=== block 1 ===
--- config.mk ---
export PLATFORM = sky130hd
export DESIGN_NAME = adc_capture_ctrl
export DESIGN_NICKNAME = d
export VERILOG_FILES = /design/src/rtl/capture_pkg.sv /design/src/rtl/capture_fifo.sv /design/src/rtl/adc_capture_ctrl.sv
export SDC_FILE = /design/constraint.sdc
export NUM_CORES = 1
export LEC_CHECK = 0
export ABC_AREA = 1
export CORE_ASPECT_RATIO = 0.9
export CORE_MARGIN = 2
export CORE_UTILIZATION = 25
export CTS_CLUSTER_DIAMETER = 100
export DETAILED_ROUTE_END_ITERATION = 6
export SETUP_SLACK_MARGIN = 0.15
export SYNTH_ARGS = -nofsm -noshare
export SYNTH_HDL_FRONTEND = slang
export SYNTH_SLANG_ARGS = --single-unit
export TNS_END_PERCENT = 50
--- constraint.sdc ---
create_clock -name clk -period 4.2 [get_ports clk]
set_clock_uncertainty 0.2 [all_clocks]
set_input_delay 0.84 -clock clk [delete_from_list [all_inputs] [get_ports clk]]
set_output_delay 0.84 -clock clk [all_outputs]
set_load 0.1 [all_outputs]
--- src/rtl/capture_pkg.sv ---
`default_nettype none
// ============================================================================
//  Module   : capture_pkg
//  Brief    : Shared types and constants for the ADC capture sequencer.
//  Revision : 1.0 - initial release
// ============================================================================
package capture_pkg;

    localparam int TDATA_W            = 32;
    localparam int DEFAULT_SAMPLE_W   = 16;
    localparam int DEFAULT_FIFO_DEPTH = 16;

    typedef enum logic [2:0] {
        ST_IDLE    = 3'd0,
        ST_ARMED   = 3'd1,
        ST_CAPTURE = 3'd2,
        ST_DRAIN   = 3'd3,
        ST_DONE    = 3'd4
    } state_t;

endpackage
`default_nettype wire

--- src/rtl/capture_fifo.sv ---
`default_nettype none
// ============================================================================
//  Module   : capture_fifo
//  Brief    : Synchronous FIFO with a registered output stage and flush.
//  Revision : 1.0 - initial release
// ============================================================================
module capture_fifo #(
    parameter int WIDTH = 33,
    parameter int DEPTH = 16
) (
    input  logic             clk,
    input  logic             resetn,
    input  logic             flush,
    input  logic             wr_en,
    input  logic [WIDTH-1:0] wr_data,
    output logic             full,
    output logic             empty,
    input  logic             rd_ready,
    output logic             rd_valid,
    output logic [WIDTH-1:0] rd_data
);

    localparam int AW = $clog2(DEPTH);

    logic [WIDTH-1:0] r_mem [DEPTH];
    logic [AW-1:0]    r_wr_ptr;
    logic [AW-1:0]    r_rd_ptr;
    logic [AW:0]      r_cnt;
    logic             r_ov;
    logic [WIDTH-1:0] r_od;

    logic w_load;
    logic w_mem_rd;
    logic w_bypass;
    logic w_mem_wr;

    // The output register refills whenever it is empty or being consumed;
    // an empty array lets a write go straight into it.
    assign w_load   = !r_ov || rd_ready;
    assign w_mem_rd = w_load && (r_cnt != '0);
    assign w_bypass = w_load && (r_cnt == '0) && wr_en;
    assign w_mem_wr = wr_en && !w_bypass && !full;

    assign full     = (r_cnt == (AW+1)'(DEPTH));
    assign empty    = (r_cnt == '0) && !r_ov;
    assign rd_valid = r_ov;
    assign rd_data  = r_od;

    always_ff @(posedge clk) begin
        if (w_mem_wr) begin
            r_mem[r_wr_ptr] <= wr_data;
        end
    end

    always_ff @(posedge clk) begin
        if (!resetn || flush) begin
            r_wr_ptr <= '0;
            r_rd_ptr <= '0;
            r_cnt    <= '0;
            r_ov     <= 1'b0;
            r_od     <= '0;
        end else begin
            if (w_mem_wr) begin
                r_wr_ptr <= r_wr_ptr + AW'(1);
            end
            if (w_mem_rd) begin
                r_rd_ptr <= r_rd_ptr + AW'(1);
            end
            case ({w_mem_wr, w_mem_rd})
                2'b10:   r_cnt <= r_cnt + (AW+1)'(1);
                2'b01:   r_cnt <= r_cnt - (AW+1)'(1);
                default: r_cnt <= r_cnt;
            endcase
            if (w_load) begin
                if (w_mem_rd) begin
                    r_ov <= 1'b1;
                    r_od <= r_mem[r_rd_ptr];
                end else if (w_bypass) begin
                    r_ov <= 1'b1;
                    r_od <= wr_data;
                end else begin
                    r_ov <= 1'b0;
                end
            end
        end
    end

endmodule
`default_nettype wire

--- src/rtl/adc_capture_ctrl.sv ---
`default_nettype none
// ============================================================================
//  Module   : adc_capture_ctrl
//  Brief    : Packs ADC sample pairs into an N-beat AXI-Stream packet for DMA.
//             Optional rising-edge trigger when CAPTURE_TRIGGER_EN is defined.
//  Revision : 1.0 - initial release
// ============================================================================
module adc_capture_ctrl
    import capture_pkg::*;
#(
    parameter int SAMPLE_W   = DEFAULT_SAMPLE_W,
    parameter int FIFO_DEPTH = DEFAULT_FIFO_DEPTH,
    parameter int SIZE_W     = 32
) (
    input  logic                clk,
    input  logic                resetn,
    input  logic                start,
    input  logic                abort,
    input  logic [SIZE_W-1:0]   packet_size,
`ifdef CAPTURE_TRIGGER_EN
    input  logic [SAMPLE_W-1:0] trig_level,
`endif
    input  logic                adc_valid,
    input  logic [SAMPLE_W-1:0] adc_data,
    output logic [TDATA_W-1:0]  m_axis_tdata,
    output logic                m_axis_tvalid,
    input  logic                m_axis_tready,
    output logic                m_axis_tlast,
    output logic                busy,
    output logic                done,
    output logic                overflow,
    output logic [SIZE_W-3:0]   words_sent
);

    localparam logic [SIZE_W-3:0] c_CNT_ONE = 1;

    state_t              r_state;
    state_t              w_next;
    logic [SIZE_W-3:0]   r_n;
    logic [SIZE_W-3:0]   r_pushed;
    logic [SIZE_W-3:0]   r_words;
    logic                r_phase;
    logic [SAMPLE_W-1:0] r_lo;
    logic                r_push;
    logic [TDATA_W-1:0]  r_push_data;
    logic                r_overflow;

    logic [SIZE_W-3:0]   w_n;
    logic                w_start_ok;
    logic                w_trig_hit;
    logic                w_take;
    logic                w_push_ok;
    logic                w_drop;
    logic                w_last_word;
    logic                w_hs;
    logic                w_fifo_full;
    logic                w_fifo_empty;
    logic                w_unused_bits;

    assign w_n         = packet_size[SIZE_W-1:2];
    assign w_start_ok  = start && !abort && (r_state == ST_IDLE) && (w_n != '0);
    assign w_take      = adc_valid && ((r_state == ST_CAPTURE) || w_trig_hit);
    assign w_push_ok   = r_push && (r_state == ST_CAPTURE) && !w_fifo_full;
    assign w_drop      = r_push && (r_state == ST_CAPTURE) && w_fifo_full;
    assign w_last_word = (r_pushed == r_n - c_CNT_ONE);
    assign w_hs        = m_axis_tvalid && m_axis_tready;

    assign overflow      = r_overflow;
    assign words_sent    = r_words;
    assign w_unused_bits = &{1'b0, packet_size[1:0], w_fifo_empty};

`ifdef CAPTURE_TRIGGER_EN
    logic [SAMPLE_W-1:0] r_prev;

    assign w_trig_hit = (r_state == ST_ARMED) && adc_valid &&
                        ($signed(r_prev) < $signed(trig_level)) &&
                        ($signed(adc_data) >= $signed(trig_level));

    // Starting from the most negative value lets a first sample already at
    // or above the threshold count as a crossing.
    always_ff @(posedge clk) begin
        if (!resetn) begin
            r_prev <= '0;
        end else if (w_start_ok) begin
            r_prev <= {1'b1, {(SAMPLE_W-1){1'b0}}};
        end else if ((r_state == ST_ARMED) && adc_valid) begin
            r_prev <= adc_data;
        end
    end
`else
    assign w_trig_hit = 1'b0;
`endif

    always_comb begin
        w_next = r_state;
        busy   = 1'b0;
        done   = 1'b0;
        case (r_state)
            ST_IDLE: begin
                if (w_start_ok) begin
`ifdef CAPTURE_TRIGGER_EN
                    w_next = ST_ARMED;
`else
                    w_next = ST_CAPTURE;
`endif
                end
            end
            ST_ARMED: begin
                busy = 1'b1;
                if (w_trig_hit) w_next = ST_CAPTURE;
            end
            ST_CAPTURE: begin
                busy = 1'b1;
                if (w_push_ok && w_last_word) w_next = ST_DRAIN;
            end
            ST_DRAIN: begin
                busy = 1'b1;
                if (w_hs && m_axis_tlast) w_next = ST_DONE;
            end
            ST_DONE: begin
                done   = 1'b1;
                w_next = ST_IDLE;
            end
            default: w_next = ST_IDLE;
        endcase
        if (abort) w_next = ST_IDLE;
    end

    always_ff @(posedge clk) begin
        if (!resetn) begin
            r_state     <= ST_IDLE;
            r_n         <= '0;
            r_pushed    <= '0;
            r_words     <= '0;
            r_phase     <= 1'b0;
            r_lo        <= '0;
            r_push      <= 1'b0;
            r_push_data <= '0;
            r_overflow  <= 1'b0;
        end else begin
            r_state <= w_next;
            if (w_start_ok) begin
                r_words <= '0;
            end else if (w_hs) begin
                r_words <= r_words + c_CNT_ONE;
            end
            if (abort) begin
                r_phase <= 1'b0;
                r_push  <= 1'b0;
            end else if (w_start_ok) begin
                r_n        <= w_n;
                r_pushed   <= '0;
                r_overflow <= 1'b0;
                r_phase    <= 1'b0;
                r_push     <= 1'b0;
            end else begin
                r_push <= 1'b0;
                if (w_take) begin
                    if (!r_phase) begin
                        r_lo    <= adc_data;
                        r_phase <= 1'b1;
                    end else begin
                        r_push      <= 1'b1;
                        r_push_data <= {adc_data, r_lo};
                        r_phase     <= 1'b0;
                    end
                end
                // A dropped word leaves the count alone so the packet is
                // always exactly N beats long.
                if (w_push_ok) r_pushed <= r_pushed + c_CNT_ONE;
                if (w_drop)    r_overflow <= 1'b1;
            end
        end
    end

    capture_fifo #(
        .WIDTH (TDATA_W + 1),
        .DEPTH (FIFO_DEPTH)
    ) u_fifo (
        .clk      (clk),
        .resetn   (resetn),
        .flush    (abort),
        .wr_en    (w_push_ok),
        .wr_data  ({w_last_word, r_push_data}),
        .full     (w_fifo_full),
        .empty    (w_fifo_empty),
        .rd_ready (m_axis_tready),
        .rd_valid (m_axis_tvalid),
        .rd_data  ({m_axis_tlast, m_axis_tdata})
    );

endmodule
`default_nettype wire

Block 1, power grid:
Pins as bars on the die edge.
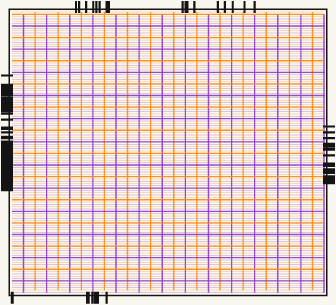
| color | net |
|---|---|
| orange | VDD |
| purple | VSS |
met4 straps: 27
met5 straps: 24
signal pins: 121
rows: 121
met1 rails: 122

==> qor.csv <==
metric,value,unit
largest net degree at the start of global routing,197,
met2 layer usage reported by global route,19.17,%
endpoint kind of the worst setup timing path,primary output,
fraction of the yosys area taken by sequential cells,65.20,%
worst hold margin,0.2412,ns
sequential group power,7.89,mW
count of non-CTS buffers in the layout,166,
Multiplexer share,0,%
number of core rows,121,
Sum Neg Setup Slack,0,ns
highest routed metal layer,met5,
Final Cell Area,35810,um^2
"EDFF count, synth",528,
number of setup buffers added after CTS,0,
total of hold buffers inserted after clock tree synthesis,0,
overall power of the completed layout,20.18,mW
measured slew at the worst slew-check pin,1.122,ns
crit start category,register,
peak per-stage delay on the critical path,1.14,ns
number of nets at floorplan,2945,
total length of routed wires,84.49,mm
Critical Path AT,2.36,ns
final number of max-transition violations,0,
total placed cells including tap cells,4484,
clock tree from TritonCTS,yes,
required time of the critical path,3.16,ns
kind of cell with the highest combined delay on the critical path,buffers and inverters,
status,"finished, final reports clean",
pwr dens,563.6,nW/um^2
R2R Path Start,u_fifo.rd_valid,
power in the clock group,6.15,mW
unrepaired setup endpoints after global routing,false,
root cell of the clock tree,sky130_fd_sc_hd__clkbuf_16,
Synth area leader,sky130_fd_sc_hd__edfxtp_1,
Core Footprint,120700,um^2
P&R area growth vs syn,18.15,%
r2r worst-path depth,13,
grt met3 use,3.741,%
switching portion of total power,36.53,%
largest driver fanout on the critical path,4,
wire length of the first global-routing pass,126.3,mm
number of flip-flops under the largest register name,528,
hold violation total from the final report,0,
multi-input combinational cell area,9371,um^2
ratio of final minimum period to clock period,80.86,%
top register by number of flip-flops,u_fifo.r_mem,
leakage power,11.77,nW
Sequential Power Share,39.1,%
combinational group share of total power,30.4,%
[how the worst max path moves through the flow]
| stage | end | slack, ns | cells after the start |
|---|---|---|---|
| after floorplan | u_fifo.r_mem[11][0] | 0.35 | 8 |
| after global placement | u_fifo.r_cnt[4] | 0.31 | 13 |
| after detailed placement | u_fifo.r_cnt[4] | 0.32 | 13 |
| after CTS | busy | 0.76 | 3 |
| after global routing | u_fifo.r_cnt[4] | 0.67 | 13 |
| final | busy | 0.80 | 3 |

=== block 2 ===
Block 2, cell classes on the final placement:
The bar under the picture is 100 um long.
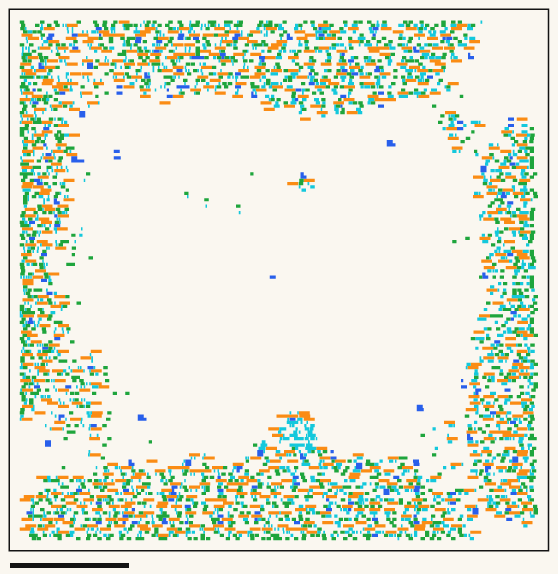
`src/rtl/gfx_pkg.sv`:
```
// Shared GFX memory-path types: Wishbone master FSM states and the fixed
// classic-cycle encodings driven on cti/bte.
package gfx_pkg;

   typedef enum logic [1:0] {WB_IDLE, WB_BUS, WB_DONE} wbm_rw_state_t;

   localparam logic [2:0] CTI_CLASSIC = 3'b000;
   localparam logic [1:0] BTE_LINEAR  = 2'b00;

endpackage

```
`src/rtl/gfx_wbm_watchdog.sv`:
```
// Bus-cycle watchdog: counts cycles while enabled, flags expiry on the cycle
// whose increment would reach all-ones, then wraps back to zero.
module gfx_wbm_watchdog #(
   parameter int TO_BITS = 8
) (
   input  logic clk_i,
   input  logic rst_i,
   input  logic clr_i,
   input  logic en_i,
   output logic expired_o
);

   localparam logic [TO_BITS-1:0] ONE = {{(TO_BITS-1){1'b0}}, 1'b1};

   logic [TO_BITS-1:0] r_cnt;
   logic [TO_BITS-1:0] w_next;

   assign w_next    = r_cnt + ONE;
   assign expired_o = en_i & (&w_next);

   always_ff @(posedge clk_i or posedge rst_i) begin
      if (rst_i) begin
         r_cnt <= '0;
      end else if (clr_i || expired_o) begin
         r_cnt <= '0;
      end else if (en_i) begin
         r_cnt <= w_next;
      end
   end

endmodule

```
`src/rtl/gfx_wbm_rw_bridge.sv`:
```
// Runs one Wishbone classic cycle per muxed arbiter request and returns read
// data plus a one-cycle ack; bus errors and watchdog expiry also complete the cycle.
module gfx_wbm_rw_bridge
   import gfx_pkg::*;
#(
   parameter int MDW     = 256,
   parameter int TO_BITS = 8
) (
   input  logic               clk_i,
   input  logic               rst_i,
   input  logic               read_request_i,
   input  logic               write_request_i,
   input  logic [31:0]        addr_i,
   input  logic               we_i,
   input  logic [MDW/8-1:0]   sel_i,
   input  logic [MDW-1:0]     dat_i,
   output logic [MDW-1:0]     dat_o,
   output logic               ack_o,
   output logic               wbm_cyc_o,
   output logic               wbm_stb_o,
   output logic [2:0]         wbm_cti_o,
   output logic [1:0]         wbm_bte_o,
   output logic               wbm_we_o,
   output logic [31:0]        wbm_adr_o,
   output logic [MDW/8-1:0]   wbm_sel_o,
   output logic [MDW-1:0]     wbm_dat_o,
   input  logic [MDW-1:0]     wbm_dat_i,
   input  logic               wbm_ack_i,
   input  logic               wbm_err_i,
   input  logic               err_clr_i,
   output logic               bus_err_o,
   output logic               timeout_o,
   output logic [1:0]         dbg_state_o
);

   // Handshake: a request is taken only in IDLE; completion is ack_o high for
   // exactly the DONE cycle, and requests seen in BUS or DONE are ignored.
   wbm_rw_state_t      r_state;
   logic               r_cyc;
   logic               r_we;
   logic [31:0]        r_adr;
   logic [MDW/8-1:0]   r_sel;
   logic [MDW-1:0]     r_wdat;
   logic [MDW-1:0]     r_rdat;
   logic               r_bus_err;
   logic               r_timeout;

   logic w_req;
   logic w_in_bus;
   logic w_start;
   logic w_expired;
   logic w_err_set;
   logic w_to_set;
   logic w_unused_we;

   // Direction comes from the request lines; the arbiter's we is redundant.
   assign w_unused_we = we_i;

   assign w_req     = read_request_i | write_request_i;
   assign w_in_bus  = (r_state == WB_BUS);
   assign w_start   = (r_state == WB_IDLE) & w_req;
   assign w_err_set = w_in_bus & wbm_err_i;
   assign w_to_set  = w_in_bus & ~wbm_err_i & ~wbm_ack_i & w_expired;

   gfx_wbm_watchdog #(.TO_BITS(TO_BITS)) u_watchdog (
      .clk_i     (clk_i),
      .rst_i     (rst_i),
      .clr_i     (w_start),
      .en_i      (w_in_bus),
      .expired_o (w_expired)
   );

   always_ff @(posedge clk_i or posedge rst_i) begin
      if (rst_i) begin
         r_state <= WB_IDLE;
         r_cyc   <= 1'b0;
         r_we    <= 1'b0;
         r_adr   <= '0;
         r_sel   <= '0;
         r_wdat  <= '0;
         r_rdat  <= '0;
      end else begin
         case (r_state)
            WB_IDLE: begin
               if (w_req) begin
                  r_adr   <= addr_i;
                  r_sel   <= sel_i;
                  r_wdat  <= dat_i;
                  r_we    <= write_request_i;
                  r_cyc   <= 1'b1;
                  r_state <= WB_BUS;
               end
            end
            WB_BUS: begin
               if (wbm_err_i || w_expired) begin
                  r_cyc   <= 1'b0;
                  if (!r_we) r_rdat <= '0;
                  r_state <= WB_DONE;
               end else if (wbm_ack_i) begin
                  r_cyc   <= 1'b0;
                  if (!r_we) r_rdat <= wbm_dat_i;
                  r_state <= WB_DONE;
               end
            end
            WB_DONE: r_state <= WB_IDLE;
            default: r_state <= WB_IDLE;
         endcase
      end
   end

   // A set event in the same cycle as a clear keeps the flag high.
   always_ff @(posedge clk_i or posedge rst_i) begin
      if (rst_i) begin
         r_bus_err <= 1'b0;
         r_timeout <= 1'b0;
      end else begin
         if (w_err_set)      r_bus_err <= 1'b1;
         else if (err_clr_i) r_bus_err <= 1'b0;
         if (w_to_set)       r_timeout <= 1'b1;
         else if (err_clr_i) r_timeout <= 1'b0;
      end
   end

   assign dat_o       = r_rdat;
   assign ack_o       = (r_state == WB_DONE);
   assign wbm_cyc_o   = r_cyc;
   assign wbm_stb_o   = r_cyc;
   assign wbm_cti_o   = CTI_CLASSIC;
   assign wbm_bte_o   = BTE_LINEAR;
   assign wbm_we_o    = r_we;
   assign wbm_adr_o   = r_adr;
   assign wbm_sel_o   = r_sel;
   assign wbm_dat_o   = r_wdat;
   assign bus_err_o   = r_bus_err;
   assign timeout_o   = r_timeout;
   assign dbg_state_o = r_state;

endmodule

```
`config.mk`:
```
export PLATFORM = sky130hd
export DESIGN_NAME = gfx_wbm_rw_bridge
export DESIGN_NICKNAME = d
export VERILOG_FILES = /design/src/rtl/gfx_pkg.sv /design/src/rtl/gfx_wbm_watchdog.sv /design/src/rtl/gfx_wbm_rw_bridge.sv
export SDC_FILE = /design/constraint.sdc
export NUM_CORES = 1
export LEC_CHECK = 0
export CAP_MARGIN = 20
export CORE_AREA = 8 8 445 447
export CTS_BUF_LIST = sky130_fd_sc_hd__clkbuf_4 sky130_fd_sc_hd__clkbuf_8
export DETAILED_ROUTE_END_ITERATION = 10
export DIE_AREA = 0 0 453 455
export PLACE_DENSITY_LB_ADDON = 0.3
export SKIP_CTS_REPAIR_TIMING = 1
export SYNTH_ARGS = -nofsm -noshare
export SYNTH_HDL_FRONTEND = slang
export SYNTH_SLANG_ARGS = --single-unit
```
`constraint.sdc`:
```
create_clock -name clk_i -period 40.4 [get_ports clk_i]
set_input_delay 6.06 -clock clk_i [delete_from_list [all_inputs] [get_ports clk_i]]
set_output_delay 6.06 -clock clk_i [all_outputs]
set_load 0.01 [all_outputs]
```
==> qor.csv <==
metric,value,unit
count of cells along the worst hold path,2,
Area after DPL,39410,um^2
terminus of the critical flop-to-flop path,dat_o[90],
synthesis warning total,0,
reported combinational group power,1.30,mW
P&R area growth vs syn,66.45,%
peak per-stage delay on the critical path,0.82,ns
top cell class by occupied area,flip-flops and latches,
ratio of final minimum period to clock period,25.50,%
hold path endpoint,wbm_dat_o[255],
antenna diode count,7,
dominant cell by count in the synthesized netlist,sky130_fd_sc_hd__nand2_1,
hold violation total from the final report,0,
ANT nets after route,0,
instance count on the critical path,7,
combinational group share of total power,43.9,%
count of non-CTS buffers in the layout,1192,
Post-layout nets,4286,
capturing instance or port of the critical path,dat_o[2],
via count normalized by instance count,3.518,
largest net degree at the start of global routing,152,
number of cell instances after yosys synthesis,2581,
die area,206100,um^2
CTS buffer count,115,
status,"finished, final reports clean",
Sequential Power Share,33.5,%
r2r worst-path depth,9,
leakage power,17.87,nW
Synth area leader,sky130_fd_sc_hd__dfrtp_1,
"commonest non-fill, non-tap cells in the layout","sky130_fd_sc_hd__clkdlybuf4s50_1 (1166), sky130_fd_sc_hd__nand2_1 (966), sky130_fd_sc_hd__dfrtp_1 (590), sky130_fd_sc_hd__inv_1 (260), sky130_fd_sc_hd__mux2i_1 (257)",
About 'cell classes on the final placement' of block 2:
| color | class | cells | share of their area |
|---|---|---|---|
| orange | flip-flops | 590 | 38% |
| blue | clock drivers and dummy loads | 204 | 6.6% |
| cyan | all other logic | 1801 | 25% |
| green | other buffers and delay cells | 1192 | 31% |
number of core rows: 161
Core Footprint: 191200 um^2
utilization of the core after routing: 21.96%
sequential portion of the cell area: 35.16%
Final Cell Area: 41990 um^2

state kept, by name (all words and copies together) (netlist names):
signal            cells
u_watchdog.r_cnt      8
dat_o               256
wbm_we_o              1
dbg_state_o           2
wbm_dat_o           256
wbm_adr_o            32
bus_err_o             1
wbm_cyc_o             1
timeout_o             1
wbm_sel_o            32
per-layer routing:
metal  global-route usage (%)  vias up  wire length, um
li1                         -    10520                -
met1                    11.75    10780            44410
met2                    20.46      747            64150
met3                    3.958      182             9864
met4                    4.510        6             4236
met5                        0        -               37

=== block 3 ===
Block 3, power grid:
Pins as bars on the die edge.
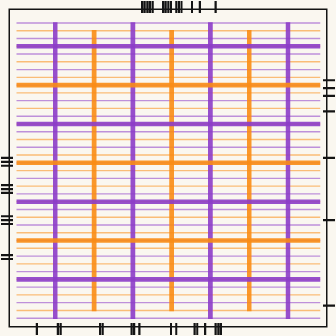
Block 3, cell classes on the final placement:
The bar under the picture is 20 um long.
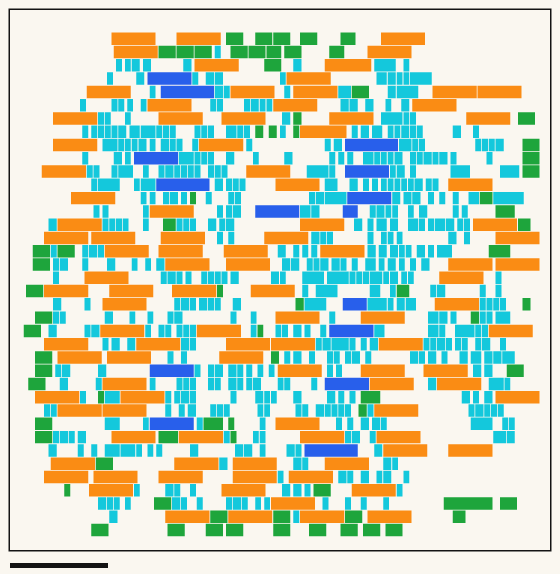
Block 3, clock network drawn from the DEF:
The bar under the picture is 20 um long.
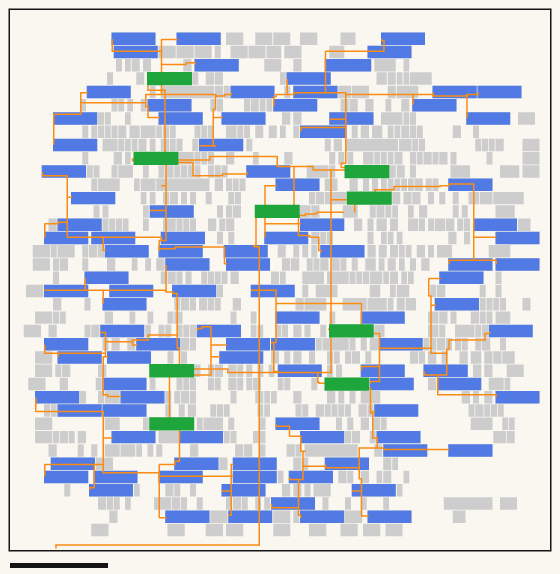
### config.mk
export PLATFORM = sky130hd
export DESIGN_NAME = multi_spi_matrix_tx
export DESIGN_NICKNAME = d
export VERILOG_FILES = /design/src/rtl/multi_spi_matrix_tx.sv
export SDC_FILE = /design/constraint.sdc
export NUM_CORES = 1
export LEC_CHECK = 0
export ABC_AREA = 1
export CAP_MARGIN = 10
export CORE_MARGIN = 2
export CORE_UTILIZATION = 46
export CTS_CLUSTER_DIAMETER = 30
export DETAILED_ROUTE_END_ITERATION = 16
export GPL_TIMING_DRIVEN = 0
export HOLD_SLACK_MARGIN = 0.03
export PLACE_DENSITY = 0.66
export SYNTH_ARGS = -nofsm -noshare
export SYNTH_HDL_FRONTEND = slang
export SYNTH_SLANG_ARGS = --single-unit
### constraint.sdc
create_clock -name clk -period 2.5 [get_ports clk]
set_clock_uncertainty 0.2 [all_clocks]
set_input_delay 0.375 -clock clk [delete_from_list [all_inputs] [get_ports clk]]
set_output_delay 0.375 -clock clk [all_outputs]
set_load 0.1 [all_outputs]
### src/rtl/multi_spi_matrix_tx.sv
// Multi-lane SPI matrix transmitter: 595 chip-select chain picks one matrix, then bytes stream on all MOSI lanes.
// Latency: frame = per matrix (select shift + latch + fetch + bytes*8 bits + gap) plus deselect; rd_data used 1 cycle after rd_req.
// Backpressure: none; start ignored while busy. Define MTX_TX_LSB_FIRST_EN for LSB-first bytes (MSB-first otherwise).
module multi_spi_matrix_tx #(
  parameter int CHANNEL_NUMBER     = 3,
  parameter int MATRIX_PER_CHANNEL = 4,
  parameter int BYTES_PER_MATRIX   = 384,
  parameter int DIV_FACTOR         = 2
) (
  input  logic                                                   clk,
  input  logic                                                   rst_n,
  input  logic                                                   start,
  output logic                                                   rd_req,
  output logic [$clog2(MATRIX_PER_CHANNEL*BYTES_PER_MATRIX)-1:0] rd_addr,
  input  logic [8*CHANNEL_NUMBER-1:0]                            rd_data,
  output logic                                                   spi_clk,
  output logic [CHANNEL_NUMBER-1:0]                              spi_mosi,
  output logic                                                   shift_clk,
  output logic                                                   shift_ser,
  output logic                                                   shift_stcp,
  output logic                                                   shift_en,
  output logic                                                   busy,
  output logic                                                   done
);

  localparam int AW  = $clog2(MATRIX_PER_CHANNEL*BYTES_PER_MATRIX);
  localparam int MW  = (MATRIX_PER_CHANNEL > 1) ? $clog2(MATRIX_PER_CHANNEL) : 1;
  localparam int BW  = (BYTES_PER_MATRIX > 1) ? $clog2(BYTES_PER_MATRIX) : 1;
  localparam int SHN = (MATRIX_PER_CHANNEL > 8) ? MATRIX_PER_CHANNEL : 8;
  localparam int BCW = $clog2(SHN);
  localparam int CW  = $clog2(2*DIV_FACTOR + 1);
  localparam int DW  = 8*CHANNEL_NUMBER;

  typedef enum logic [2:0] {
    IDLE, SEL_SHIFT, SEL_LATCH, SEND, GAP, DESEL_SHIFT, DESEL_LATCH, DONE
  } state_t;

  state_t          state;
  logic [MW-1:0]   m_idx;
  logic [BCW-1:0]  bit_cnt;
  logic [BW-1:0]   byte_cnt;
  logic [CW-1:0]   div_cnt;
  logic [AW-1:0]   fetch_addr;
  logic [DW-1:0]   cur;
  logic [DW-1:0]   nxt;
  logic            pend;
  logic            first;

  // Chain bit idx lands in stage (N-1-idx): the first bit shifted ends up furthest down the chain.
  function automatic logic chain_bit(input logic [BCW-1:0] idx, input logic [MW-1:0] mi,
                                     input logic desel);
    chain_bit = desel || ((MATRIX_PER_CHANNEL - 1 - int'(idx)) != int'(mi));
  endfunction

  function automatic logic [CHANNEL_NUMBER-1:0] lane_bits(input logic [DW-1:0] d,
                                                          input logic [2:0] b);
    logic [CHANNEL_NUMBER-1:0] r;
    r = '0;
    for (int k = 0; k < CHANNEL_NUMBER; k++) begin
`ifdef MTX_TX_LSB_FIRST_EN
      r[k] = d[8*k + int'(b)];
`else
      r[k] = d[8*k + 7 - int'(b)];
`endif
    end
    return r;
  endfunction

  always_ff @(posedge clk or negedge rst_n) begin
    if (!rst_n) begin
      state      <= IDLE;
      m_idx      <= '0;
      bit_cnt    <= '0;
      byte_cnt   <= '0;
      div_cnt    <= '0;
      fetch_addr <= '0;
      cur        <= '0;
      nxt        <= '0;
      pend       <= 1'b0;
      first      <= 1'b0;
      spi_clk    <= 1'b0;
      spi_mosi   <= '0;
      shift_clk  <= 1'b0;
      shift_ser  <= 1'b1;
      shift_stcp <= 1'b0;
      shift_en   <= 1'b1;
      rd_req     <= 1'b0;
      rd_addr    <= '0;
      busy       <= 1'b0;
      done       <= 1'b0;
    end else begin
      rd_req <= 1'b0;
      // Fetch data arrives the cycle after rd_req; park it in nxt until the byte boundary.
      pend   <= rd_req;
      if (pend) nxt <= rd_data;

      case (state)
        IDLE: begin
          if (start) begin
            state      <= SEL_SHIFT;
            busy       <= 1'b1;
            m_idx      <= '0;
            fetch_addr <= '0;
            bit_cnt    <= '0;
            div_cnt    <= '0;
            shift_clk  <= 1'b0;
            shift_ser  <= chain_bit('0, '0, 1'b0);
          end
        end

        SEL_SHIFT, DESEL_SHIFT: begin
          if (div_cnt != CW'(DIV_FACTOR - 1)) begin
            div_cnt <= div_cnt + CW'(1);
          end else begin
            div_cnt <= '0;
            if (!shift_clk) begin
              shift_clk <= 1'b1;
            end else begin
              shift_clk <= 1'b0;
              if (bit_cnt == BCW'(MATRIX_PER_CHANNEL - 1)) begin
                shift_stcp <= 1'b1;
                shift_en   <= 1'b0;
                state      <= (state == SEL_SHIFT) ? SEL_LATCH : DESEL_LATCH;
              end else begin
                bit_cnt   <= bit_cnt + BCW'(1);
                shift_ser <= chain_bit(bit_cnt + BCW'(1), m_idx, state == DESEL_SHIFT);
              end
            end
          end
        end

        SEL_LATCH: begin
          if (div_cnt != CW'(DIV_FACTOR - 1)) begin
            div_cnt <= div_cnt + CW'(1);
          end else begin
            div_cnt    <= '0;
            shift_stcp <= 1'b0;
            rd_req     <= 1'b1;
            rd_addr    <= fetch_addr;
            fetch_addr <= fetch_addr + AW'(1);
            first      <= 1'b1;
            byte_cnt   <= '0;
            bit_cnt    <= '0;
            state      <= SEND;
          end
        end

        SEND: begin
          if (first) begin
            // Hold spi_clk low until the first byte of this matrix has landed in nxt.
            if (!rd_req && !pend) begin
              first    <= 1'b0;
              cur      <= nxt;
              spi_mosi <= lane_bits(nxt, 3'd0);
              div_cnt  <= '0;
            end
          end else if (div_cnt != CW'(DIV_FACTOR - 1)) begin
            div_cnt <= div_cnt + CW'(1);
          end else begin
            div_cnt <= '0;
            if (!spi_clk) begin
              spi_clk <= 1'b1;
            end else begin
              spi_clk <= 1'b0;
              if (bit_cnt != BCW'(7)) begin
                bit_cnt  <= bit_cnt + BCW'(1);
                spi_mosi <= lane_bits(cur, 3'(bit_cnt + BCW'(1)));
                if (bit_cnt == BCW'(6) && byte_cnt != BW'(BYTES_PER_MATRIX - 1)) begin
                  rd_req     <= 1'b1;
                  rd_addr    <= fetch_addr;
                  fetch_addr <= fetch_addr + AW'(1);
                end
              end else if (byte_cnt != BW'(BYTES_PER_MATRIX - 1)) begin
                byte_cnt <= byte_cnt + BW'(1);
                bit_cnt  <= '0;
                cur      <= nxt;
                spi_mosi <= lane_bits(nxt, 3'd0);
              end else begin
                state <= GAP;
              end
            end
          end
        end

        GAP: begin
          if (div_cnt != CW'(2*DIV_FACTOR - 1)) begin
            div_cnt <= div_cnt + CW'(1);
          end else begin
            div_cnt   <= '0;
            bit_cnt   <= '0;
            shift_clk <= 1'b0;
            if (m_idx != MW'(MATRIX_PER_CHANNEL - 1)) begin
              m_idx     <= m_idx + MW'(1);
              shift_ser <= chain_bit('0, m_idx + MW'(1), 1'b0);
              state     <= SEL_SHIFT;
            end else begin
              shift_ser <= chain_bit('0, m_idx, 1'b1);
              state     <= DESEL_SHIFT;
            end
          end
        end

        DESEL_LATCH: begin
          if (div_cnt != CW'(DIV_FACTOR - 1)) begin
            div_cnt <= div_cnt + CW'(1);
          end else begin
            div_cnt    <= '0;
            shift_stcp <= 1'b0;
            done       <= 1'b1;
            busy       <= 1'b0;
            state      <= DONE;
          end
        end

        DONE: begin
          done  <= 1'b0;
          state <= IDLE;
        end

        default: state <= IDLE;
      endcase
    end
  end

endmodule

==> qor.csv <==
metric,value,unit
number of top-level pins,49,
required time of the critical path,1.92,ns
wire length of the first global-routing pass,20.25,mm
Final Cell Area,6285,um^2
VDD IR max,0.0002877,V
dominant cell by count in the synthesized netlist,sky130_fd_sc_hd__nand2_1,
synthesis warning total,0,
WL met2,5.415,mm
instance count on the critical path,1,
drt first-iter violations,232,
total length of routed wires,11.57,mm
Hold/Removal Path Class,register to register,
vias in the first global route,4416,
number of design rule violations left after detail routing,0,
power share of the clock group,47.6,%
worst path setup slack after routing,0.06269,ns
area figure in the yosys stat output,5229,um^2
number of distinct library cell variants in the gate-level netlist after synthesis,35,
status,"finished, final reports clean",
endpoint kind of the worst setup timing path,primary output,
final cell count without fillers,877,
Clock buffer cells,10,
share of final-layout standard cells stronger than drive strength 1,7.056,%
leading post-synthesis cells by instance count,"sky130_fd_sc_hd__nand2_1 (226), sky130_fd_sc_hd__dfrtp_1 (101), sky130_fd_sc_hd__inv_1 (76)",
multi-input combinational area share,34.98,%
terminus of the critical flop-to-flop path,fetch_addr[3],
utilization of the core after routing,57.22,%
power in the clock group,1.71,mW
CP Class,register to primary output,
via count normalized by instance count,5.130,
number of nets at floorplan,712,
multi-input combinational cell area,2198,um^2
largest net degree at the start of global routing,58,
count of non-CTS buffers in the layout,74,
number of clock sinks,103,
met1 track demand over resource,26.81,%
clock buffer depth,2,
Notes on 'power grid' of block 3 above:
| color | net |
|---|---|
| orange | VDD |
| purple | VSS |
signal pins: 49
met1 rails: 39

Notes on 'cell classes on the final placement' of block 3 above:
| color | class | cells | share of their area |
|---|---|---|---|
| orange | flip-flops | 103 | 42% |
| blue | clock drivers and dummy loads | 15 | 6.0% |
| green | other buffers and delay cells | 74 | 11% |
| cyan | all other logic | 545 | 41% |
sequential portion of the cell area: 41.05%
Core Footprint: 10980 um^2
number of core rows: 38

Notes on 'clock network drawn from the DEF' of block 3 above:
[blue] flip-flops | count: 103
[orange] clock wires | length: 1220 um
[green] cells driving clock nets | count: 9
routed clock nets: 10

-- logic make-up (layout without fill, tap and decap cells) --
family                     Yosys count  in the layout  share of synthesized area [%]
xor gates and xnor gates             8              8                          1.340
buffers and inverters              104            168                          8.614
and+or+nand+nor                    358            358                          28.83
DFF                                103            103                          49.34
AOI/OAI and AO/OA                   88             88                          8.997
adders and majority gates           12             12                          2.871
-- registers in the layout, indices dropped and copies added (netlist names), 2 cells and up --
signal / flops
fetch_addr: 11
nxt: 24
div_cnt: 3
state: 3
byte_cnt: 9
bit_cnt: 3
spi_mosi: 3
cur: 24
rd_addr: 11
m_idx: 2

=== block 4 ===
Block 4, power grid:
Pins as bars on the die edge.
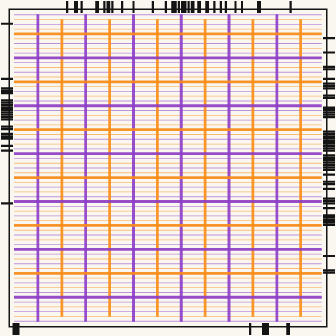
Block 4, cell classes on the final placement:
The bar under the picture is 50 um long.
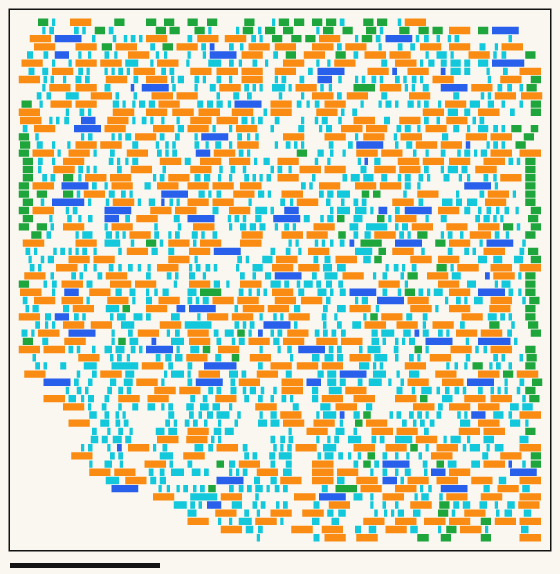
**config.mk**
```make
export PLATFORM = sky130hd
export DESIGN_NAME = router_aurora_system
export DESIGN_NICKNAME = d
export VERILOG_FILES = /design/src/rtl/router_link_pkg.sv /design/src/rtl/lane_rx_align.sv /design/src/rtl/router_aurora_system.sv
export SDC_FILE = /design/constraint.sdc
export NUM_CORES = 1
export LEC_CHECK = 0
export CAP_MARGIN = 25
export CELL_PAD_IN_SITES_DETAIL_PLACEMENT = 1
export CELL_PAD_IN_SITES_GLOBAL_PLACEMENT = 1
export CORE_MARGIN = 2
export CORE_UTILIZATION = 44
export DETAILED_ROUTE_END_ITERATION = 8
export PLACE_DENSITY_LB_ADDON = 0.1
export SLEW_MARGIN = 40
export SYNTH_ARGS = -nofsm -noshare
export SYNTH_HDL_FRONTEND = slang
export SYNTH_SLANG_ARGS = --single-unit
```
**constraint.sdc**
```tcl
create_clock -name user_clk -period 2.6 [get_ports user_clk]
set_clock_uncertainty 0.15 [all_clocks]
set_input_delay 0.26 -clock user_clk [delete_from_list [all_inputs] [get_ports user_clk]]
set_output_delay 0.26 -clock user_clk [all_outputs]
set_load 0.03 [all_outputs]
```
**src/rtl/router_link_pkg.sv**
```systemverilog
`default_nettype none
// ============================================================================
// Module      : router_link_pkg
// Description : Shared constants, header/control codes, router FSM state
//               type and source-BRAM init pattern for the 4-lane router
//               link system.
// Revision    : 1.0 - initial release
// ============================================================================
package router_link_pkg;

  localparam int LANES      = 4;
  localparam int LANE_W     = 16;
  localparam int ADDR_W     = 10;
  localparam int DATA_W     = LANES * LANE_W;
  localparam int LOCK_CNT   = 16;
  localparam int UNLOCK_CNT = 4;
  localparam int HDR_W      = 2;
  localparam int FRAME_LEN  = HDR_W + LANE_W;

  localparam logic [HDR_W-1:0]  HDR_DATA  = 2'b01;
  localparam logic [HDR_W-1:0]  HDR_CTRL  = 2'b10;
  localparam logic [LANE_W-1:0] IDLE_CODE = 16'h7800;
  localparam logic [LANE_W-1:0] SOF_CODE  = 16'hF0F0;
  localparam logic [31:0]       SRC_TAG   = 32'hA5A5_A5A5;

  typedef enum logic [1:0] {
    ST_IDLE    = 2'd0,
    ST_READ    = 2'd1,
    ST_WAIT_TX = 2'd2,
    ST_SEND    = 2'd3
  } router_state_e;

  // Content of the source BRAM: a fixed tag in the upper half, address below.
  function automatic logic [DATA_W-1:0] src_init_word(input logic [ADDR_W-1:0] a);
    return {SRC_TAG, {(DATA_W - 32 - ADDR_W){1'b0}}, a};
  endfunction

endpackage
`default_nettype wire

```
**src/rtl/lane_rx_align.sv**
```systemverilog
`default_nettype none
// ============================================================================
// Module      : lane_rx_align
// Description : Per-lane serial deserialiser with header-based framing.
//               Shifts in one bit per cycle, checks the 2-bit sync header at
//               each frame boundary, slips the boundary by one bit on an
//               invalid header while unlocked, and tracks lock state.
// Ports       : clk, rst (sync active-high), rx_bit (serial in);
//               frame_valid (1-cycle pulse per boundary), hdr, payload,
//               locked.
// Revision    : 1.0 - initial release
// ============================================================================
module lane_rx_align
  import router_link_pkg::*;
(
  input  logic              clk,
  input  logic              rst,
  input  logic              rx_bit,
  output logic              frame_valid,
  output logic [HDR_W-1:0]  hdr,
  output logic [LANE_W-1:0] payload,
  output logic              locked
);

  localparam int CNT_W  = $clog2(FRAME_LEN);
  localparam int VCNT_W = $clog2(LOCK_CNT + 1);
  localparam int ICNT_W = $clog2(UNLOCK_CNT + 1);
  localparam logic [CNT_W-1:0]  FRAME_LAST = CNT_W'(FRAME_LEN - 1);
  localparam logic [VCNT_W-1:0] VCNT_LAST  = VCNT_W'(LOCK_CNT - 1);
  localparam logic [ICNT_W-1:0] ICNT_LAST  = ICNT_W'(UNLOCK_CNT - 1);

  logic [FRAME_LEN-2:0] sr_q, sr_d;
  logic [CNT_W-1:0]     cnt_q, cnt_d;
  logic [VCNT_W-1:0]    vcnt_q, vcnt_d;
  logic [ICNT_W-1:0]    icnt_q, icnt_d;
  logic                 fv_q, fv_d;
  logic [HDR_W-1:0]     hdr_q, hdr_d;
  logic [LANE_W-1:0]    pl_q, pl_d;
  logic                 locked_q, locked_d;

  logic [FRAME_LEN-1:0] frame_w;
  logic                 hdr_ok;

  // Full frame as it stands once the current bit is included.
  assign frame_w = {sr_q, rx_bit};
  assign hdr_ok  = (frame_w[FRAME_LEN-1 -: HDR_W] == HDR_DATA) ||
                   (frame_w[FRAME_LEN-1 -: HDR_W] == HDR_CTRL);

  always_comb begin
    sr_d     = {sr_q[FRAME_LEN-3:0], rx_bit};
    cnt_d    = (cnt_q == FRAME_LAST) ? '0 : cnt_q + CNT_W'(1);
    vcnt_d   = vcnt_q;
    icnt_d   = icnt_q;
    fv_d     = 1'b0;
    hdr_d    = hdr_q;
    pl_d     = pl_q;
    locked_d = locked_q;
    if (cnt_q == FRAME_LAST) begin
      fv_d  = 1'b1;
      hdr_d = frame_w[FRAME_LEN-1 -: HDR_W];
      pl_d  = frame_w[LANE_W-1:0];
      if (hdr_ok) begin
        icnt_d = '0;
        if (!locked_q) begin
          if (vcnt_q == VCNT_LAST) begin
            locked_d = 1'b1;
            vcnt_d   = '0;
          end else begin
            vcnt_d = vcnt_q + VCNT_W'(1);
          end
        end
      end else begin
        vcnt_d = '0;
        if (locked_q) begin
          // A locked lane tolerates a few bad headers without moving its
          // boundary; losing lock never slips by itself.
          if (icnt_q == ICNT_LAST) begin
            locked_d = 1'b0;
            icnt_d   = '0;
          end else begin
            icnt_d = icnt_q + ICNT_W'(1);
          end
        end else begin
          // Holding the counter at the last position delays the next
          // boundary check by one bit: that is the slip.
          cnt_d = cnt_q;
        end
      end
    end
  end

  always_ff @(posedge clk) begin
    if (rst) begin
      sr_q     <= '0;
      cnt_q    <= '0;
      vcnt_q   <= '0;
      icnt_q   <= '0;
      fv_q     <= 1'b0;
      hdr_q    <= '0;
      pl_q     <= '0;
      locked_q <= 1'b0;
    end else begin
      sr_q     <= sr_d;
      cnt_q    <= cnt_d;
      vcnt_q   <= vcnt_d;
      icnt_q   <= icnt_d;
      fv_q     <= fv_d;
      hdr_q    <= hdr_d;
      pl_q     <= pl_d;
      locked_q <= locked_d;
    end
  end

  assign frame_valid = fv_q;
  assign hdr         = hdr_q;
  assign payload     = pl_q;
  assign locked      = locked_q;

endmodule
`default_nettype wire

```
**src/rtl/router_aurora_system.sv**
```systemverilog
`default_nettype none
// ============================================================================
// Module      : router_aurora_system
// Description : 4-lane router test system on one clock. A request copies a
//               source-BRAM word through a framed serial link (TX serializer
//               -> external loopback -> per-lane RX aligners) into a
//               destination BRAM via the receive arbiter.
// Ports       : user_clk, reset_pb (sync, whole block), pma_init (sync, lane
//               logic); GT_SERIAL_TX_txp/txn out, GT_SERIAL_RX_rxp/rxn in;
//               channel_up; router_start_req, router_scr_addr,
//               router_dst_addr in; router_done, dst_addr,
//               data_arbiter_recv out.
// Revision    : 1.0 - initial release
// ============================================================================
module router_aurora_system
  import router_link_pkg::*;
(
  input  logic              user_clk,
  input  logic              reset_pb,
  input  logic              pma_init,
  output logic [LANES-1:0]  GT_SERIAL_TX_txp,
  output logic [LANES-1:0]  GT_SERIAL_TX_txn,
  input  logic [LANES-1:0]  GT_SERIAL_RX_rxp,
  input  logic [LANES-1:0]  GT_SERIAL_RX_rxn,
  output logic              channel_up,
  input  logic              router_start_req,
  input  logic [ADDR_W-1:0] router_scr_addr,
  input  logic [ADDR_W-1:0] router_dst_addr,
  output logic              router_done,
  output logic [ADDR_W-1:0] dst_addr,
  output logic [DATA_W-1:0] data_arbiter_recv
);

  localparam int CNT_W = $clog2(FRAME_LEN);
  localparam logic [CNT_W-1:0]     FRAME_LAST = CNT_W'(FRAME_LEN - 1);
  localparam logic [FRAME_LEN-1:0] IDLE_FRAME = {HDR_CTRL, IDLE_CODE};
  localparam int DEPTH = 1 << ADDR_W;

  // Link status
  logic [LANES-1:0] lane_locked;
  logic             channel_up_q, channel_up_d;

  // TX serializer
  logic [CNT_W-1:0]                 tx_cnt_q, tx_cnt_d;
  logic [LANES-1:0][FRAME_LEN-1:0]  tx_sh_q, tx_sh_d;
  logic                             frame_load, load_sof, load_data;

  // Router FSM
  router_state_e     state_q, state_d;
  logic              req_prev_q, req_prev_d;
  logic [ADDR_W-1:0] src_q, src_d, dst_q, dst_d;
  logic [DATA_W-1:0] rd_data_q, rd_data_d;

  // RX side
  logic [LANES-1:0]              rx_fv;
  logic [LANES-1:0][HDR_W-1:0]   rx_hdr;
  logic [LANES-1:0][LANE_W-1:0]  rx_pl;
  logic [DATA_W-1:0]             rx_word;
  logic                          all_ctrl, all_data, sof_rest_zero, is_sof, is_data;

  // Arbiter
  logic              sof_pend_q, sof_pend_d;
  logic [ADDR_W-1:0] pend_dst_q, pend_dst_d;
  logic [ADDR_W-1:0] dst_addr_q, dst_addr_d;
  logic [DATA_W-1:0] recv_q, recv_d;
  logic              wr_fire, wr_q, wr_d, done_q, done_d;

  logic [DATA_W-1:0] dst_mem [DEPTH] = '{default: '0};

  logic unused_rxn;
  assign unused_rxn = ^GT_SERIAL_RX_rxn;

  // --------------------------------------------------------------------------
  // RX lanes. They are held in reset by pma_init together with the TX
  // serializer, so under zero-delay loopback both start framing on the same
  // cycle and lock without slipping.
  // --------------------------------------------------------------------------
  for (genvar k = 0; k < LANES; k++) begin : g_lane
    lane_rx_align u_rx (
      .clk         (user_clk),
      .rst         (pma_init),
      .rx_bit      (GT_SERIAL_RX_rxp[k]),
      .frame_valid (rx_fv[k]),
      .hdr         (rx_hdr[k]),
      .payload     (rx_pl[k]),
      .locked      (lane_locked[k])
    );
  end

  assign rx_word = rx_pl;

  // --------------------------------------------------------------------------
  // TX serializer and router FSM
  // --------------------------------------------------------------------------
  always_comb begin
    frame_load = (tx_cnt_q == FRAME_LAST);
    load_sof   = frame_load && (state_q == ST_WAIT_TX) && channel_up_q;
    load_data  = frame_load && (state_q == ST_SEND) && channel_up_q;
    tx_cnt_d   = frame_load ? '0 : tx_cnt_q + CNT_W'(1);
    tx_sh_d    = tx_sh_q;
    for (int k = 0; k < LANES; k++) begin
      if (!frame_load) begin
        tx_sh_d[k] = {tx_sh_q[k][FRAME_LEN-2:0], 1'b0};
      end else if (load_sof) begin
        if (k == 0)      tx_sh_d[k] = {HDR_CTRL, SOF_CODE};
        else if (k == 1) tx_sh_d[k] = {HDR_CTRL, LANE_W'(dst_q)};
        else             tx_sh_d[k] = {HDR_CTRL, {LANE_W{1'b0}}};
      end else if (load_data) begin
        tx_sh_d[k] = {HDR_DATA, rd_data_q[k*LANE_W +: LANE_W]};
      end else begin
        tx_sh_d[k] = IDLE_FRAME;
      end
    end
  end

  always_comb begin
    state_d    = state_q;
    src_d      = src_q;
    dst_d      = dst_q;
    rd_data_d  = rd_data_q;
    req_prev_d = router_start_req;
    case (state_q)
      ST_IDLE: begin
        if (channel_up_q && router_start_req && !req_prev_q) begin
          src_d   = router_scr_addr;
          dst_d   = router_dst_addr;
          state_d = ST_READ;
        end
      end
      ST_READ: begin
        rd_data_d = src_init_word(src_q);
        state_d   = ST_WAIT_TX;
      end
      ST_WAIT_TX: if (frame_load) state_d = ST_SEND;
      ST_SEND:    if (frame_load) state_d = ST_IDLE;
      default:    state_d = ST_IDLE;
    endcase
    if (!channel_up_q) state_d = ST_IDLE;
  end

  // --------------------------------------------------------------------------
  // Receive arbiter. All lanes frame in lockstep, so a boundary is taken as
  // the moment every lane reports one.
  // --------------------------------------------------------------------------
  always_comb begin
    all_ctrl      = 1'b1;
    all_data      = 1'b1;
    sof_rest_zero = 1'b1;
    for (int k = 0; k < LANES; k++) begin
      all_ctrl = all_ctrl & (rx_hdr[k] == HDR_CTRL);
      all_data = all_data & (rx_hdr[k] == HDR_DATA);
      if (k >= 2) sof_rest_zero = sof_rest_zero & (rx_pl[k] == '0);
    end
    is_sof  = (&rx_fv) && all_ctrl && (rx_pl[0] == SOF_CODE) &&
              (rx_pl[1][LANE_W-1:ADDR_W] == '0) && sof_rest_zero;
    is_data = (&rx_fv) && all_data;

    sof_pend_d   = sof_pend_q;
    pend_dst_d   = pend_dst_q;
    dst_addr_d   = dst_addr_q;
    recv_d       = recv_q;
    wr_fire      = 1'b0;
    channel_up_d = (&lane_locked) & ~pma_init;

    if (!channel_up_q) begin
      sof_pend_d = 1'b0;
    end else if (&rx_fv) begin
      if (is_sof) begin
        sof_pend_d = 1'b1;
        pend_dst_d = rx_pl[1][ADDR_W-1:0];
      end else if (is_data && sof_pend_q) begin
        wr_fire    = 1'b1;
        dst_addr_d = pend_dst_q;
        recv_d     = rx_word;
        sof_pend_d = 1'b0;
      end else begin
        sof_pend_d = 1'b0;
      end
    end
    wr_d   = wr_fire;
    done_d = wr_q;
  end

  // Lane-level TX state follows pma_init only, so idles keep flowing while
  // the rest of the block sits in reset_pb.
  always_ff @(posedge user_clk) begin
    if (pma_init) begin
      tx_cnt_q <= '0;
      tx_sh_q  <= {LANES{IDLE_FRAME}};
    end else begin
      tx_cnt_q <= tx_cnt_d;
      tx_sh_q  <= tx_sh_d;
    end
  end

  always_ff @(posedge user_clk) begin
    if (reset_pb) begin
      channel_up_q <= 1'b0;
      state_q      <= ST_IDLE;
      req_prev_q   <= 1'b0;
      src_q        <= '0;
      dst_q        <= '0;
      rd_data_q    <= '0;
      sof_pend_q   <= 1'b0;
      pend_dst_q   <= '0;
      dst_addr_q   <= '0;
      recv_q       <= '0;
      wr_q         <= 1'b0;
      done_q       <= 1'b0;
    end else begin
      channel_up_q <= channel_up_d;
      state_q      <= state_d;
      req_prev_q   <= req_prev_d;
      src_q        <= src_d;
      dst_q        <= dst_d;
      rd_data_q    <= rd_data_d;
      sof_pend_q   <= sof_pend_d;
      pend_dst_q   <= pend_dst_d;
      dst_addr_q   <= dst_addr_d;
      recv_q       <= recv_d;
      wr_q         <= wr_d;
      done_q       <= done_d;
    end
  end

  // Destination BRAM write port; contents survive reset.
  always_ff @(posedge user_clk) begin
    if (wr_fire && !reset_pb) dst_mem[pend_dst_q] <= rx_word;
  end

  for (genvar k = 0; k < LANES; k++) begin : g_txout
    assign GT_SERIAL_TX_txp[k] = tx_sh_q[k][FRAME_LEN-1];
    assign GT_SERIAL_TX_txn[k] = ~tx_sh_q[k][FRAME_LEN-1];
  end

  assign channel_up        = channel_up_q;
  assign router_done       = done_q;
  assign dst_addr          = dst_addr_q;
  assign data_arbiter_recv = recv_q;

endmodule
`default_nettype wire

```
==> qor.csv <==
metric,value,unit
worst path setup slack after routing,0.2610,ns
multi-input combinational cell area,5490,um^2
"Cell Area, Synth",13560,um^2
largest driver fanout on the critical path,53,
CTS buffer count,41,
hold violation total from the final report,0,
Mapped Avg Cell Area,8.977,um^2
Worst Setup SP,g_lane[2].u_rx.hdr[1],
"most common cell after layout, fill and taps aside",sky130_fd_sc_hd__dfxtp_1,
top register by number of flip-flops,g_lane.u_rx.sr_q,
leading post-synthesis cells by instance count,"sky130_fd_sc_hd__dfxtp_1 (381), sky130_fd_sc_hd__nand2_1 (368), sky130_fd_sc_hd__a21oi_1 (206)",
Sum Neg Setup Slack,0,ns
floorplan-stage core utilization,44.55,%
WL met2,15.25,mm
fill cell instance count of the final layout,3515,
global route overflow,0,
Synth logic family,simple AND/OR/NAND/NOR gates,
R2R Path Start,g_lane[2].u_rx.hdr[1],
cell-by-cell listing of the critical path,"nor4_1, nand3_1, or3_2, buf_4, nand2_1, a21oi_1",
drt first-iter violations,371,
number of antenna violations at the first check in global routing,0,
via count normalized by instance count,5.088,
"synthesized-area fraction occupied by ao, oa, aoi and oai cells",10.95,%
Post-Synth Simple-Gate Area,23.63,%
wl on met1,14.83,mm
total routing resource utilization after global routing,19.63,%
VDD IR max,0.0004326,V
total length of routed wires,31.80,mm
clock transition at the registers of the reported paths,0.06,ns
per-cell routed wire length,15.70,um
status,"finished, final reports clean",
measured slew at the worst slew-check pin,0.6853,ns
vias in the first global route,10640,
"Async S/R FF share, synth",0,%
total placed cells including tap cells,1951,
normalized max-slew margin,54.31,%
endpoint kind of the worst setup timing path,register,
About 'power grid' of block 4:
| color | net |
|---|---|
| purple | VSS |
| orange | VDD |
signal pins: 116
met5 straps: 12
met4 straps: 12

About 'cell classes on the final placement' of block 4:
| color | class | cells | share of their area |
|---|---|---|---|
| green | other buffers and delay cells | 138 | 8.5% |
| cyan | all other logic | 1036 | 35% |
| orange | flip-flops | 381 | 48% |
| blue | clock drivers and dummy loads | 75 | 8.9% |
utilization of the core after routing: 54.00%
sequential portion of the cell area: 46.41%
Core Footprint: 30430 um^2

final timing paths:
path	end	slack (ns)	cells after the start
worst max-delay path	data_arbiter_recv[6]	0.26	6
worst min-delay path	tx_cnt_q[3]	0.04	2
worst max register to register	data_arbiter_recv[6]	0.26	6
worst min register to register	tx_sh_q[64]	0.27	1
power breakdown:
part | switching, mW | total (mW) | leakage (nW) | internal, mW
clock network | 2.32 | 5.99 | 0.712 | 3.67
logic | 0.161 | 0.281 | 2.16 | 0.119
registers | 0.0360 | 5.92 | 3.08 | 5.89
total | 2.52 | 12.2 | 5.95 | 9.67

=== block 5 ===
`config.mk`:
```
export PLATFORM = sky130hd
export DESIGN_NAME = mac_serial_acc
export DESIGN_NICKNAME = d
export VERILOG_FILES = /design/src/rtl/mac_serial_acc.sv
export SDC_FILE = /design/constraint.sdc
export NUM_CORES = 1
export LEC_CHECK = 0
export CAP_MARGIN = 20
export CORE_AREA = 3 3 73 75
export CTS_CLUSTER_DIAMETER = 100
export DETAILED_ROUTE_END_ITERATION = 8
export DIE_AREA = 0 0 76 78
export MAX_ROUTING_LAYER = met4
export PLACE_DENSITY_LB_ADDON = 0.08
export RECOVER_POWER = 50
export SLEW_MARGIN = 10
export SYNTH_ARGS = -nofsm -noshare
export SYNTH_HDL_FRONTEND = slang
export SYNTH_SLANG_ARGS = --single-unit
```
`constraint.sdc`:
```
create_clock -name clk -period 2 [get_ports clk]
set_clock_uncertainty 0.1 [all_clocks]
set_input_delay 0.6 -clock clk [delete_from_list [all_inputs] [get_ports clk]]
set_output_delay 0.6 -clock clk [all_outputs]
set_load 0.01 [all_outputs]
```
`src/rtl/mac_serial_acc.sv`:
```
// Serial shift-add multiply-accumulate: one operand pair per in_valid, sum on a one-cycle out_valid.
// Optional MAC_SAT_EN: accumulator clamps at 2^OUT_W-1 instead of wrapping.
module mac_serial_acc #(
   parameter int DATA_W = 4,
   parameter int OUT_W  = 10
) (
   input  logic              clk,
   input  logic              rst_n,
   input  logic              in_valid,
   input  logic [DATA_W-1:0] in1_IFM,
   input  logic [DATA_W-1:0] in2_IFM,
   output logic              out_valid,
   output logic [OUT_W-1:0]  Out_OFM
);

   localparam int PROD_W = 2 * DATA_W;
   localparam int STEP_W = $clog2(DATA_W + 1);

   typedef enum logic [1:0] {
      IDLE,
      MUL,
      ACC
   } state_t;

   state_t            r_state;
   state_t            w_nextState;
   logic [PROD_W-1:0] r_mcand;
   logic [PROD_W-1:0] r_prod;
   logic [DATA_W-1:0] r_mplier;
   logic [STEP_W-1:0] r_step;
   logic [OUT_W-1:0]  r_acc;
   logic              r_outValid;
   logic [OUT_W:0]    w_sum;
   logic [OUT_W-1:0]  w_accNext;
   logic              w_lastStep;

   assign w_lastStep = (r_step == STEP_W'(DATA_W - 1));
   assign out_valid  = r_outValid;
   assign Out_OFM    = r_acc;

   always_ff @(posedge clk or negedge rst_n) begin
      if (!rst_n) begin
         r_state <= IDLE;
      end else begin
         r_state <= w_nextState;
      end
   end

   always_comb begin
      w_nextState = r_state;
      case (r_state)
         IDLE:    if (in_valid) w_nextState = MUL;
         MUL:     if (w_lastStep) w_nextState = ACC;
         ACC:     w_nextState = IDLE;
         default: w_nextState = IDLE;
      endcase
   end

   // The extra carry bit of w_sum is what detects overflow for saturation.
   always_comb begin
      w_sum = {1'b0, r_acc} + (OUT_W + 1)'(r_prod);
`ifdef MAC_SAT_EN
      w_accNext = w_sum[OUT_W] ? {OUT_W{1'b1}} : w_sum[OUT_W-1:0];
`else
      w_accNext = w_sum[OUT_W-1:0];
`endif
   end

   always_ff @(posedge clk or negedge rst_n) begin
      if (!rst_n) begin
         r_mcand    <= '0;
         r_prod     <= '0;
         r_mplier   <= '0;
         r_step     <= '0;
         r_acc      <= '0;
         r_outValid <= 1'b0;
      end else begin
         r_outValid <= 1'b0;
         case (r_state)
            IDLE: begin
               if (in_valid) begin
                  r_mcand  <= PROD_W'(in1_IFM);
                  r_mplier <= in2_IFM;
                  r_prod   <= '0;
                  r_step   <= '0;
               end
            end
            MUL: begin
               if (r_mplier[0]) r_prod <= r_prod + r_mcand;
               r_mcand  <= r_mcand << 1;
               r_mplier <= r_mplier >> 1;
               r_step   <= r_step + 1'b1;
            end
            ACC: begin
               r_acc      <= w_accNext;
               r_outValid <= 1'b1;
            end
            default: ;
         endcase
      end
   end

endmodule
```
Block 5, power grid:
Pins as bars on the die edge.
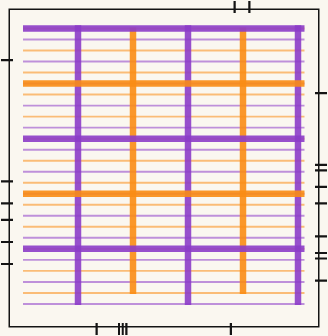
| color | net |
|---|---|
| orange | VDD |
| purple | VSS |
signal pins: 22
rows: 25
met4 straps: 5
met1 rails: 26
met5 straps: 5

==> qor.csv <==
metric,value,unit
status,"finished, violations left",
failing checks,negative setup slack,
die area,5928,um^2
total routing resource utilization after global routing,16.64,%
Hold/Removal Path Class,register to register,
crit start category,register,
"commonest non-fill, non-tap cells in the layout","sky130_fd_sc_hd__buf_4 (35), sky130_fd_sc_hd__dfrtp_1 (33), sky130_fd_sc_hd__o21ai_0 (25), sky130_fd_sc_hd__nand2_1 (24), sky130_fd_sc_hd__clkdlybuf4s50_1 (18)",
NonClk Buf Share,16.71,%
total of hold buffers inserted after clock tree synthesis,0,
hold path endpoint,Out_OFM[9],
pwr dens,1391,nW/um^2
worst hold margin,0.3798,ns
VDD IR max,0.0005490,V
ANT nets after route,0,
P&R area growth vs syn,35.43,%
final setup fails,5,
leakage power,1.280,nW
worst path setup slack after routing,-0.1215,ns
hold violation total from the final report,0,
## registers in the layout (all words and copies together) (netlist names)
signal and count:
Out_OFM 10, out_valid 1, r_mcand 8, r_mplier 4
r_prod 8, r_state 2, r_step 3
## timing repair
| action | 4_1_cts | 5_1_grt |
|---|---|---|
| endpoints found under the setup margin | 6 | 10 |
| setup buffers | 5 | 0 |
| resized | 9 | 15 |
| pin swaps | 12 | 8 |

=== block 6 ===
Block 6, power grid:
Pins as bars on the die edge.
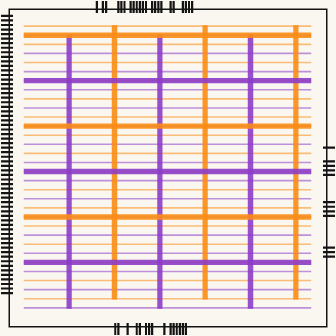
==> src/rtl/readout_capture.sv <==
// Write side of the readout DPRAM: captures an indexed packet stream into the DPRAM and tracks frame completion/timeout.
// Optional pre-capture zeroing sweep is built when READOUT_CAPTURE_CLEAR_EN is defined.
module readout_capture #(
  parameter int ADDR_WIDTH     = 9,
  parameter int DATA_WIDTH     = 32,
  parameter int TIMEOUT_CYCLES = 1000
) (
  input  logic                  clk,
  input  logic                  reset,
  input  logic                  captureStart,
  input  logic [ADDR_WIDTH:0]   expectedCount,
  input  logic [ADDR_WIDTH-1:0] packetIndex,
  input  logic [DATA_WIDTH-1:0] packetData,
  input  logic                  packetValid,
  output logic [ADDR_WIDTH-1:0] dpramAddress,
  output logic [DATA_WIDTH-1:0] dpramData,
  output logic                  dpramWrite,
  output logic                  readoutActive,
  output logic                  readoutValid,
  output logic                  timedOut,
  output logic                  overrun,
  output logic [ADDR_WIDTH:0]   receivedCount
);

  localparam int TIMER_WIDTH = (TIMEOUT_CYCLES > 1) ? $clog2(TIMEOUT_CYCLES) : 1;
  localparam logic [TIMER_WIDTH-1:0] TIMER_LAST = TIMER_WIDTH'(TIMEOUT_CYCLES - 1);
  localparam logic [ADDR_WIDTH:0]    COUNT_MAX  = '1;

  typedef enum logic [1:0] {
    IDLE    = 2'd0,
    CLEAR   = 2'd1,
    CAPTURE = 2'd2,
    DONE    = 2'd3
  } state_t;

  state_t                 state;
  logic [TIMER_WIDTH-1:0] timer;
  logic [ADDR_WIDTH:0]    latchedCount;
  logic [ADDR_WIDTH:0]    nextCount;
  logic                   captureComplete;
  logic                   timerExpired;

  // Count including a write accepted this cycle, so completion coincides with the final write.
  always_comb begin
    nextCount = receivedCount;
    if (packetValid && (receivedCount != COUNT_MAX)) begin
      nextCount = receivedCount + 1'b1;
    end
  end

  assign captureComplete = (latchedCount == '0) || (nextCount == latchedCount);
  assign timerExpired    = (timer == TIMER_LAST);

  // NOTE: all state and outputs are registered with non-blocking assignments so every
  // branch below reads the pre-edge values; blocking here would create ordering races.
  always_ff @(posedge clk) begin
    if (reset) begin
      state         <= IDLE;
      timer         <= '0;
      latchedCount  <= '0;
      dpramAddress  <= '0;
      dpramData     <= '0;
      dpramWrite    <= 1'b0;
      readoutActive <= 1'b0;
      readoutValid  <= 1'b0;
      timedOut      <= 1'b0;
      overrun       <= 1'b0;
      receivedCount <= '0;
    end else begin
      dpramWrite <= 1'b0;
      case (state)
        IDLE, DONE: begin
          if (packetValid) begin
            overrun <= 1'b1;
          end
          if (captureStart) begin
            latchedCount  <= expectedCount;
            readoutValid  <= 1'b0;
            timedOut      <= 1'b0;
            overrun       <= 1'b0;
            receivedCount <= '0;
            timer         <= '0;
            readoutActive <= 1'b1;
`ifdef READOUT_CAPTURE_CLEAR_EN
            state        <= CLEAR;
            dpramWrite   <= 1'b1;
            dpramAddress <= '0;
            dpramData    <= '0;
`else
            state <= CAPTURE;
`endif
          end
        end
`ifdef READOUT_CAPTURE_CLEAR_EN
        CLEAR: begin
          // The write address register doubles as the sweep counter.
          if (packetValid) begin
            overrun <= 1'b1;
          end
          if (&dpramAddress) begin
            state <= CAPTURE;
          end else begin
            dpramWrite   <= 1'b1;
            dpramAddress <= dpramAddress + 1'b1;
            dpramData    <= '0;
          end
        end
`endif
        CAPTURE: begin
          timer         <= timer + 1'b1;
          receivedCount <= nextCount;
          if (packetValid) begin
            dpramWrite   <= 1'b1;
            dpramAddress <= packetIndex;
            dpramData    <= packetData;
          end
          if (captureComplete) begin
            state         <= DONE;
            readoutValid  <= 1'b1;
            readoutActive <= 1'b0;
          end else if (timerExpired) begin
            state         <= DONE;
            timedOut      <= 1'b1;
            readoutActive <= 1'b0;
          end
        end
        default: state <= IDLE;
      endcase
    end
  end

endmodule

==> config.mk <==
export PLATFORM = sky130hd
export DESIGN_NAME = readout_capture
export DESIGN_NICKNAME = d
export VERILOG_FILES = /design/src/rtl/readout_capture.sv
export SDC_FILE = /design/constraint.sdc
export NUM_CORES = 1
export LEC_CHECK = 0
export ABC_AREA = 1
export CORE_MARGIN = 4
export CORE_UTILIZATION = 46
export CTS_BUF_LIST = sky130_fd_sc_hd__clkbuf_8 sky130_fd_sc_hd__clkbuf_16
export DETAILED_ROUTE_END_ITERATION = 7
export GPL_ROUTABILITY_DRIVEN = 1
export PLACE_DENSITY = 0.89
export RECOVER_POWER = 100
export SYNTH_ARGS = -nofsm -noshare
export SYNTH_HDL_FRONTEND = slang
export SYNTH_SLANG_ARGS = --single-unit
export TNS_END_PERCENT = 1
==> constraint.sdc <==
create_clock -name clk -period 3.75 [get_ports clk]
set_input_delay 1.125 -clock clk [delete_from_list [all_inputs] [get_ports clk]]
set_output_delay 1.125 -clock clk [all_outputs]
set_load 0.05 [all_outputs]
==> qor.csv <==
metric,value,unit
combinational group share of total power,44.0,%
VDD IR max,0.0004412,V
power share of the clock group,20.8,%
ClkCell Share,4.482,%
unrepaired setup endpoints after global routing,false,
Final Cell Area,4830,um^2
terminus of the critical flop-to-flop path,timer[5],
worst hold margin,0.4620,ns
crit start category,input pin,
"commonest non-fill, non-tap cells in the layout","sky130_fd_sc_hd__nor2_1 (101), sky130_fd_sc_hd__nand2_1 (83), sky130_fd_sc_hd__dfxtp_1 (78), sky130_fd_sc_hd__dlygate4sd3_1 (58), sky130_fd_sc_hd__o21ai_0 (57)",
number of cell instances after yosys synthesis,485,
Core Footprint,7253,um^2
final cell count without fillers,696,
multi-input combinational area share,33.83,%
Mapped Avg Cell Area,7.112,um^2
total length of routed wires,9.761,mm
number of flip-flops under the largest register name,32,
leading post-synthesis cells by instance count,"sky130_fd_sc_hd__nor2_1 (100), sky130_fd_sc_hd__nand2_1 (83), sky130_fd_sc_hd__dfxtp_1 (78)",
Sum Neg Setup Slack,0,ns
CTS buffer count,9,
via count normalized by instance count,5.088,
total placed cells including tap cells,680,
num tapcells,99,
R2R Path Start,state[0],
r2r worst-path depth,10,
hold violation total from the final report,0,
dominant synthesized flop cell,sky130_fd_sc_hd__dfxtp_1,
measured slew at the worst slew-check pin,1.295,ns
Hold/Removal Path Class,register to register,
power in the clock group,670,uW
ratio of final minimum period to clock period,85.00,%
global route overflow,0,
number of search-and-repair iterations in the first detailed-routing pass,5,
fraction of the yosys area taken by sequential cells,45.27,%
H-tree Lvls,3,
number of setup buffers added after CTS,0,
peak per-stage delay on the critical path,0.97,ns
"EDFF count, synth",0,
Reg area,1562,um^2
kind of cell with the highest combined delay on the critical path,buffers and inverters,
number of antenna violations at the first check in global routing,0,
Synth area leader,sky130_fd_sc_hd__dfxtp_1,
area figure in the yosys stat output,3450,um^2
final number of max-transition violations,0,
share of final-layout standard cells stronger than drive strength 1,6.700,%
"Async S/R FF share, synth",0,%
die area,8948,um^2
multi-input combinational cell area,1634,um^2
Max-Cap Viols,0,
vias in the first global route,3601,
NonClk Buf Share,23.52,%
"Cell Area, Synth",3450,um^2
startpoint of the tightest hold check path,readoutValid,
count of non-CTS buffers in the layout,116,
Post-layout nets,651,
number of distinct library cell variants in the gate-level netlist after synthesis,29,
# resized after CTS,0,
seq_cells,78,
insertion delay at the late pin of the worst-skew pair,0.34,ns
non-clock inverter instance count of the final layout,42,
drt first-iter violations,204,
status,"finished, final reports clean",
## Picture notes: 'power grid' of block 6
| color | net |
|---|---|
| purple | VSS |
| orange | VDD |
signal pins: 111
met1 rails: 32

-- metal layers --
metal | track usage, % | part of all wire (%)
met2 | 38.83 | 48
met5 | 0 | 0
met3 | 8.287 | 9.2
met4 | 10.46 | 2.4
met1 | 25.05 | 40
-- logic make-up after synthesis --
| family | after synthesis | synth area share [%] |
|---|---|---|
| AND/OR/NAND/NOR | 246 | 31.70 |
| AND-OR/OR-AND | 94 | 14.29 |
| flip-flops | 78 | 45.27 |
| buffers and inverters | 62 | 7.037 |
| adder cells (fa/ha/maj) | 4 | 1.451 |
| XOR/XNOR | 1 | 0.2539 |

=== block 7 ===
$ cat config.mk
export PLATFORM = sky130hd
export DESIGN_NAME = multicycle_datapath
export DESIGN_NICKNAME = d
export VERILOG_FILES = /design/src/rtl/multicycle_datapath.sv
export SDC_FILE = /design/constraint.sdc
export NUM_CORES = 1
export LEC_CHECK = 0
export CORE_ASPECT_RATIO = 1.2
export CORE_UTILIZATION = 45
export CTS_CLUSTER_SIZE = 24
export DETAILED_ROUTE_END_ITERATION = 10
export PLACE_DENSITY_LB_ADDON = 0.05
export SYNTH_ARGS = -nofsm -noshare
export SYNTH_HDL_FRONTEND = slang
export SYNTH_SLANG_ARGS = --single-unit
$ cat constraint.sdc
create_clock -name clk -period 10.7 [get_ports clk]
set_input_delay 2.675 -clock clk [delete_from_list [all_inputs] [get_ports clk]]
set_output_delay 2.675 -clock clk [all_outputs]
set_load 0.05 [all_outputs]
$ cat src/rtl/multicycle_datapath.sv
// Multi-cycle 16-bit-instruction core: IMEM, register file, DMEM and ALU sequenced by a
// fetch/decode/execute/memory/writeback FSM, with host program load and debug read port.
module multicycle_datapath #(
  parameter int DATA_W     = 16,
  parameter int REG_N      = 8,
  parameter int IMEM_DEPTH = 16,
  parameter int DMEM_DEPTH = 8
) (
  input  logic                          clk,
  input  logic                          reset,
  input  logic                          start,
  input  logic                          imem_we,
  input  logic [$clog2(IMEM_DEPTH)-1:0] imem_waddr,
  input  logic [15:0]                   imem_wdata,
  input  logic [2:0]                    dbg_raddr,
  output logic [DATA_W-1:0]             dbg_rdata,
  output logic [$clog2(IMEM_DEPTH)-1:0] pc,
  output logic                          busy,
  output logic                          done,
  output logic [2:0]                    dbg_state
);

  localparam int PW = $clog2(IMEM_DEPTH);
  localparam int AW = $clog2(DMEM_DEPTH);

  typedef enum logic [2:0] {
    S_IDLE   = 3'd0,
    S_FETCH  = 3'd1,
    S_DECODE = 3'd2,
    S_EXEC   = 3'd3,
    S_MEM    = 3'd4,
    S_WB     = 3'd5,
    S_HALT   = 3'd6
  } state_t;

  logic [15:0]       imem_q [IMEM_DEPTH];
  logic [DATA_W-1:0] rf_q   [8];
  logic [DATA_W-1:0] dmem_q [DMEM_DEPTH];

  state_t            state_q, state_d;
  logic [PW-1:0]     pc_q, pc_d;
  logic [15:0]       ir_q, ir_d;
  logic [DATA_W-1:0] a_q, a_d, b_q, b_d, imm_q, imm_d;
  logic [DATA_W-1:0] alu_q, alu_d, mdr_q, mdr_d;
  logic              rf_we, dm_we;

  logic [3:0]        op;
  logic [2:0]        rd_f, rs_f, rt_f;
  logic [DATA_W-1:0] imm_ext, rs_val, rt_val, rd_val, rf_wdata;
  logic [PW-1:0]     pc_inc, br_tgt;
  logic [AW-1:0]     dm_addr;

  // r0 and any field beyond the implemented register count read as zero.
  function automatic logic [DATA_W-1:0] rf_read(input logic [2:0] idx);
    if (idx == 3'd0 || int'(idx) >= REG_N) return '0;
    return rf_q[idx];
  endfunction

  assign op       = ir_q[15:12];
  assign rd_f     = ir_q[11:9];
  assign rs_f     = ir_q[8:6];
  assign rt_f     = ir_q[5:3];
  assign imm_ext  = {{(DATA_W-6){ir_q[5]}}, ir_q[5:0]};
  assign rs_val   = rf_read(rs_f);
  assign rt_val   = rf_read(rt_f);
  assign rd_val   = rf_read(rd_f);
  assign pc_inc   = pc_q + PW'(1);
  assign br_tgt   = pc_inc + PW'(imm_ext);
  assign dm_addr  = AW'(alu_q);
  assign rf_wdata = (op == 4'h6) ? mdr_q : alu_q;

  always_comb begin
    state_d = state_q;
    pc_d    = pc_q;
    ir_d    = ir_q;
    a_d     = a_q;
    b_d     = b_q;
    imm_d   = imm_q;
    alu_d   = alu_q;
    mdr_d   = mdr_q;
    rf_we   = 1'b0;
    dm_we   = 1'b0;
    unique case (state_q)
      S_IDLE: begin
        if (start) begin
          state_d = S_FETCH;
          pc_d    = '0;
        end
      end
      S_FETCH: begin
        ir_d    = imem_q[pc_q];
        state_d = S_DECODE;
      end
      S_DECODE: begin
        // SW stores rd and branches compare rd against rs, so B carries rd for those.
        a_d   = rs_val;
        b_d   = (op == 4'h7 || op == 4'h8 || op == 4'h9) ? rd_val : rt_val;
        imm_d = imm_ext;
        case (op)
          4'h0, 4'h1, 4'h2, 4'h3, 4'h4, 4'h5, 4'h6, 4'h7: state_d = S_EXEC;
          4'h8: begin
            pc_d    = (rd_val == rs_val) ? br_tgt : pc_inc;
            state_d = S_FETCH;
          end
          4'h9: begin
            pc_d    = (rd_val != rs_val) ? br_tgt : pc_inc;
            state_d = S_FETCH;
          end
          4'hA: begin
            pc_d    = PW'(ir_q[11:0]);
            state_d = S_FETCH;
          end
          4'hF: state_d = S_HALT;
          default: begin
            pc_d    = pc_inc;
            state_d = S_FETCH;
          end
        endcase
      end
      S_EXEC: begin
        case (op)
          4'h0:    alu_d = a_q + b_q;
          4'h1:    alu_d = a_q - b_q;
          4'h2:    alu_d = a_q & b_q;
          4'h3:    alu_d = a_q | b_q;
          4'h4:    alu_d = {{(DATA_W-1){1'b0}}, ($signed(a_q) < $signed(b_q))};
          default: alu_d = a_q + imm_q;
        endcase
        state_d = (op == 4'h6 || op == 4'h7) ? S_MEM : S_WB;
      end
      S_MEM: begin
        if (op == 4'h6) begin
          mdr_d   = dmem_q[dm_addr];
          state_d = S_WB;
        end else begin
          dm_we   = 1'b1;
          pc_d    = pc_inc;
          state_d = S_FETCH;
        end
      end
      S_WB: begin
        rf_we   = 1'b1;
        pc_d    = pc_inc;
        state_d = S_FETCH;
      end
      S_HALT:  state_d = S_HALT;
      default: state_d = S_IDLE;
    endcase
  end

  always_ff @(posedge clk or negedge reset) begin
    if (!reset) begin
      state_q <= S_IDLE;
      pc_q    <= '0;
      ir_q    <= '0;
      a_q     <= '0;
      b_q     <= '0;
      imm_q   <= '0;
      alu_q   <= '0;
      mdr_q   <= '0;
      for (int i = 0; i < 8; i++) rf_q[i] <= '0;
      for (int i = 0; i < DMEM_DEPTH; i++) dmem_q[i] <= '0;
    end else begin
      state_q <= state_d;
      pc_q    <= pc_d;
      ir_q    <= ir_d;
      a_q     <= a_d;
      b_q     <= b_d;
      imm_q   <= imm_d;
      alu_q   <= alu_d;
      mdr_q   <= mdr_d;
      if (rf_we && rd_f != 3'd0 && int'(rd_f) < REG_N) rf_q[rd_f] <= rf_wdata;
      if (dm_we) dmem_q[dm_addr] <= b_q;
    end
  end

  // Program memory survives reset; only the host may write it, and only while idle.
  always_ff @(posedge clk) begin
    if (imem_we && state_q == S_IDLE) imem_q[imem_waddr] <= imem_wdata;
  end

  assign dbg_rdata = rf_read(dbg_raddr);
  assign pc        = pc_q;
  assign busy      = (state_q != S_IDLE) && (state_q != S_HALT);
  assign done      = (state_q == S_HALT);
  assign dbg_state = state_q;

endmodule
Block 7, power grid:
Pins as bars on the die edge.
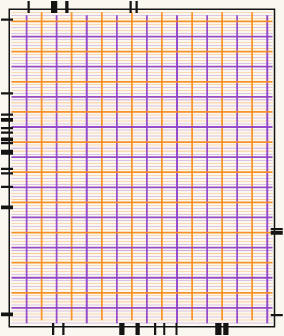
| color | net |
|---|---|
| purple | VSS |
| orange | VDD |
rows: 103
met5 straps: 20
Core Footprint: 65980 um^2
VDD IR max: 0.0001724 V
die extent in y: 285.1 um

==> qor.csv <==
metric,value,unit
status,"finished, final reports clean",
total placed cells including tap cells,3185,
leakage power,13.30,nW
ANT nets after route,0,
fill cell instance count of the final layout,5772,
area figure in the yosys stat output,30050,um^2
Sum Neg Setup Slack,0,ns
share of final-layout standard cells stronger than drive strength 1,19.88,%
kind of cell with the highest combined delay on the critical path,buffers and inverters,
"synthesized-area fraction occupied by ao, oa, aoi and oai cells",10.11,%
root cell of the clock tree,sky130_fd_sc_hd__clkbuf_16,
reported combinational group power,4.28,mW
required time of the critical path,8.03,ns
dominant synthesized flop cell,sky130_fd_sc_hd__dfrtp_1,
via count normalized by instance count,5.909,
maximum clock frequency,121.1,MHz
worst hold margin,0.3727,ns
Area after DPL,31450,um^2
largest registers ranked by flip-flop count,"imem_q: 256 flops, dmem_q: 128 flops, rf_q: 128 flops",
unrepaired setup endpoints after global routing,false,
r2r worst-path depth,11,
Post-Synth Simple-Gate Area,6.891,%
clock transition at the registers of the reported paths,0.05,ns
cell-by-cell listing of the critical path,"buf_2, buf_4, nor2b_1, buf_4, a221oi_1, a21oi_1, clkdlybuf4s50_1",
synthesized instance count,2363,
number of antenna violations at the first check in global routing,0,
"Cell Area, Synth",30050,um^2
sequential group power,3.53,mW
number of design rule violations left after detail routing,0,
Pwr top,combinational logic,
instance count on the critical path,7,
endpoint kind of the worst setup timing path,primary output,
Worst path most repeated cell,sky130_fd_sc_hd__buf_4,
Synth logic family,multiplexers,
final cell count without fillers,3306,
dominant cell by count in the synthesized netlist,sky130_fd_sc_hd__dfrtp_1,
global route overflow,0,
peak per-stage delay on the critical path,0.86,ns
pwr dens,302.0,nW/um^2
Net Sw Power,4.047,mW
synthesis warning total,0,
"Async S/R FF share, synth",57.69,%
per-cell routed wire length,25.36,um
detailed placement HPWL,54.85,mm
Final Cell Area,33680,um^2
number of setup buffers added after CTS,0,
Sequential Power Share,34.7,%
antenna diode count,0,
vias in the first global route,20190,
floorplan-stage core utilization,45.54,%
Synth Register Bits,605,
number of distinct library cell variants in the gate-level netlist after synthesis,73,
overall power of the completed layout,10.17,mW
number of search-and-repair iterations in the first detailed-routing pass,6,
clock tree from TritonCTS,yes,
total length of routed wires,83.85,mm
highest-delay cell along the critical path,sky130_fd_sc_hd__clkdlybuf4s50_1,
insertion delay at the late pin of the worst-skew pair,0.61,ns
hold path endpoint,rf_q[116],
die area,67820,um^2
## final cells by class
class,instances,area (um^2),share of cell area [%]
multi-input combinational,1511,12730,37.79
sequential,605,16430,48.79
timing repair buffer,103,895.9,2.660
clock inverter,32,367.9,1.092
tap,892,1116,3.314
clock buffer,89,1863,5.532
inverter,74,277.8,0.8248
## per-layer routing
metal,share of wire (%),track usage [%],routed length (um)
met1,42,33.36,34840
met3,4.7,3.040,3963
met2,51,43.36,42700
met4,2.8,8.742,2348
met5,0,0,0

=== block 8 ===
Block 8, power grid:
Pins as bars on the die edge.
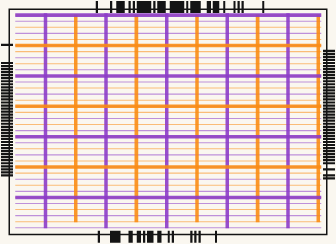
[src/rtl/hqc_rm_pkg.sv]
// Shared RM(1,7) definitions for the HQC inner-code datapath: sizes, per-level constants,
// FSM state type and the byte-to-codeword encoder.
package hqc_rm_pkg;

  localparam int unsigned RM_N = 128;
  localparam int unsigned RM_K = 8;

  typedef enum logic [1:0] {HQC_128, HQC_192, HQC_256} hqc_level_t;

  typedef enum logic [1:0] {IDLE, FILL, EMIT, DONE} rm_state_t;

  function automatic int unsigned hqc_n1(input hqc_level_t lvl);
    case (lvl)
      HQC_192: return 56;
      HQC_256: return 90;
      default: return 46;
    endcase
  endfunction

  function automatic int unsigned hqc_mult(input hqc_level_t lvl);
    case (lvl)
      HQC_192: return 5;
      HQC_256: return 5;
      default: return 3;
    endcase
  endfunction

  // Bit 7 selects the all-ones row; bits 6:0 select the rows j[6:0].
  function automatic logic [RM_N-1:0] rm_encode_byte(input logic [RM_K-1:0] b);
    logic [RM_N-1:0] cw;
    cw = '0;
    for (int unsigned j = 0; j < RM_N; j++) begin
      cw[j] = b[7] ^ (^(b[6:0] & j[6:0]));
    end
    return cw;
  endfunction

endpackage

[src/rtl/rm_dup_encoder_stream_if.sv]
// Byte input and codeword output handshakes of the duplicated RM encoder.
interface rm_dup_encoder_stream_if #(parameter int unsigned OUT_W = 128);
  logic [7:0]       byte_in;
  logic             byte_valid;
  logic             byte_ready;
  logic [OUT_W-1:0] cdw_out;
  logic             cdw_valid;
  logic             cdw_ready;

  modport master (
    input  byte_in, byte_valid, cdw_ready,
    output byte_ready, cdw_out, cdw_valid
  );

  modport slave (
    output byte_in, byte_valid, cdw_ready,
    input  byte_ready, cdw_out, cdw_valid
  );
endinterface

[src/rtl/rm_word_sel.sv]
// Selects OUT_W-bit word number word_idx out of a 128-bit RM codeword.
module rm_word_sel
  import hqc_rm_pkg::*;
#(
  parameter int unsigned OUT_W   = 128,
  parameter int unsigned WORD_CW = 1
) (
  input  logic [RM_N-1:0]    cw,
  input  logic [WORD_CW-1:0] word_idx,
  output logic [OUT_W-1:0]   word
);

  always_comb begin
    word = OUT_W'(cw >> (int'(word_idx) * OUT_W));
  end

endmodule

[src/rtl/rm_dup_encoder_stream.sv]
// Streaming duplicated RM(1,7) encoder: one byte in, MULTIPLICITY copies of its 128-bit
// codeword out as OUT_W-bit words, with a one-byte prefetch to avoid bubbles.
module rm_dup_encoder_stream
  import hqc_rm_pkg::*;
#(
  parameter int unsigned N1           = hqc_n1(HQC_128),
  parameter int unsigned MULTIPLICITY = hqc_mult(HQC_128),
  parameter int unsigned OUT_W        = 128
) (
  input  logic                    clk,
  input  logic                    rst,
  input  logic                    start,
  rm_dup_encoder_stream_if.master bus,
  output logic                    busy,
  output logic                    done
);

  localparam int unsigned WPC     = RM_N / OUT_W;
  localparam int unsigned BYTE_CW = $clog2(N1 + 1);
  localparam int unsigned COPY_CW = (MULTIPLICITY > 1) ? $clog2(MULTIPLICITY) : 1;
  localparam int unsigned WORD_CW = (WPC > 1) ? $clog2(WPC) : 1;

  localparam logic [BYTE_CW-1:0] N1_V      = BYTE_CW'(N1);
  localparam logic [COPY_CW-1:0] LAST_COPY = COPY_CW'(MULTIPLICITY - 1);
  localparam logic [WORD_CW-1:0] LAST_WORD = WORD_CW'(WPC - 1);

  if (!(OUT_W == 32 || OUT_W == 64 || OUT_W == 128) || MULTIPLICITY < 1) begin : g_param_check
    $error("rm_dup_encoder_stream: OUT_W must be 32/64/128 and MULTIPLICITY >= 1");
  end

  rm_state_t          state, state_nxt;
  logic [BYTE_CW-1:0] byte_cnt, byte_cnt_nxt;
  logic [COPY_CW-1:0] copy_cnt, copy_cnt_nxt;
  logic [WORD_CW-1:0] word_cnt, word_cnt_nxt;
  logic [RM_N-1:0]    out_reg, out_reg_nxt;
  logic [7:0]         hold_byte, hold_byte_nxt;
  logic               hold_full, hold_full_nxt;

  logic               byte_rdy, cdw_vld, byte_xfer, last_xfer, more_bytes;
  logic [RM_N-1:0]    enc_cw;
  logic [OUT_W-1:0]   cdw_word;

  // Single encoder: the held byte has priority, it is only present when byte_ready is low.
  always_comb begin
    enc_cw = rm_encode_byte(hold_full ? hold_byte : bus.byte_in);
  end

  always_comb begin
    state_nxt     = state;
    byte_cnt_nxt  = byte_cnt;
    copy_cnt_nxt  = copy_cnt;
    word_cnt_nxt  = word_cnt;
    out_reg_nxt   = out_reg;
    hold_byte_nxt = hold_byte;
    hold_full_nxt = hold_full;
    busy          = 1'b0;
    done          = 1'b0;
    byte_rdy      = 1'b0;
    cdw_vld       = 1'b0;
    more_bytes    = byte_cnt < N1_V;
    byte_xfer     = 1'b0;
    last_xfer     = 1'b0;

    case (state)
      IDLE: begin
        if (start) begin
          state_nxt     = FILL;
          byte_cnt_nxt  = '0;
          copy_cnt_nxt  = '0;
          word_cnt_nxt  = '0;
          hold_full_nxt = 1'b0;
        end
      end
      FILL: begin
        busy     = 1'b1;
        byte_rdy = more_bytes;
        if (bus.byte_valid && byte_rdy) begin
          out_reg_nxt  = enc_cw;
          byte_cnt_nxt = byte_cnt + 1'b1;
          copy_cnt_nxt = '0;
          word_cnt_nxt = '0;
          state_nxt    = EMIT;
        end
      end
      EMIT: begin
        busy      = 1'b1;
        cdw_vld   = 1'b1;
        byte_rdy  = !hold_full && more_bytes;
        byte_xfer = bus.byte_valid && byte_rdy;
        last_xfer = bus.cdw_ready && (word_cnt == LAST_WORD) && (copy_cnt == LAST_COPY);
        if (byte_xfer) byte_cnt_nxt = byte_cnt + 1'b1;
        if (bus.cdw_ready) begin
          if (word_cnt != LAST_WORD) begin
            word_cnt_nxt = word_cnt + 1'b1;
          end else begin
            word_cnt_nxt = '0;
            copy_cnt_nxt = (copy_cnt != LAST_COPY) ? copy_cnt + 1'b1 : '0;
          end
        end
        // Next codeword comes from the holding reg, or straight from the input if it lands now.
        if (last_xfer) begin
          if (hold_full || byte_xfer) begin
            out_reg_nxt   = enc_cw;
            hold_full_nxt = 1'b0;
          end else if (more_bytes) begin
            state_nxt = FILL;
          end else begin
            state_nxt = DONE;
          end
        end else if (byte_xfer) begin
          hold_byte_nxt = bus.byte_in;
          hold_full_nxt = 1'b1;
        end
      end
      DONE: begin
        done      = 1'b1;
        state_nxt = IDLE;
      end
      default: state_nxt = IDLE;
    endcase
  end

  always_ff @(posedge clk) begin
    if (rst) begin
      state     <= IDLE;
      byte_cnt  <= '0;
      copy_cnt  <= '0;
      word_cnt  <= '0;
      out_reg   <= '0;
      hold_byte <= '0;
      hold_full <= 1'b0;
    end else begin
      state     <= state_nxt;
      byte_cnt  <= byte_cnt_nxt;
      copy_cnt  <= copy_cnt_nxt;
      word_cnt  <= word_cnt_nxt;
      out_reg   <= out_reg_nxt;
      hold_byte <= hold_byte_nxt;
      hold_full <= hold_full_nxt;
    end
  end

  rm_word_sel #(
    .OUT_W  (OUT_W),
    .WORD_CW(WORD_CW)
  ) u_word_sel (
    .cw      (out_reg),
    .word_idx(word_cnt),
    .word    (cdw_word)
  );

  assign bus.byte_ready = byte_rdy;
  assign bus.cdw_valid  = cdw_vld;
  assign bus.cdw_out    = cdw_word;

endmodule

[src/flat_wrapper.sv]
// flat-port wrapper written by rule: the top's interface ports become plain ports
module rm_dup_encoder_stream_flat import hqc_rm_pkg::*;
#(
  parameter int unsigned N1           = hqc_n1(HQC_128),
  parameter int unsigned MULTIPLICITY = hqc_mult(HQC_128),
  parameter int unsigned OUT_W        = 128
)
  (clk, rst, start, busy, done, bus_byte_in, bus_byte_valid, bus_cdw_ready, bus_byte_ready, bus_cdw_out, bus_cdw_valid);
  rm_dup_encoder_stream_if #(.OUT_W(OUT_W)) bus_i ();
  input  logic clk;
  input  logic rst;
  input  logic start;
  output logic busy;
  output logic done;
  input wire logic [$bits(bus_i.byte_in)-1:0] bus_byte_in;
  input wire logic [$bits(bus_i.byte_valid)-1:0] bus_byte_valid;
  input wire logic [$bits(bus_i.cdw_ready)-1:0] bus_cdw_ready;
  output wire logic [$bits(bus_i.byte_ready)-1:0] bus_byte_ready;
  output wire logic [$bits(bus_i.cdw_out)-1:0] bus_cdw_out;
  output wire logic [$bits(bus_i.cdw_valid)-1:0] bus_cdw_valid;
  assign bus_i.byte_in = bus_byte_in;
  assign bus_i.byte_valid = bus_byte_valid;
  assign bus_i.cdw_ready = bus_cdw_ready;
  assign bus_byte_ready = bus_i.byte_ready;
  assign bus_cdw_out = bus_i.cdw_out;
  assign bus_cdw_valid = bus_i.cdw_valid;
  rm_dup_encoder_stream #(.N1(N1), .MULTIPLICITY(MULTIPLICITY), .OUT_W(OUT_W)) u_core (.clk(clk), .rst(rst), .start(start), .bus(bus_i), .busy(busy), .done(done));
endmodule
[config.mk]
export PLATFORM = sky130hd
export DESIGN_NAME = rm_dup_encoder_stream_flat
export DESIGN_NICKNAME = d
export VERILOG_FILES = /design/src/rtl/hqc_rm_pkg.sv /design/src/rtl/rm_dup_encoder_stream_if.sv /design/src/rtl/rm_word_sel.sv /design/src/rtl/rm_dup_encoder_stream.sv /design/src/flat_wrapper.sv
export SDC_FILE = /design/constraint.sdc
export NUM_CORES = 1
export LEC_CHECK = 0
export CAP_MARGIN = 30
export CORE_ASPECT_RATIO = 0.7
export CORE_MARGIN = 2
export CORE_UTILIZATION = 56
export DETAILED_ROUTE_END_ITERATION = 10
export GPL_TIMING_DRIVEN = 0
export PLACE_DENSITY = 0.95
export SLEW_MARGIN = 20
export SYNTH_ARGS = -nofsm -noshare
export SYNTH_HDL_FRONTEND = slang
export SYNTH_SLANG_ARGS = --single-unit
[constraint.sdc]
create_clock -name clk -period 4.8 [get_ports clk]
set_input_delay 0.48 -clock clk [delete_from_list [all_inputs] [get_ports clk]]
set_output_delay 0.48 -clock clk [all_outputs]
set_load 0.02 [all_outputs]
==> qor.csv <==
metric,value,unit
Critical Path AT,3.44,ns
number of antenna violations at the first check in global routing,0,
number of design rule violations left after detail routing,0,
highest routed metal layer,met4,
"synthesized-area fraction occupied by ao, oa, aoi and oai cells",14.54,%
largest net degree at the start of global routing,17,
Max-Cap Viols,0,
dominant cell by count in the synthesized netlist,sky130_fd_sc_hd__dfxtp_1,
internal power,3.135,mW
final critical path time including I/O delays and setup,3.157,ns
leading post-synthesis cells by instance count,"sky130_fd_sc_hd__dfxtp_1 (147), sky130_fd_sc_hd__nand2_1 (104), sky130_fd_sc_hd__a21oi_1 (77)",
fraction of the yosys area taken by sequential cells,39.72,%
detailed placement HPWL,16.63,mm
wl on met1,9.400,mm
number of core rows,35,
startpoint of the tightest hold check path,bus_byte_in[5],
global route overflow,0,
fraction of the mapped netlist area in adder cells,0.8445,%
antenna diode count,0,
drt first-iter violations,855,
area figure in the yosys stat output,7408,um^2
"most common cell after layout, fill and taps aside",sky130_fd_sc_hd__dfxtp_1,
sequential portion of the cell area,30.59,%
worst hold margin,0.4489,ns
H-tree Lvls,4,
required time of the critical path,5.08,ns
WL met2,10.72,mm
via count normalized by instance count,6.246,
non-clock inverter instance count of the final layout,6,
Core Footprint,13050,um^2
num tapcells,166,
clock transition at the registers of the reported paths,0.06,ns
NonClk Buf Share,18.14,%
synthesized instance count,805,
number of flip-flops under the largest register name,128,
Final Cell Area,9620,um^2
sequential group power,1.63,mW
Worst Setup SP,u_core.state[0],
met2 layer usage reported by global route,52.69,%
vias after detailed routing,7133,
pre-CTS worst setup slack,1.581,ns
endpoint kind of the worst setup timing path,register,
terminus of the critical flop-to-flop path,u_core.out_reg[39],
hold violation total from the final report,0,
Hold/Removal Path Class,input pin to register,
final weighted congestion of routability-driven global placement,0.9585,
power share of the clock group,27.4,%
status,"finished, final reports clean",
Sum Neg Setup Slack,0,ns
ANT nets after route,0,
leakage power,3.477,nW
worst path setup slack after routing,1.643,ns
"commonest non-fill, non-tap cells in the layout","sky130_fd_sc_hd__dfxtp_1 (147), sky130_fd_sc_hd__clkdlybuf4s50_1 (138), sky130_fd_sc_hd__nand2_1 (104), sky130_fd_sc_hd__a21oi_1 (77), sky130_fd_sc_hd__xor2_1 (70)",
vias in the first global route,6756,
floorplan-stage core utilization,56.77,%
met3 wire length,3.578,mm
total placed cells including tap cells,1109,
measured slew at the worst slew-check pin,1.078,ns
Area after DPL,8997,um^2
fraction of synthesized cell area in xor and xnor cells,20.98,%
About 'power grid' of block 8:
| color | net |
|---|---|
| purple | VSS |
| orange | VDD |
met5 straps: 7
signal pins: 145
met4 straps: 10
rows: 35
met1 rails: 36
chip width: 141.5 um
die extent in y: 100.2 um
VDD IR max: 0.0003489 V

## worst max-delay path: stages, from the launching register on
cell and delay, ns:
sky130_fd_sc_hd__dfxtp_1 0.37, sky130_fd_sc_hd__inv_1 0.10, sky130_fd_sc_hd__ha_1 0.22, sky130_fd_sc_hd__buf_2 0.19
sky130_fd_sc_hd__mux2i_1 0.32, sky130_fd_sc_hd__nor2_1 0.64, sky130_fd_sc_hd__clkbuf_1 0.50, sky130_fd_sc_hd__clkbuf_1 0.48
sky130_fd_sc_hd__a21oi_1 0.17

=== block 9 ===
Block 9, power grid:
Pins as bars on the die edge.
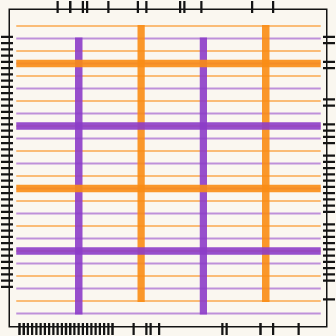
Block 9, cell classes on the final placement:
The bar under the picture is 20 um long.
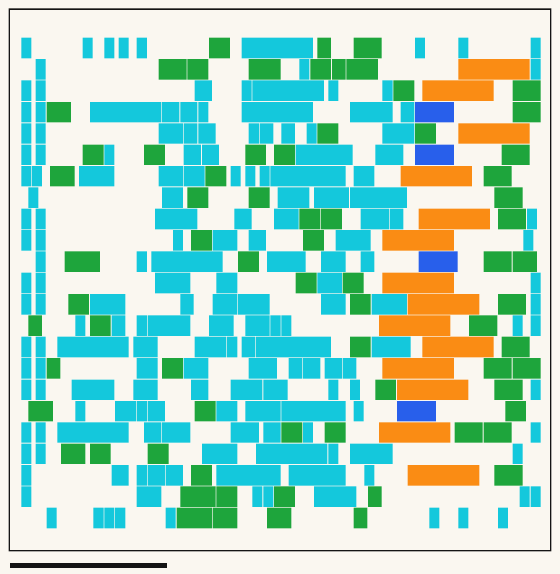
Block 9, clock network drawn from the DEF:
The bar under the picture is 20 um long.
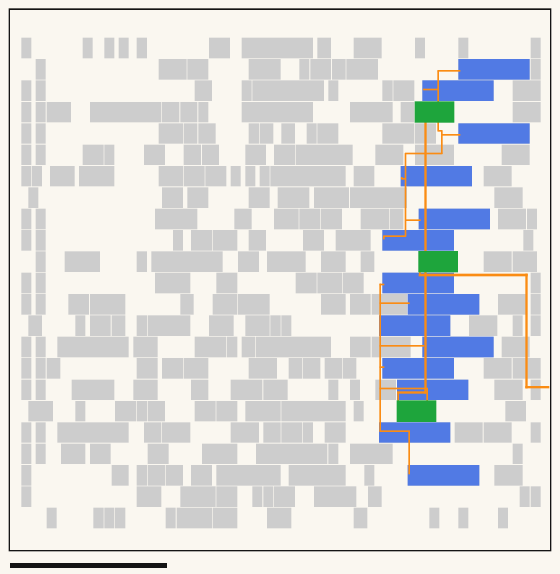
[src/rtl/dual_alu_pkg.sv]
// Shared opcode encodings and bit positions for the dual 4-bit ALU pad block.
package dual_alu_pkg;

   localparam int unsigned PAD_W  = 38;
   localparam int unsigned OPND_W = 4;
   localparam int unsigned SEL_W  = 2;
   localparam int unsigned RES_W  = 15;

   localparam logic [SEL_W-1:0] OP_ADD = 2'b00;
   localparam logic [SEL_W-1:0] OP_SUB = 2'b01;
   localparam logic [SEL_W-1:0] OP_AND = 2'b10;
   localparam logic [SEL_W-1:0] OP_XOR = 2'b11;

   // Operand/opcode field LSBs on io_in
   localparam int unsigned A0_LSB   = 18;
   localparam int unsigned B0_LSB   = 22;
   localparam int unsigned A1_LSB   = 26;
   localparam int unsigned B1_LSB   = 30;
   localparam int unsigned SEL0_LSB = 34;
   localparam int unsigned SEL1_LSB = 36;

   // Result vector layout
   localparam int unsigned RES_C0 = 0;
   localparam int unsigned RES_Z0 = 1;
   localparam int unsigned RES_V0 = 2;
   localparam int unsigned RES_R0 = 3;
   localparam int unsigned RES_N0 = 7;
   localparam int unsigned RES_R1 = 8;
   localparam int unsigned RES_Z1 = 12;
   localparam int unsigned RES_C1 = 13;
   localparam int unsigned RES_V1 = 14;

endpackage

[src/rtl/dual_alu4_io_alu4.sv]
// Combinational 4-bit ALU: ADD/SUB/AND/XOR with C, V, Z, N flags.
module alu4
   import dual_alu_pkg::*;
(
   input  logic [OPND_W-1:0] i_a,
   input  logic [OPND_W-1:0] i_b,
   input  logic [SEL_W-1:0]  i_sel,
   output logic [OPND_W-1:0] o_r,
   output logic              o_c,
   output logic              o_v,
   output logic              o_z,
   output logic              o_n
);

   logic [OPND_W:0] w_sum;

   always_comb begin
      w_sum = '0;
      o_r   = '0;
      o_c   = 1'b0;
      o_v   = 1'b0;
      case (i_sel)
         OP_ADD: begin
            w_sum = {1'b0, i_a} + {1'b0, i_b};
            o_r   = w_sum[OPND_W-1:0];
            o_c   = w_sum[OPND_W];
            o_v   = (i_a[3] == i_b[3]) && (o_r[3] != i_a[3]);
         end
         OP_SUB: begin
            // C=1 means no borrow, so carry comes straight from A+~B+1
            w_sum = {1'b0, i_a} + {1'b0, ~i_b} + 5'd1;
            o_r   = w_sum[OPND_W-1:0];
            o_c   = w_sum[OPND_W];
            o_v   = (i_a[3] != i_b[3]) && (o_r[3] != i_a[3]);
         end
         OP_AND:  o_r = i_a & i_b;
         default: o_r = i_a ^ i_b;
      endcase
      o_z = (o_r == '0);
      o_n = o_r[3];
   end

endmodule

[src/rtl/dual_alu4_io.sv]
// Two independent 4-bit ALUs fed from mprj_io pads; flags and results
// are registered once and returned on io_out[17:4] and io_out[0].
module dual_alu4_io
   import dual_alu_pkg::*;
(
   input  logic             clk,
   input  logic             rst_n,
   input  logic [PAD_W-1:0] io_in,
   output logic [PAD_W-1:0] io_out,
   output logic [PAD_W-1:0] io_oeb
);

   logic [OPND_W-1:0] w_r0, w_r1;
   logic              w_c0, w_v0, w_z0, w_n0;
   logic              w_c1, w_v1, w_z1, w_n1;
   logic [RES_W-1:0]  w_res;
   logic [RES_W-1:0]  r_res;
   logic              w_unused;

   alu4 u_alu0 (
      .i_a   (io_in[A0_LSB +: OPND_W]),
      .i_b   (io_in[B0_LSB +: OPND_W]),
      .i_sel (io_in[SEL0_LSB +: SEL_W]),
      .o_r   (w_r0),
      .o_c   (w_c0),
      .o_v   (w_v0),
      .o_z   (w_z0),
      .o_n   (w_n0)
   );

   alu4 u_alu1 (
      .i_a   (io_in[A1_LSB +: OPND_W]),
      .i_b   (io_in[B1_LSB +: OPND_W]),
      .i_sel (io_in[SEL1_LSB +: SEL_W]),
      .o_r   (w_r1),
      .o_c   (w_c1),
      .o_v   (w_v1),
      .o_z   (w_z1),
      .o_n   (w_n1)
   );

   // Low pads and ALU1's N have no destination
   assign w_unused = ^{io_in[A0_LSB-1:0], w_n1};

   always_comb begin
      w_res                       = '0;
      w_res[RES_C0]               = w_c0;
      w_res[RES_Z0]               = w_z0;
      w_res[RES_V0]               = w_v0;
      w_res[RES_R0 +: OPND_W]     = w_r0;
      w_res[RES_N0]               = w_n0;
      w_res[RES_R1 +: OPND_W]     = w_r1;
      w_res[RES_Z1]               = w_z1;
      w_res[RES_C1]               = w_c1;
      w_res[RES_V1]               = w_v1;
   end

   always_ff @(posedge clk or negedge rst_n) begin
      if (!rst_n) r_res <= '0;
      else        r_res <= w_res;
   end

   assign io_out = {20'b0, r_res[RES_W-1:1], 3'b0, r_res[0]};
   assign io_oeb = {20'hFFFFF, 14'b0, 3'b111, 1'b0};

endmodule

[config.mk]
export PLATFORM = sky130hd
export DESIGN_NAME = dual_alu4_io
export DESIGN_NICKNAME = d
export VERILOG_FILES = /design/src/rtl/dual_alu_pkg.sv /design/src/rtl/dual_alu4_io_alu4.sv /design/src/rtl/dual_alu4_io.sv
export SDC_FILE = /design/constraint.sdc
export NUM_CORES = 1
export LEC_CHECK = 0
export CORE_MARGIN = 1
export CORE_UTILIZATION = 40
export DETAILED_ROUTE_END_ITERATION = 7
export PLACE_DENSITY_LB_ADDON = 0.08
export SYNTH_ARGS = -nofsm -noshare
export SYNTH_HDL_FRONTEND = slang
export SYNTH_SLANG_ARGS = --single-unit
[constraint.sdc]
create_clock -name clk -period 1.6 [get_ports clk]
set_input_delay 0.24 -clock clk [delete_from_list [all_inputs] [get_ports clk]]
set_output_delay 0.24 -clock clk [all_outputs]
set_load 0.01 [all_outputs]
==> qor.csv <==
metric,value,unit
status,"finished, final reports clean",
antenna diode count,0,
fill cell instance count of the final layout,393,
largest net degree at the start of global routing,15,
total of hold buffers inserted after clock tree synthesis,0,
top register by number of flip-flops,r_res,
total placed cells including tap cells,314,
CTS buffer count,3,
Post-Synth Simple-Gate Area,17.75,%
via count normalized by instance count,4.316,
"EDFF count, synth",0,
Multiplexer share,3.649,%
Critical Path AT,1.69,ns
Area after DPL,2205,um^2
worst hold margin,0.2986,ns
## Picture notes: 'power grid' of block 9
| color | net |
|---|---|
| orange | VDD |
| purple | VSS |
met1 rails: 24
rows: 23
met4 straps: 4
signal pins: 116
chip width: 68.77 um
Core Footprint: 4144 um^2
VDD IR max: 0.0002246 V
die extent in y: 68.77 um

## Picture notes: 'cell classes on the final placement' of block 9
| color | class | cells | share of their area |
|---|---|---|---|
| green | other buffers and delay cells | 71 | 25% |
| orange | flip-flops | 14 | 15% |
| cyan | all other logic | 181 | 58% |
| blue | clock drivers and dummy loads | 4 | 2.3% |
Final Cell Area: 2427 um^2
sequential portion of the cell area: 14.43%

## Picture notes: 'clock network drawn from the DEF' of block 9
[green] cells driving clock nets | count: 3
[blue] flip-flops | count: 14
[orange] clock wires | length: 164 um
routed clock nets: 4
power in the clock group: 331 uW
power share of the clock group: 23.2%

[repair_timing]
action / CTS / global route
pin swaps: 11 / 9
setup endpoints to repair: 12 / 5
gates resized: 49 / 31
buffers inserted: 0 / 2
gates cloned: 0 / 0
[worst paths after layout]
path	start	end	slack, ns	cells after the start
setup / recovery	io_in[26]	r_res[12]	0.04	7
hold / removal	rst_n	r_res[3]	0.30	2
max in group asynchronous	rst_n	r_res[8]	1.14	2
min in group clk	io_in[35]	r_res[0]	0.38	3

=== block 10 ===
### src/rtl/tracker_edit_sequencer.sv
// Tracker pattern editor sequencer: key decode, cursor tracking and VRAM
// read-modify-write through an external combinational cell controller.
//
// state  | meaning
// IDLE   | waiting for a key event; cursor moves applied here
// READ   | vram_rd_en strobe at the cursor address
// WAIT   | RD_LAT cycles of read latency; data captured on the last one
// MODIFY | cell controller sees captured word and latched action
// WRITE  | registered cell result written back to the same address
module tracker_edit_sequencer #(
  parameter int NUM_ROWS       = 32,
  parameter int NUM_CHANS      = 4,
  parameter int WORDS_PER_ROW  = 40,
  parameter int WORDS_PER_CHAN = 5,
  parameter int FIRST_ROW      = 2,
  parameter int RD_LAT         = 2
) (
  input  logic        clk,
  input  logic        reset,
  input  logic [7:0]  keycode,
  output logic [10:0] vram_addr,
  output logic        vram_rd_en,
  input  logic [31:0] vram_rd_data,
  output logic        vram_wr_en,
  output logic [31:0] vram_wr_data,
  output logic [31:0] cell_word,
  output logic [1:0]  cell_action,
  output logic [1:0]  cell_sel,
  input  logic [31:0] cell_result,
  output logic [4:0]  cursor_row,
  output logic [1:0]  cursor_chan,
  output logic [1:0]  cursor_field,
  output logic        busy
);

  typedef enum logic [2:0] {S_IDLE, S_READ, S_WAIT, S_MODIFY, S_WRITE} state_t;

  localparam logic [4:0] ROW_MAX   = 5'(NUM_ROWS - 1);
  localparam logic [1:0] CHAN_MAX  = 2'(NUM_CHANS - 1);
  localparam logic [1:0] WAIT_LOAD = 2'(RD_LAT - 1);

  state_t     state;
  logic [7:0] prev_key;
  logic [7:0] evt_code;
  logic       evt_valid;
  logic       key_evt;
  logic [1:0] act_q;
  logic [1:0] edit_act;
  logic [1:0] wait_cnt;
  logic [1:0] chan_inc;
  logic [1:0] chan_dec;

  // Events seen while busy are dropped at detection, not queued.
  assign key_evt = (keycode != 8'h00) && (keycode != prev_key) && !busy;

  assign chan_inc = (cursor_chan == CHAN_MAX) ? 2'd0 : cursor_chan + 2'd1;
  assign chan_dec = (cursor_chan == 2'd0) ? CHAN_MAX : cursor_chan - 2'd1;

  assign vram_addr = (11'(FIRST_ROW) + 11'(cursor_row)) * 11'(WORDS_PER_ROW)
                   + 11'(cursor_chan) * 11'(WORDS_PER_CHAN) + 11'(cursor_field);
  assign cell_sel  = cursor_field;

  always_comb begin
    edit_act = 2'b00;
    case (evt_code)
      8'h2E:        edit_act = 2'b01;
      8'h2D:        edit_act = 2'b10;
      8'h4C, 8'h2A: edit_act = 2'b11;
      default:      edit_act = 2'b00;
    endcase
  end

  always_ff @(posedge clk or posedge reset) begin
    if (reset) begin
      state        <= S_IDLE;
      prev_key     <= 8'h00;
      evt_code     <= 8'h00;
      evt_valid    <= 1'b0;
      act_q        <= 2'b00;
      wait_cnt     <= 2'd0;
      cursor_row   <= 5'd0;
      cursor_chan  <= 2'd0;
      cursor_field <= 2'd0;
      cell_word    <= 32'h0;
      cell_action  <= 2'b00;
      vram_rd_en   <= 1'b0;
      vram_wr_en   <= 1'b0;
      vram_wr_data <= 32'h0;
      busy         <= 1'b0;
    end else begin
      prev_key    <= keycode;
      evt_valid   <= key_evt;
      evt_code    <= keycode;
      vram_rd_en  <= 1'b0;
      vram_wr_en  <= 1'b0;
      cell_action <= 2'b00;
      case (state)
        S_IDLE: begin
          if (evt_valid && edit_act != 2'b00) begin
            act_q      <= edit_act;
            vram_rd_en <= 1'b1;
            busy       <= 1'b1;
            state      <= S_READ;
          end else if (evt_valid) begin
            case (evt_code)
              8'h52: cursor_row <= (cursor_row == 5'd0) ? ROW_MAX : cursor_row - 5'd1;
              8'h51: cursor_row <= (cursor_row == ROW_MAX) ? 5'd0 : cursor_row + 5'd1;
              8'h50: begin
                if (cursor_field == 2'd0) begin
                  cursor_field <= 2'd3;
                  cursor_chan  <= chan_dec;
                end else begin
                  cursor_field <= cursor_field - 2'd1;
                end
              end
              8'h4F: begin
                if (cursor_field == 2'd3) begin
                  cursor_field <= 2'd0;
                  cursor_chan  <= chan_inc;
                end else begin
                  cursor_field <= cursor_field + 2'd1;
                end
              end
              8'h2B:   cursor_chan <= chan_inc;
              default: ;
            endcase
          end
        end
        S_READ: begin
          wait_cnt <= WAIT_LOAD;
          state    <= S_WAIT;
        end
        S_WAIT: begin
          if (wait_cnt == 2'd0) begin
            cell_word   <= vram_rd_data;
            cell_action <= act_q;
            state       <= S_MODIFY;
          end else begin
            wait_cnt <= wait_cnt - 2'd1;
          end
        end
        S_MODIFY: begin
          vram_wr_data <= cell_result;
          vram_wr_en   <= 1'b1;
          state        <= S_WRITE;
        end
        S_WRITE: begin
          busy  <= 1'b0;
          state <= S_IDLE;
        end
        default: begin
          busy  <= 1'b0;
          state <= S_IDLE;
        end
      endcase
    end
  end

endmodule

### config.mk
export PLATFORM = sky130hd
export DESIGN_NAME = tracker_edit_sequencer
export DESIGN_NICKNAME = d
export VERILOG_FILES = /design/src/rtl/tracker_edit_sequencer.sv
export SDC_FILE = /design/constraint.sdc
export NUM_CORES = 1
export LEC_CHECK = 0
export CAP_MARGIN = 25
export CORE_MARGIN = 3
export CORE_UTILIZATION = 50
export CTS_BUF_LIST = sky130_fd_sc_hd__clkbuf_4 sky130_fd_sc_hd__clkbuf_8
export CTS_CLUSTER_DIAMETER = 30
export DETAILED_ROUTE_END_ITERATION = 6
export GPL_TIMING_DRIVEN = 0
export HOLD_SLACK_MARGIN = 0.05
export PLACE_DENSITY = 0.89
export SLEW_MARGIN = 20
export SYNTH_ARGS = -nofsm -noshare
export SYNTH_HDL_FRONTEND = slang
export SYNTH_SLANG_ARGS = --single-unit
### constraint.sdc
create_clock -name clk -period 8.2 [get_ports clk]
set_clock_uncertainty 0.05 [all_clocks]
set_input_delay 2.46 -clock clk [delete_from_list [all_inputs] [get_ports clk]]
set_output_delay 2.46 -clock clk [all_outputs]
set_load 0.05 [all_outputs]
Block 10, power grid:
Pins as bars on the die edge.
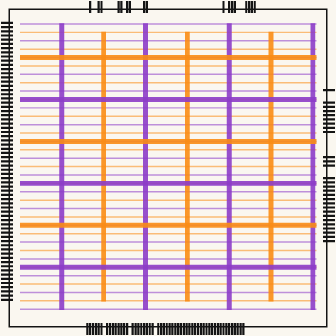
| color | net |
|---|---|
| purple | VSS |
| orange | VDD |
signal pins: 165
met1 rails: 35
met5 straps: 6
met4 straps: 7
rows: 34

Block 10, cell classes on the final placement:
The bar under the picture is 20 um long.
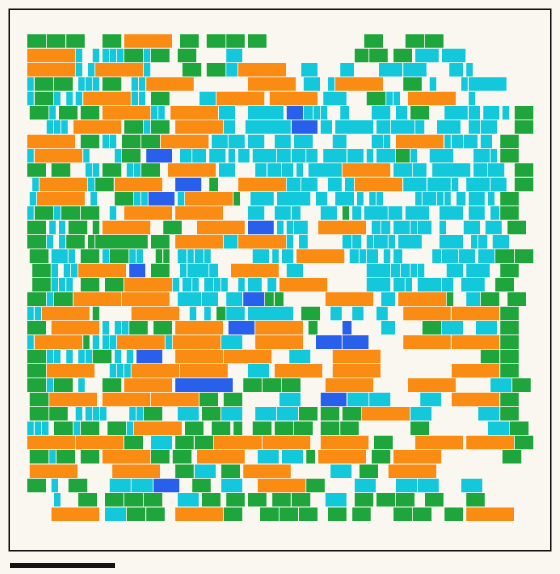
| color | class | cells | share of their area |
|---|---|---|---|
| green | other buffers and delay cells | 183 | 27% |
| orange | flip-flops | 94 | 36% |
| cyan | all other logic | 326 | 34% |
| blue | clock drivers and dummy loads | 16 | 3.3% |
Core Footprint: 8891 um^2
number of core rows: 34
sequential portion of the cell area: 35.23%

==> qor.csv <==
metric,value,unit
Multiplexer share,7.988,%
worst hold margin,0.4381,ns
total routing resource utilization after global routing,22.56,%
CP Class,register to primary output,
multi-input combinational area share,31.78,%
Area after DPL,6461,um^2
Top cells by area,"sky130_fd_sc_hd__dfrtp_1 (51%), sky130_fd_sc_hd__nand2_1 (9.0%), sky130_fd_sc_hd__mux2_2 (8.0%)",
die area,10500,um^2
"commonest non-fill, non-tap cells in the layout","sky130_fd_sc_hd__clkdlybuf4s50_1 (164), sky130_fd_sc_hd__nand2_1 (112), sky130_fd_sc_hd__dfrtp_1 (94), sky130_fd_sc_hd__mux2_2 (33)",
WL met2,5.839,mm
total placed cells including tap cells,711,
endpoint kind of the worst setup timing path,primary output,
number of search-and-repair iterations in the first detailed-routing pass,5,
multi-input combinational gate total,301,
final critical path time including I/O delays and setup,6.319,ns
CTS buffer count,9,
number of cell instances after yosys synthesis,438,
"Async S/R FF share, synth",100.0,%
peak per-stage delay on the critical path,0.81,ns
top cell class by occupied area,flip-flops and latches,
total of hold buffers inserted after clock tree synthesis,0,
per-cell routed wire length,15.49,um
share of final-layout standard cells stronger than drive strength 1,11.63,%
Synth Register Bits,94,
chip width,102.5,um
fraction of synthesized cell area in xor and xnor cells,4.895,%
met2 layer usage reported by global route,40.47,%
fraction of the yosys area taken by sequential cells,50.56,%
floorplan-stage core utilization,52.32,%
global route overflow,0,
highest routed metal layer,met4,
Hold/Removal Path Class,register to register,
count of non-CTS buffers in the layout,183,
Mapped Avg Cell Area,10.62,um^2
ANT nets after route,0,
Clock buffer cells,11,
status,"finished, final reports clean",
leading post-synthesis cells by instance count,"sky130_fd_sc_hd__nand2_1 (112), sky130_fd_sc_hd__dfrtp_1 (94), sky130_fd_sc_hd__mux2_2 (33)",
r2r worst-path depth,6,
Post-layout nets,714,
normalized max-slew margin,61.56,%
crit start category,register,
NonClk Buf Share,26.26,%
grt met3 use,8.737,%
highest-delay cell along the critical path,sky130_fd_sc_hd__clkdlybuf4s50_1,
H-tree Lvls,3,
Post-Synth Simple-Gate Area,17.89,%
vias after detailed routing,3751,
fill cell instance count of the final layout,596,
R2R Path Start,wait_cnt[0],
maximum clock frequency,158.2,MHz
[registers in the layout (all words and copies together), names as in the netlist]
| name | cells |
|---|---|
| cell_word | 32 |
| vram_wr_data | 32 |
| vram_rd_en | 1 |
| evt_valid | 1 |
| act_q | 2 |
| state | 3 |
| vram_wr_en | 1 |
| cursor_row | 5 |
| cell_action | 2 |
| busy | 1 |
| wait_cnt | 2 |
| cursor_chan | 2 |
| cell_sel | 2 |
| evt_code | 8 |
[report_power, final]
group	leakage [nW]	total (mW)	internal (mW)	switching (mW)
combinational	1.80	2.09	0.752	1.34
clock	0.112	0.327	0.161	0.166
sequential	1.14	0.799	0.666	0.133

=== block 11 ===
## src/rtl/multicycle_main_control.sv

```systemverilog
// Main control FSM for the multi-cycle RV32I subset core (lw, sw, add/sub/and/or, beq).
// Datapath enables are registered from the next state; ir/pc write and illegal follow mem_ready/opcode live.
module multicycle_main_control #(
  parameter int CNT_W        = 32,
  parameter bit ILLEGAL_HALT = 1'b0
) (
  input  logic             clk,
  input  logic             rst_n,
  input  logic [6:0]       opcode,
  input  logic             mem_ready,
  output logic             pc_write,
  output logic             pc_write_cond,
  output logic             ir_write,
  output logic             iord,
  output logic             mem_read,
  output logic             mem_write,
  output logic             mem_to_reg,
  output logic             reg_write,
  output logic             alusrca,
  output logic [1:0]       alusrcb,
  output logic [1:0]       aluop,
  output logic [1:0]       pcsource,
  output logic             illegal,
  output logic [3:0]       state_o,
  output logic [CNT_W-1:0] instret_o
);

  typedef enum logic [3:0] {
    IDLE     = 4'd0,
    FETCH    = 4'd1,
    DECODE   = 4'd2,
    MEMADR   = 4'd3,
    MEMREAD  = 4'd4,
    MEMWB    = 4'd5,
    MEMWRITE = 4'd6,
    EXEC     = 4'd7,
    ALUWB    = 4'd8,
    BRANCH   = 4'd9,
    HALT     = 4'd10
  } state_t;

  typedef struct packed {
    logic       pc_write_cond;
    logic       iord;
    logic       mem_read;
    logic       mem_write;
    logic       mem_to_reg;
    logic       reg_write;
    logic       alusrca;
    logic [1:0] alusrcb;
    logic [1:0] aluop;
    logic [1:0] pcsource;
  } ctrl_t;

  localparam logic [6:0] OP_LW   = 7'b0000011;
  localparam logic [6:0] OP_SW   = 7'b0100011;
  localparam logic [6:0] OP_RTYP = 7'b0110011;
  localparam logic [6:0] OP_BEQ  = 7'b1100011;

  state_t state;
  state_t nxt;
  ctrl_t  ctrl;
  logic   retire;
  logic   op_legal;

  function automatic ctrl_t decode(input state_t s);
    ctrl_t c;
    c = '0;
    case (s)
      FETCH: begin
        c.mem_read = 1'b1;
        c.alusrcb  = 2'b01;
      end
      DECODE: c.alusrcb = 2'b11;
      MEMADR: begin
        c.alusrca = 1'b1;
        c.alusrcb = 2'b10;
      end
      MEMREAD: begin
        c.mem_read = 1'b1;
        c.iord     = 1'b1;
      end
      MEMWB: begin
        c.reg_write  = 1'b1;
        c.mem_to_reg = 1'b1;
      end
      MEMWRITE: begin
        c.mem_write = 1'b1;
        c.iord      = 1'b1;
      end
      EXEC: begin
        c.alusrca = 1'b1;
        c.aluop   = 2'b10;
      end
      ALUWB: c.reg_write = 1'b1;
      BRANCH: begin
        c.alusrca       = 1'b1;
        c.aluop         = 2'b01;
        c.pc_write_cond = 1'b1;
        c.pcsource      = 2'b01;
      end
      default: c = '0;
    endcase
    return c;
  endfunction

  assign op_legal = (opcode == OP_LW) || (opcode == OP_SW) ||
                    (opcode == OP_RTYP) || (opcode == OP_BEQ);

  always_comb begin
    nxt    = IDLE;
    retire = 1'b0;
    case (state)
      IDLE:    nxt = FETCH;
      FETCH:   nxt = mem_ready ? DECODE : FETCH;
      DECODE: begin
        case (opcode)
          OP_LW, OP_SW: nxt = MEMADR;
          OP_RTYP:      nxt = EXEC;
          OP_BEQ:       nxt = BRANCH;
          default:      nxt = ILLEGAL_HALT ? HALT : FETCH;
        endcase
      end
      MEMADR:  nxt = (opcode == OP_LW) ? MEMREAD : MEMWRITE;
      MEMREAD: nxt = mem_ready ? MEMWB : MEMREAD;
      MEMWB: begin
        nxt    = FETCH;
        retire = 1'b1;
      end
      MEMWRITE: begin
        nxt    = mem_ready ? FETCH : MEMWRITE;
        retire = mem_ready;
      end
      EXEC:    nxt = ALUWB;
      ALUWB, BRANCH: begin
        nxt    = FETCH;
        retire = 1'b1;
      end
      HALT:    nxt = HALT;
      default: nxt = IDLE;
    endcase
  end

  // Control word is precomputed from the next state so it lines up with state_o.
  always_ff @(posedge clk or negedge rst_n) begin
    if (!rst_n) begin
      state     <= IDLE;
      ctrl      <= '0;
      instret_o <= '0;
    end else begin
      state <= nxt;
      ctrl  <= decode(nxt);
      if (retire) begin
        instret_o <= instret_o + CNT_W'(1);
      end
    end
  end

  assign pc_write      = (state == FETCH) && mem_ready;
  assign ir_write      = (state == FETCH) && mem_ready;
  assign illegal       = (state == DECODE) && !op_legal;
  assign pc_write_cond = ctrl.pc_write_cond;
  assign iord          = ctrl.iord;
  assign mem_read      = ctrl.mem_read;
  assign mem_write     = ctrl.mem_write;
  assign mem_to_reg    = ctrl.mem_to_reg;
  assign reg_write     = ctrl.reg_write;
  assign alusrca       = ctrl.alusrca;
  assign alusrcb       = ctrl.alusrcb;
  assign aluop         = ctrl.aluop;
  assign pcsource      = ctrl.pcsource;
  assign state_o       = state;

endmodule

```

## config.mk

```make
export PLATFORM = sky130hd
export DESIGN_NAME = multicycle_main_control
export DESIGN_NICKNAME = d
export VERILOG_FILES = /design/src/rtl/multicycle_main_control.sv
export SDC_FILE = /design/constraint.sdc
export NUM_CORES = 1
export LEC_CHECK = 0
export CAP_MARGIN = 5
export CORE_ASPECT_RATIO = 0.5
export CORE_MARGIN = 2
export CORE_UTILIZATION = 30
export DETAILED_ROUTE_END_ITERATION = 12
export SYNTH_ARGS = -nofsm -noshare
export SYNTH_HDL_FRONTEND = slang
export SYNTH_SLANG_ARGS = --single-unit
```

## constraint.sdc

```tcl
create_clock -name clk -period 2.8 [get_ports clk]
set_input_delay 0.84 -clock clk [delete_from_list [all_inputs] [get_ports clk]]
set_output_delay 0.84 -clock clk [all_outputs]
set_load 0.01 [all_outputs]
```

Block 11, power grid:
Pins as bars on the die edge.
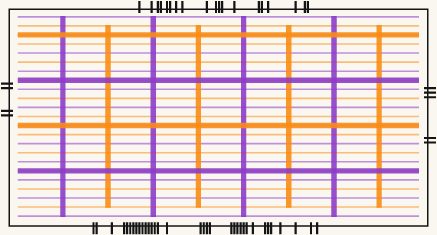
| color | net |
|---|---|
| purple | VSS |
| orange | VDD |
met4 straps: 8
rows: 22

Block 11, cell classes on the final placement:
The bar under the picture is 50 um long.
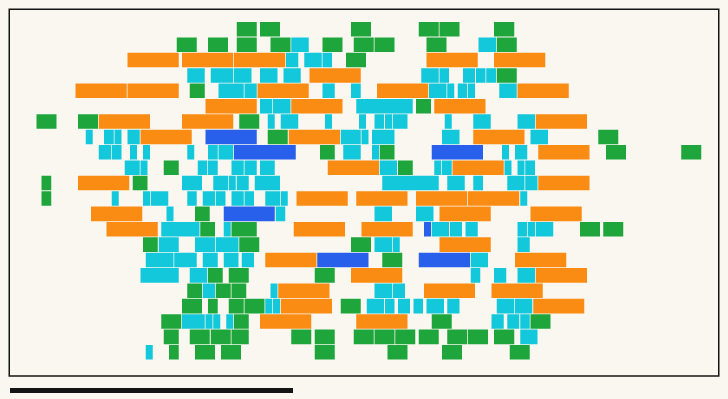
| color | class | cells | share of their area |
|---|---|---|---|
| cyan | all other logic | 143 | 33% |
| green | other buffers and delay cells | 77 | 23% |
| blue | clock drivers and dummy loads | 7 | 5.2% |
| orange | flip-flops | 47 | 39% |
Core Footprint: 7212 um^2
utilization of the core after routing: 43.91%

Block 11, clock network drawn from the DEF:
The bar under the picture is 50 um long.
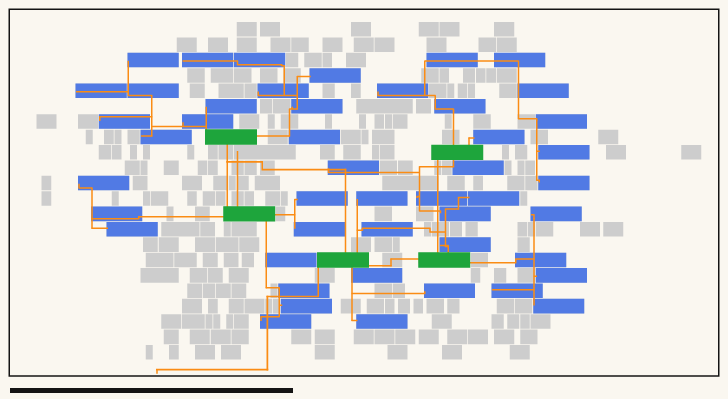
[orange] clock wires | length: 567 um
[blue] flip-flops | count: 47
[green] cells driving clock nets | count: 5
routed clock nets: 6

## timing repair
action / in CTS / in global routing
pin swaps: 2 / 0
hold endpoints to repair: 0 / 0
setup buffers: 1 / 0
gates resized: 18 / 2
endpoints found under the setup margin: 3 / 2
## cell families (layout without fill, tap and decap cells)
kind of cell | count (synthesis) | in the layout | share of synthesized area (%)
flops | 47 | 47 | 53.35
mux | 1 | 1 | 0.5107
buf+inv | 20 | 96 | 4.313
compound gates | 21 | 21 | 8.684
fa+ha+maj | 2 | 2 | 1.021
other cells | 1 | 1 | 0.1701
xor+xnor | 31 | 31 | 12.32
simple gates | 75 | 75 | 19.64
==> qor.csv <==
metric,value,unit
number of top-level pins,62,
power in the clock group,654,uW
number of flip-flops under the largest register name,32,
status,"finished, final reports clean",
routing layer with the top usage in global route,met2,
final setup fails,0,
Top cells by area,"sky130_fd_sc_hd__dfrtp_1 (53%), sky130_fd_sc_hd__xnor2_1 (9.9%), sky130_fd_sc_hd__nand3_1 (3.4%)",
clock transition at the registers of the reported paths,0.06,ns
"EDFF count, synth",0,
final critical path time including I/O delays and setup,2.733,ns
count of cells along the worst hold path,1,
Hold/Removal Path Class,register to register,
P&R area growth vs syn,43.64,%
switching portion of total power,29.98,%
reported combinational group power,680,uW
Net Sw Power,661.2,uW
endpoint kind of the worst setup timing path,primary output,


## Gallery

Clock network drawn from the DEF.
picture 1
The bar under the picture is 20 um long.
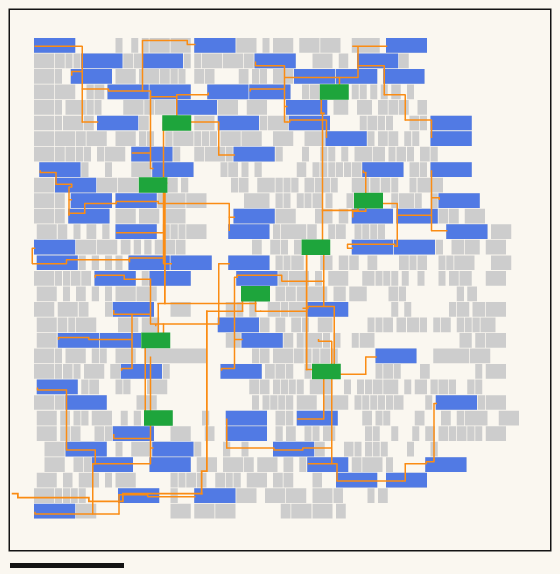
picture 2
The bar under the picture is 20 um long.
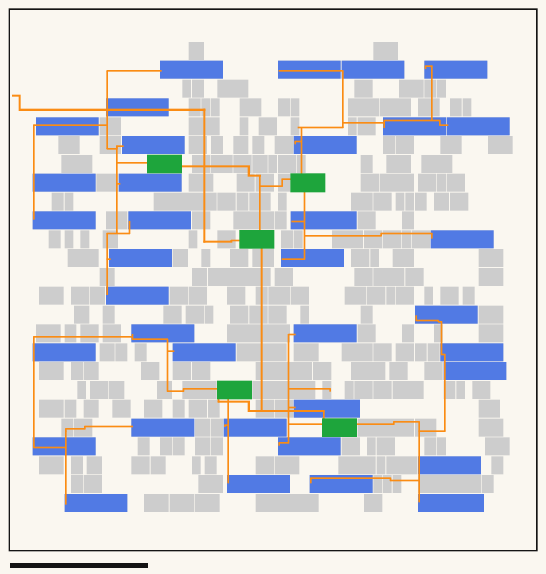
picture 3
The bar under the picture is 50 um long.
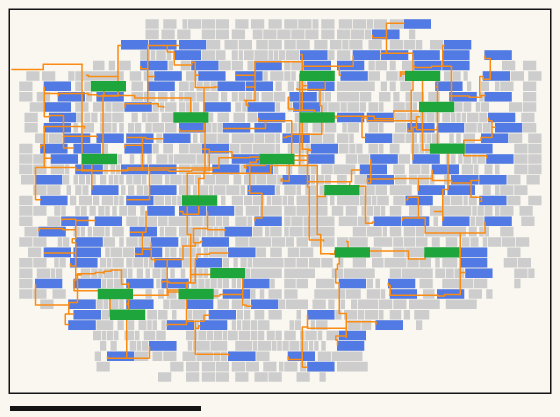
picture 4
The bar under the picture is 50 um long.
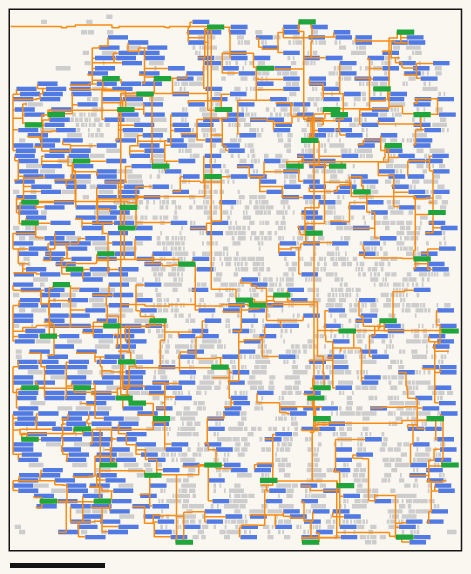
picture 5
The bar under the picture is 50 um long.
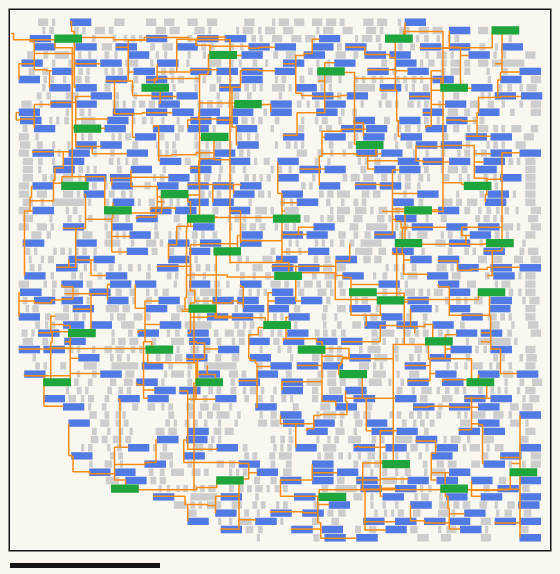
picture 6
The bar under the picture is 20 um long.
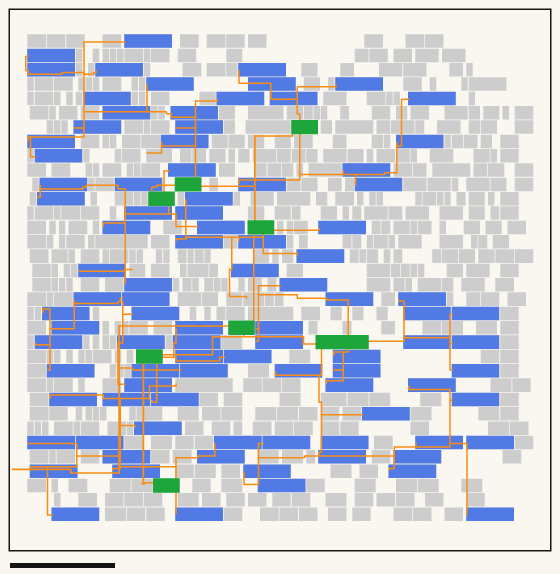
block 5 -> picture 2
block 10 -> picture 6
block 6 -> picture 1
block 8 -> picture 3
block 4 -> picture 5
block 7 -> picture 4
The one with the smallest die is picture 2.


==> layout pictures side by side <==
Cell classes on the final placement.
(a)
The bar under the picture is 50 um long.
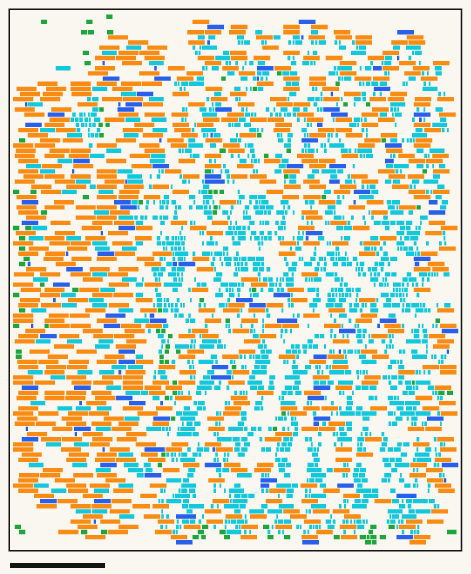
(b)
The bar under the picture is 20 um long.
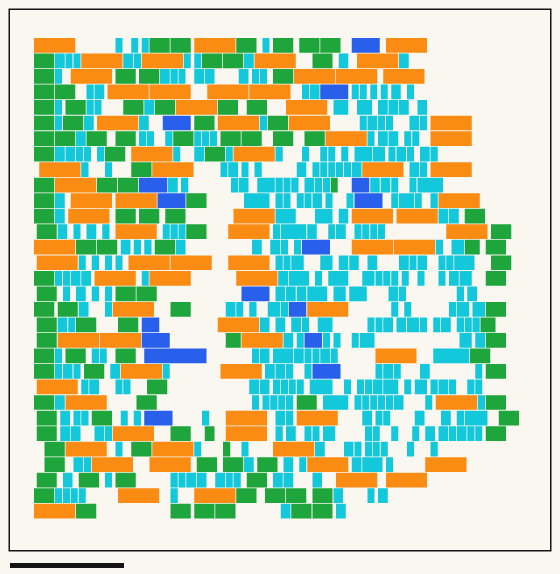
(c)
The bar under the picture is 50 um long.
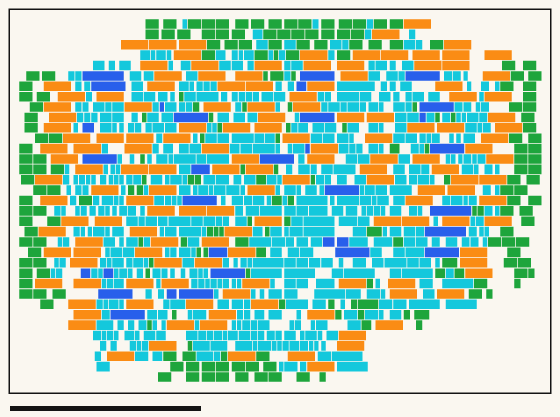
(d)
The bar under the picture is 20 um long.
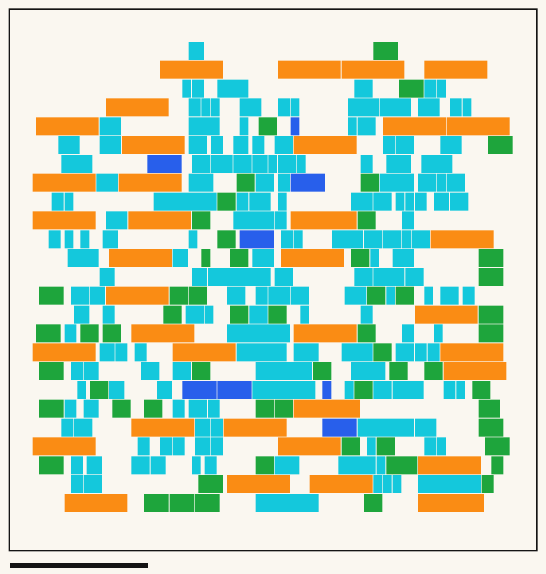
(e)
The bar under the picture is 100 um long.
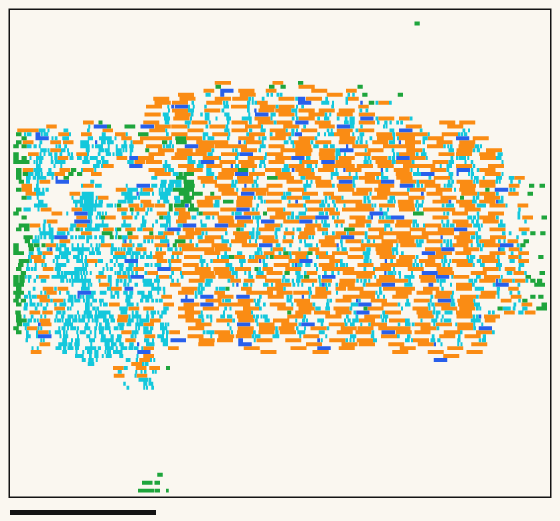
Of these, fewest cells: (d)
Of these, largest die: (e)
- (c) = block 8
- (e) = block 1
- (d) = block 5
- (b) = block 6
- (a) = block 7

No activity file was given, so power comes from the tool's default toggle rates.
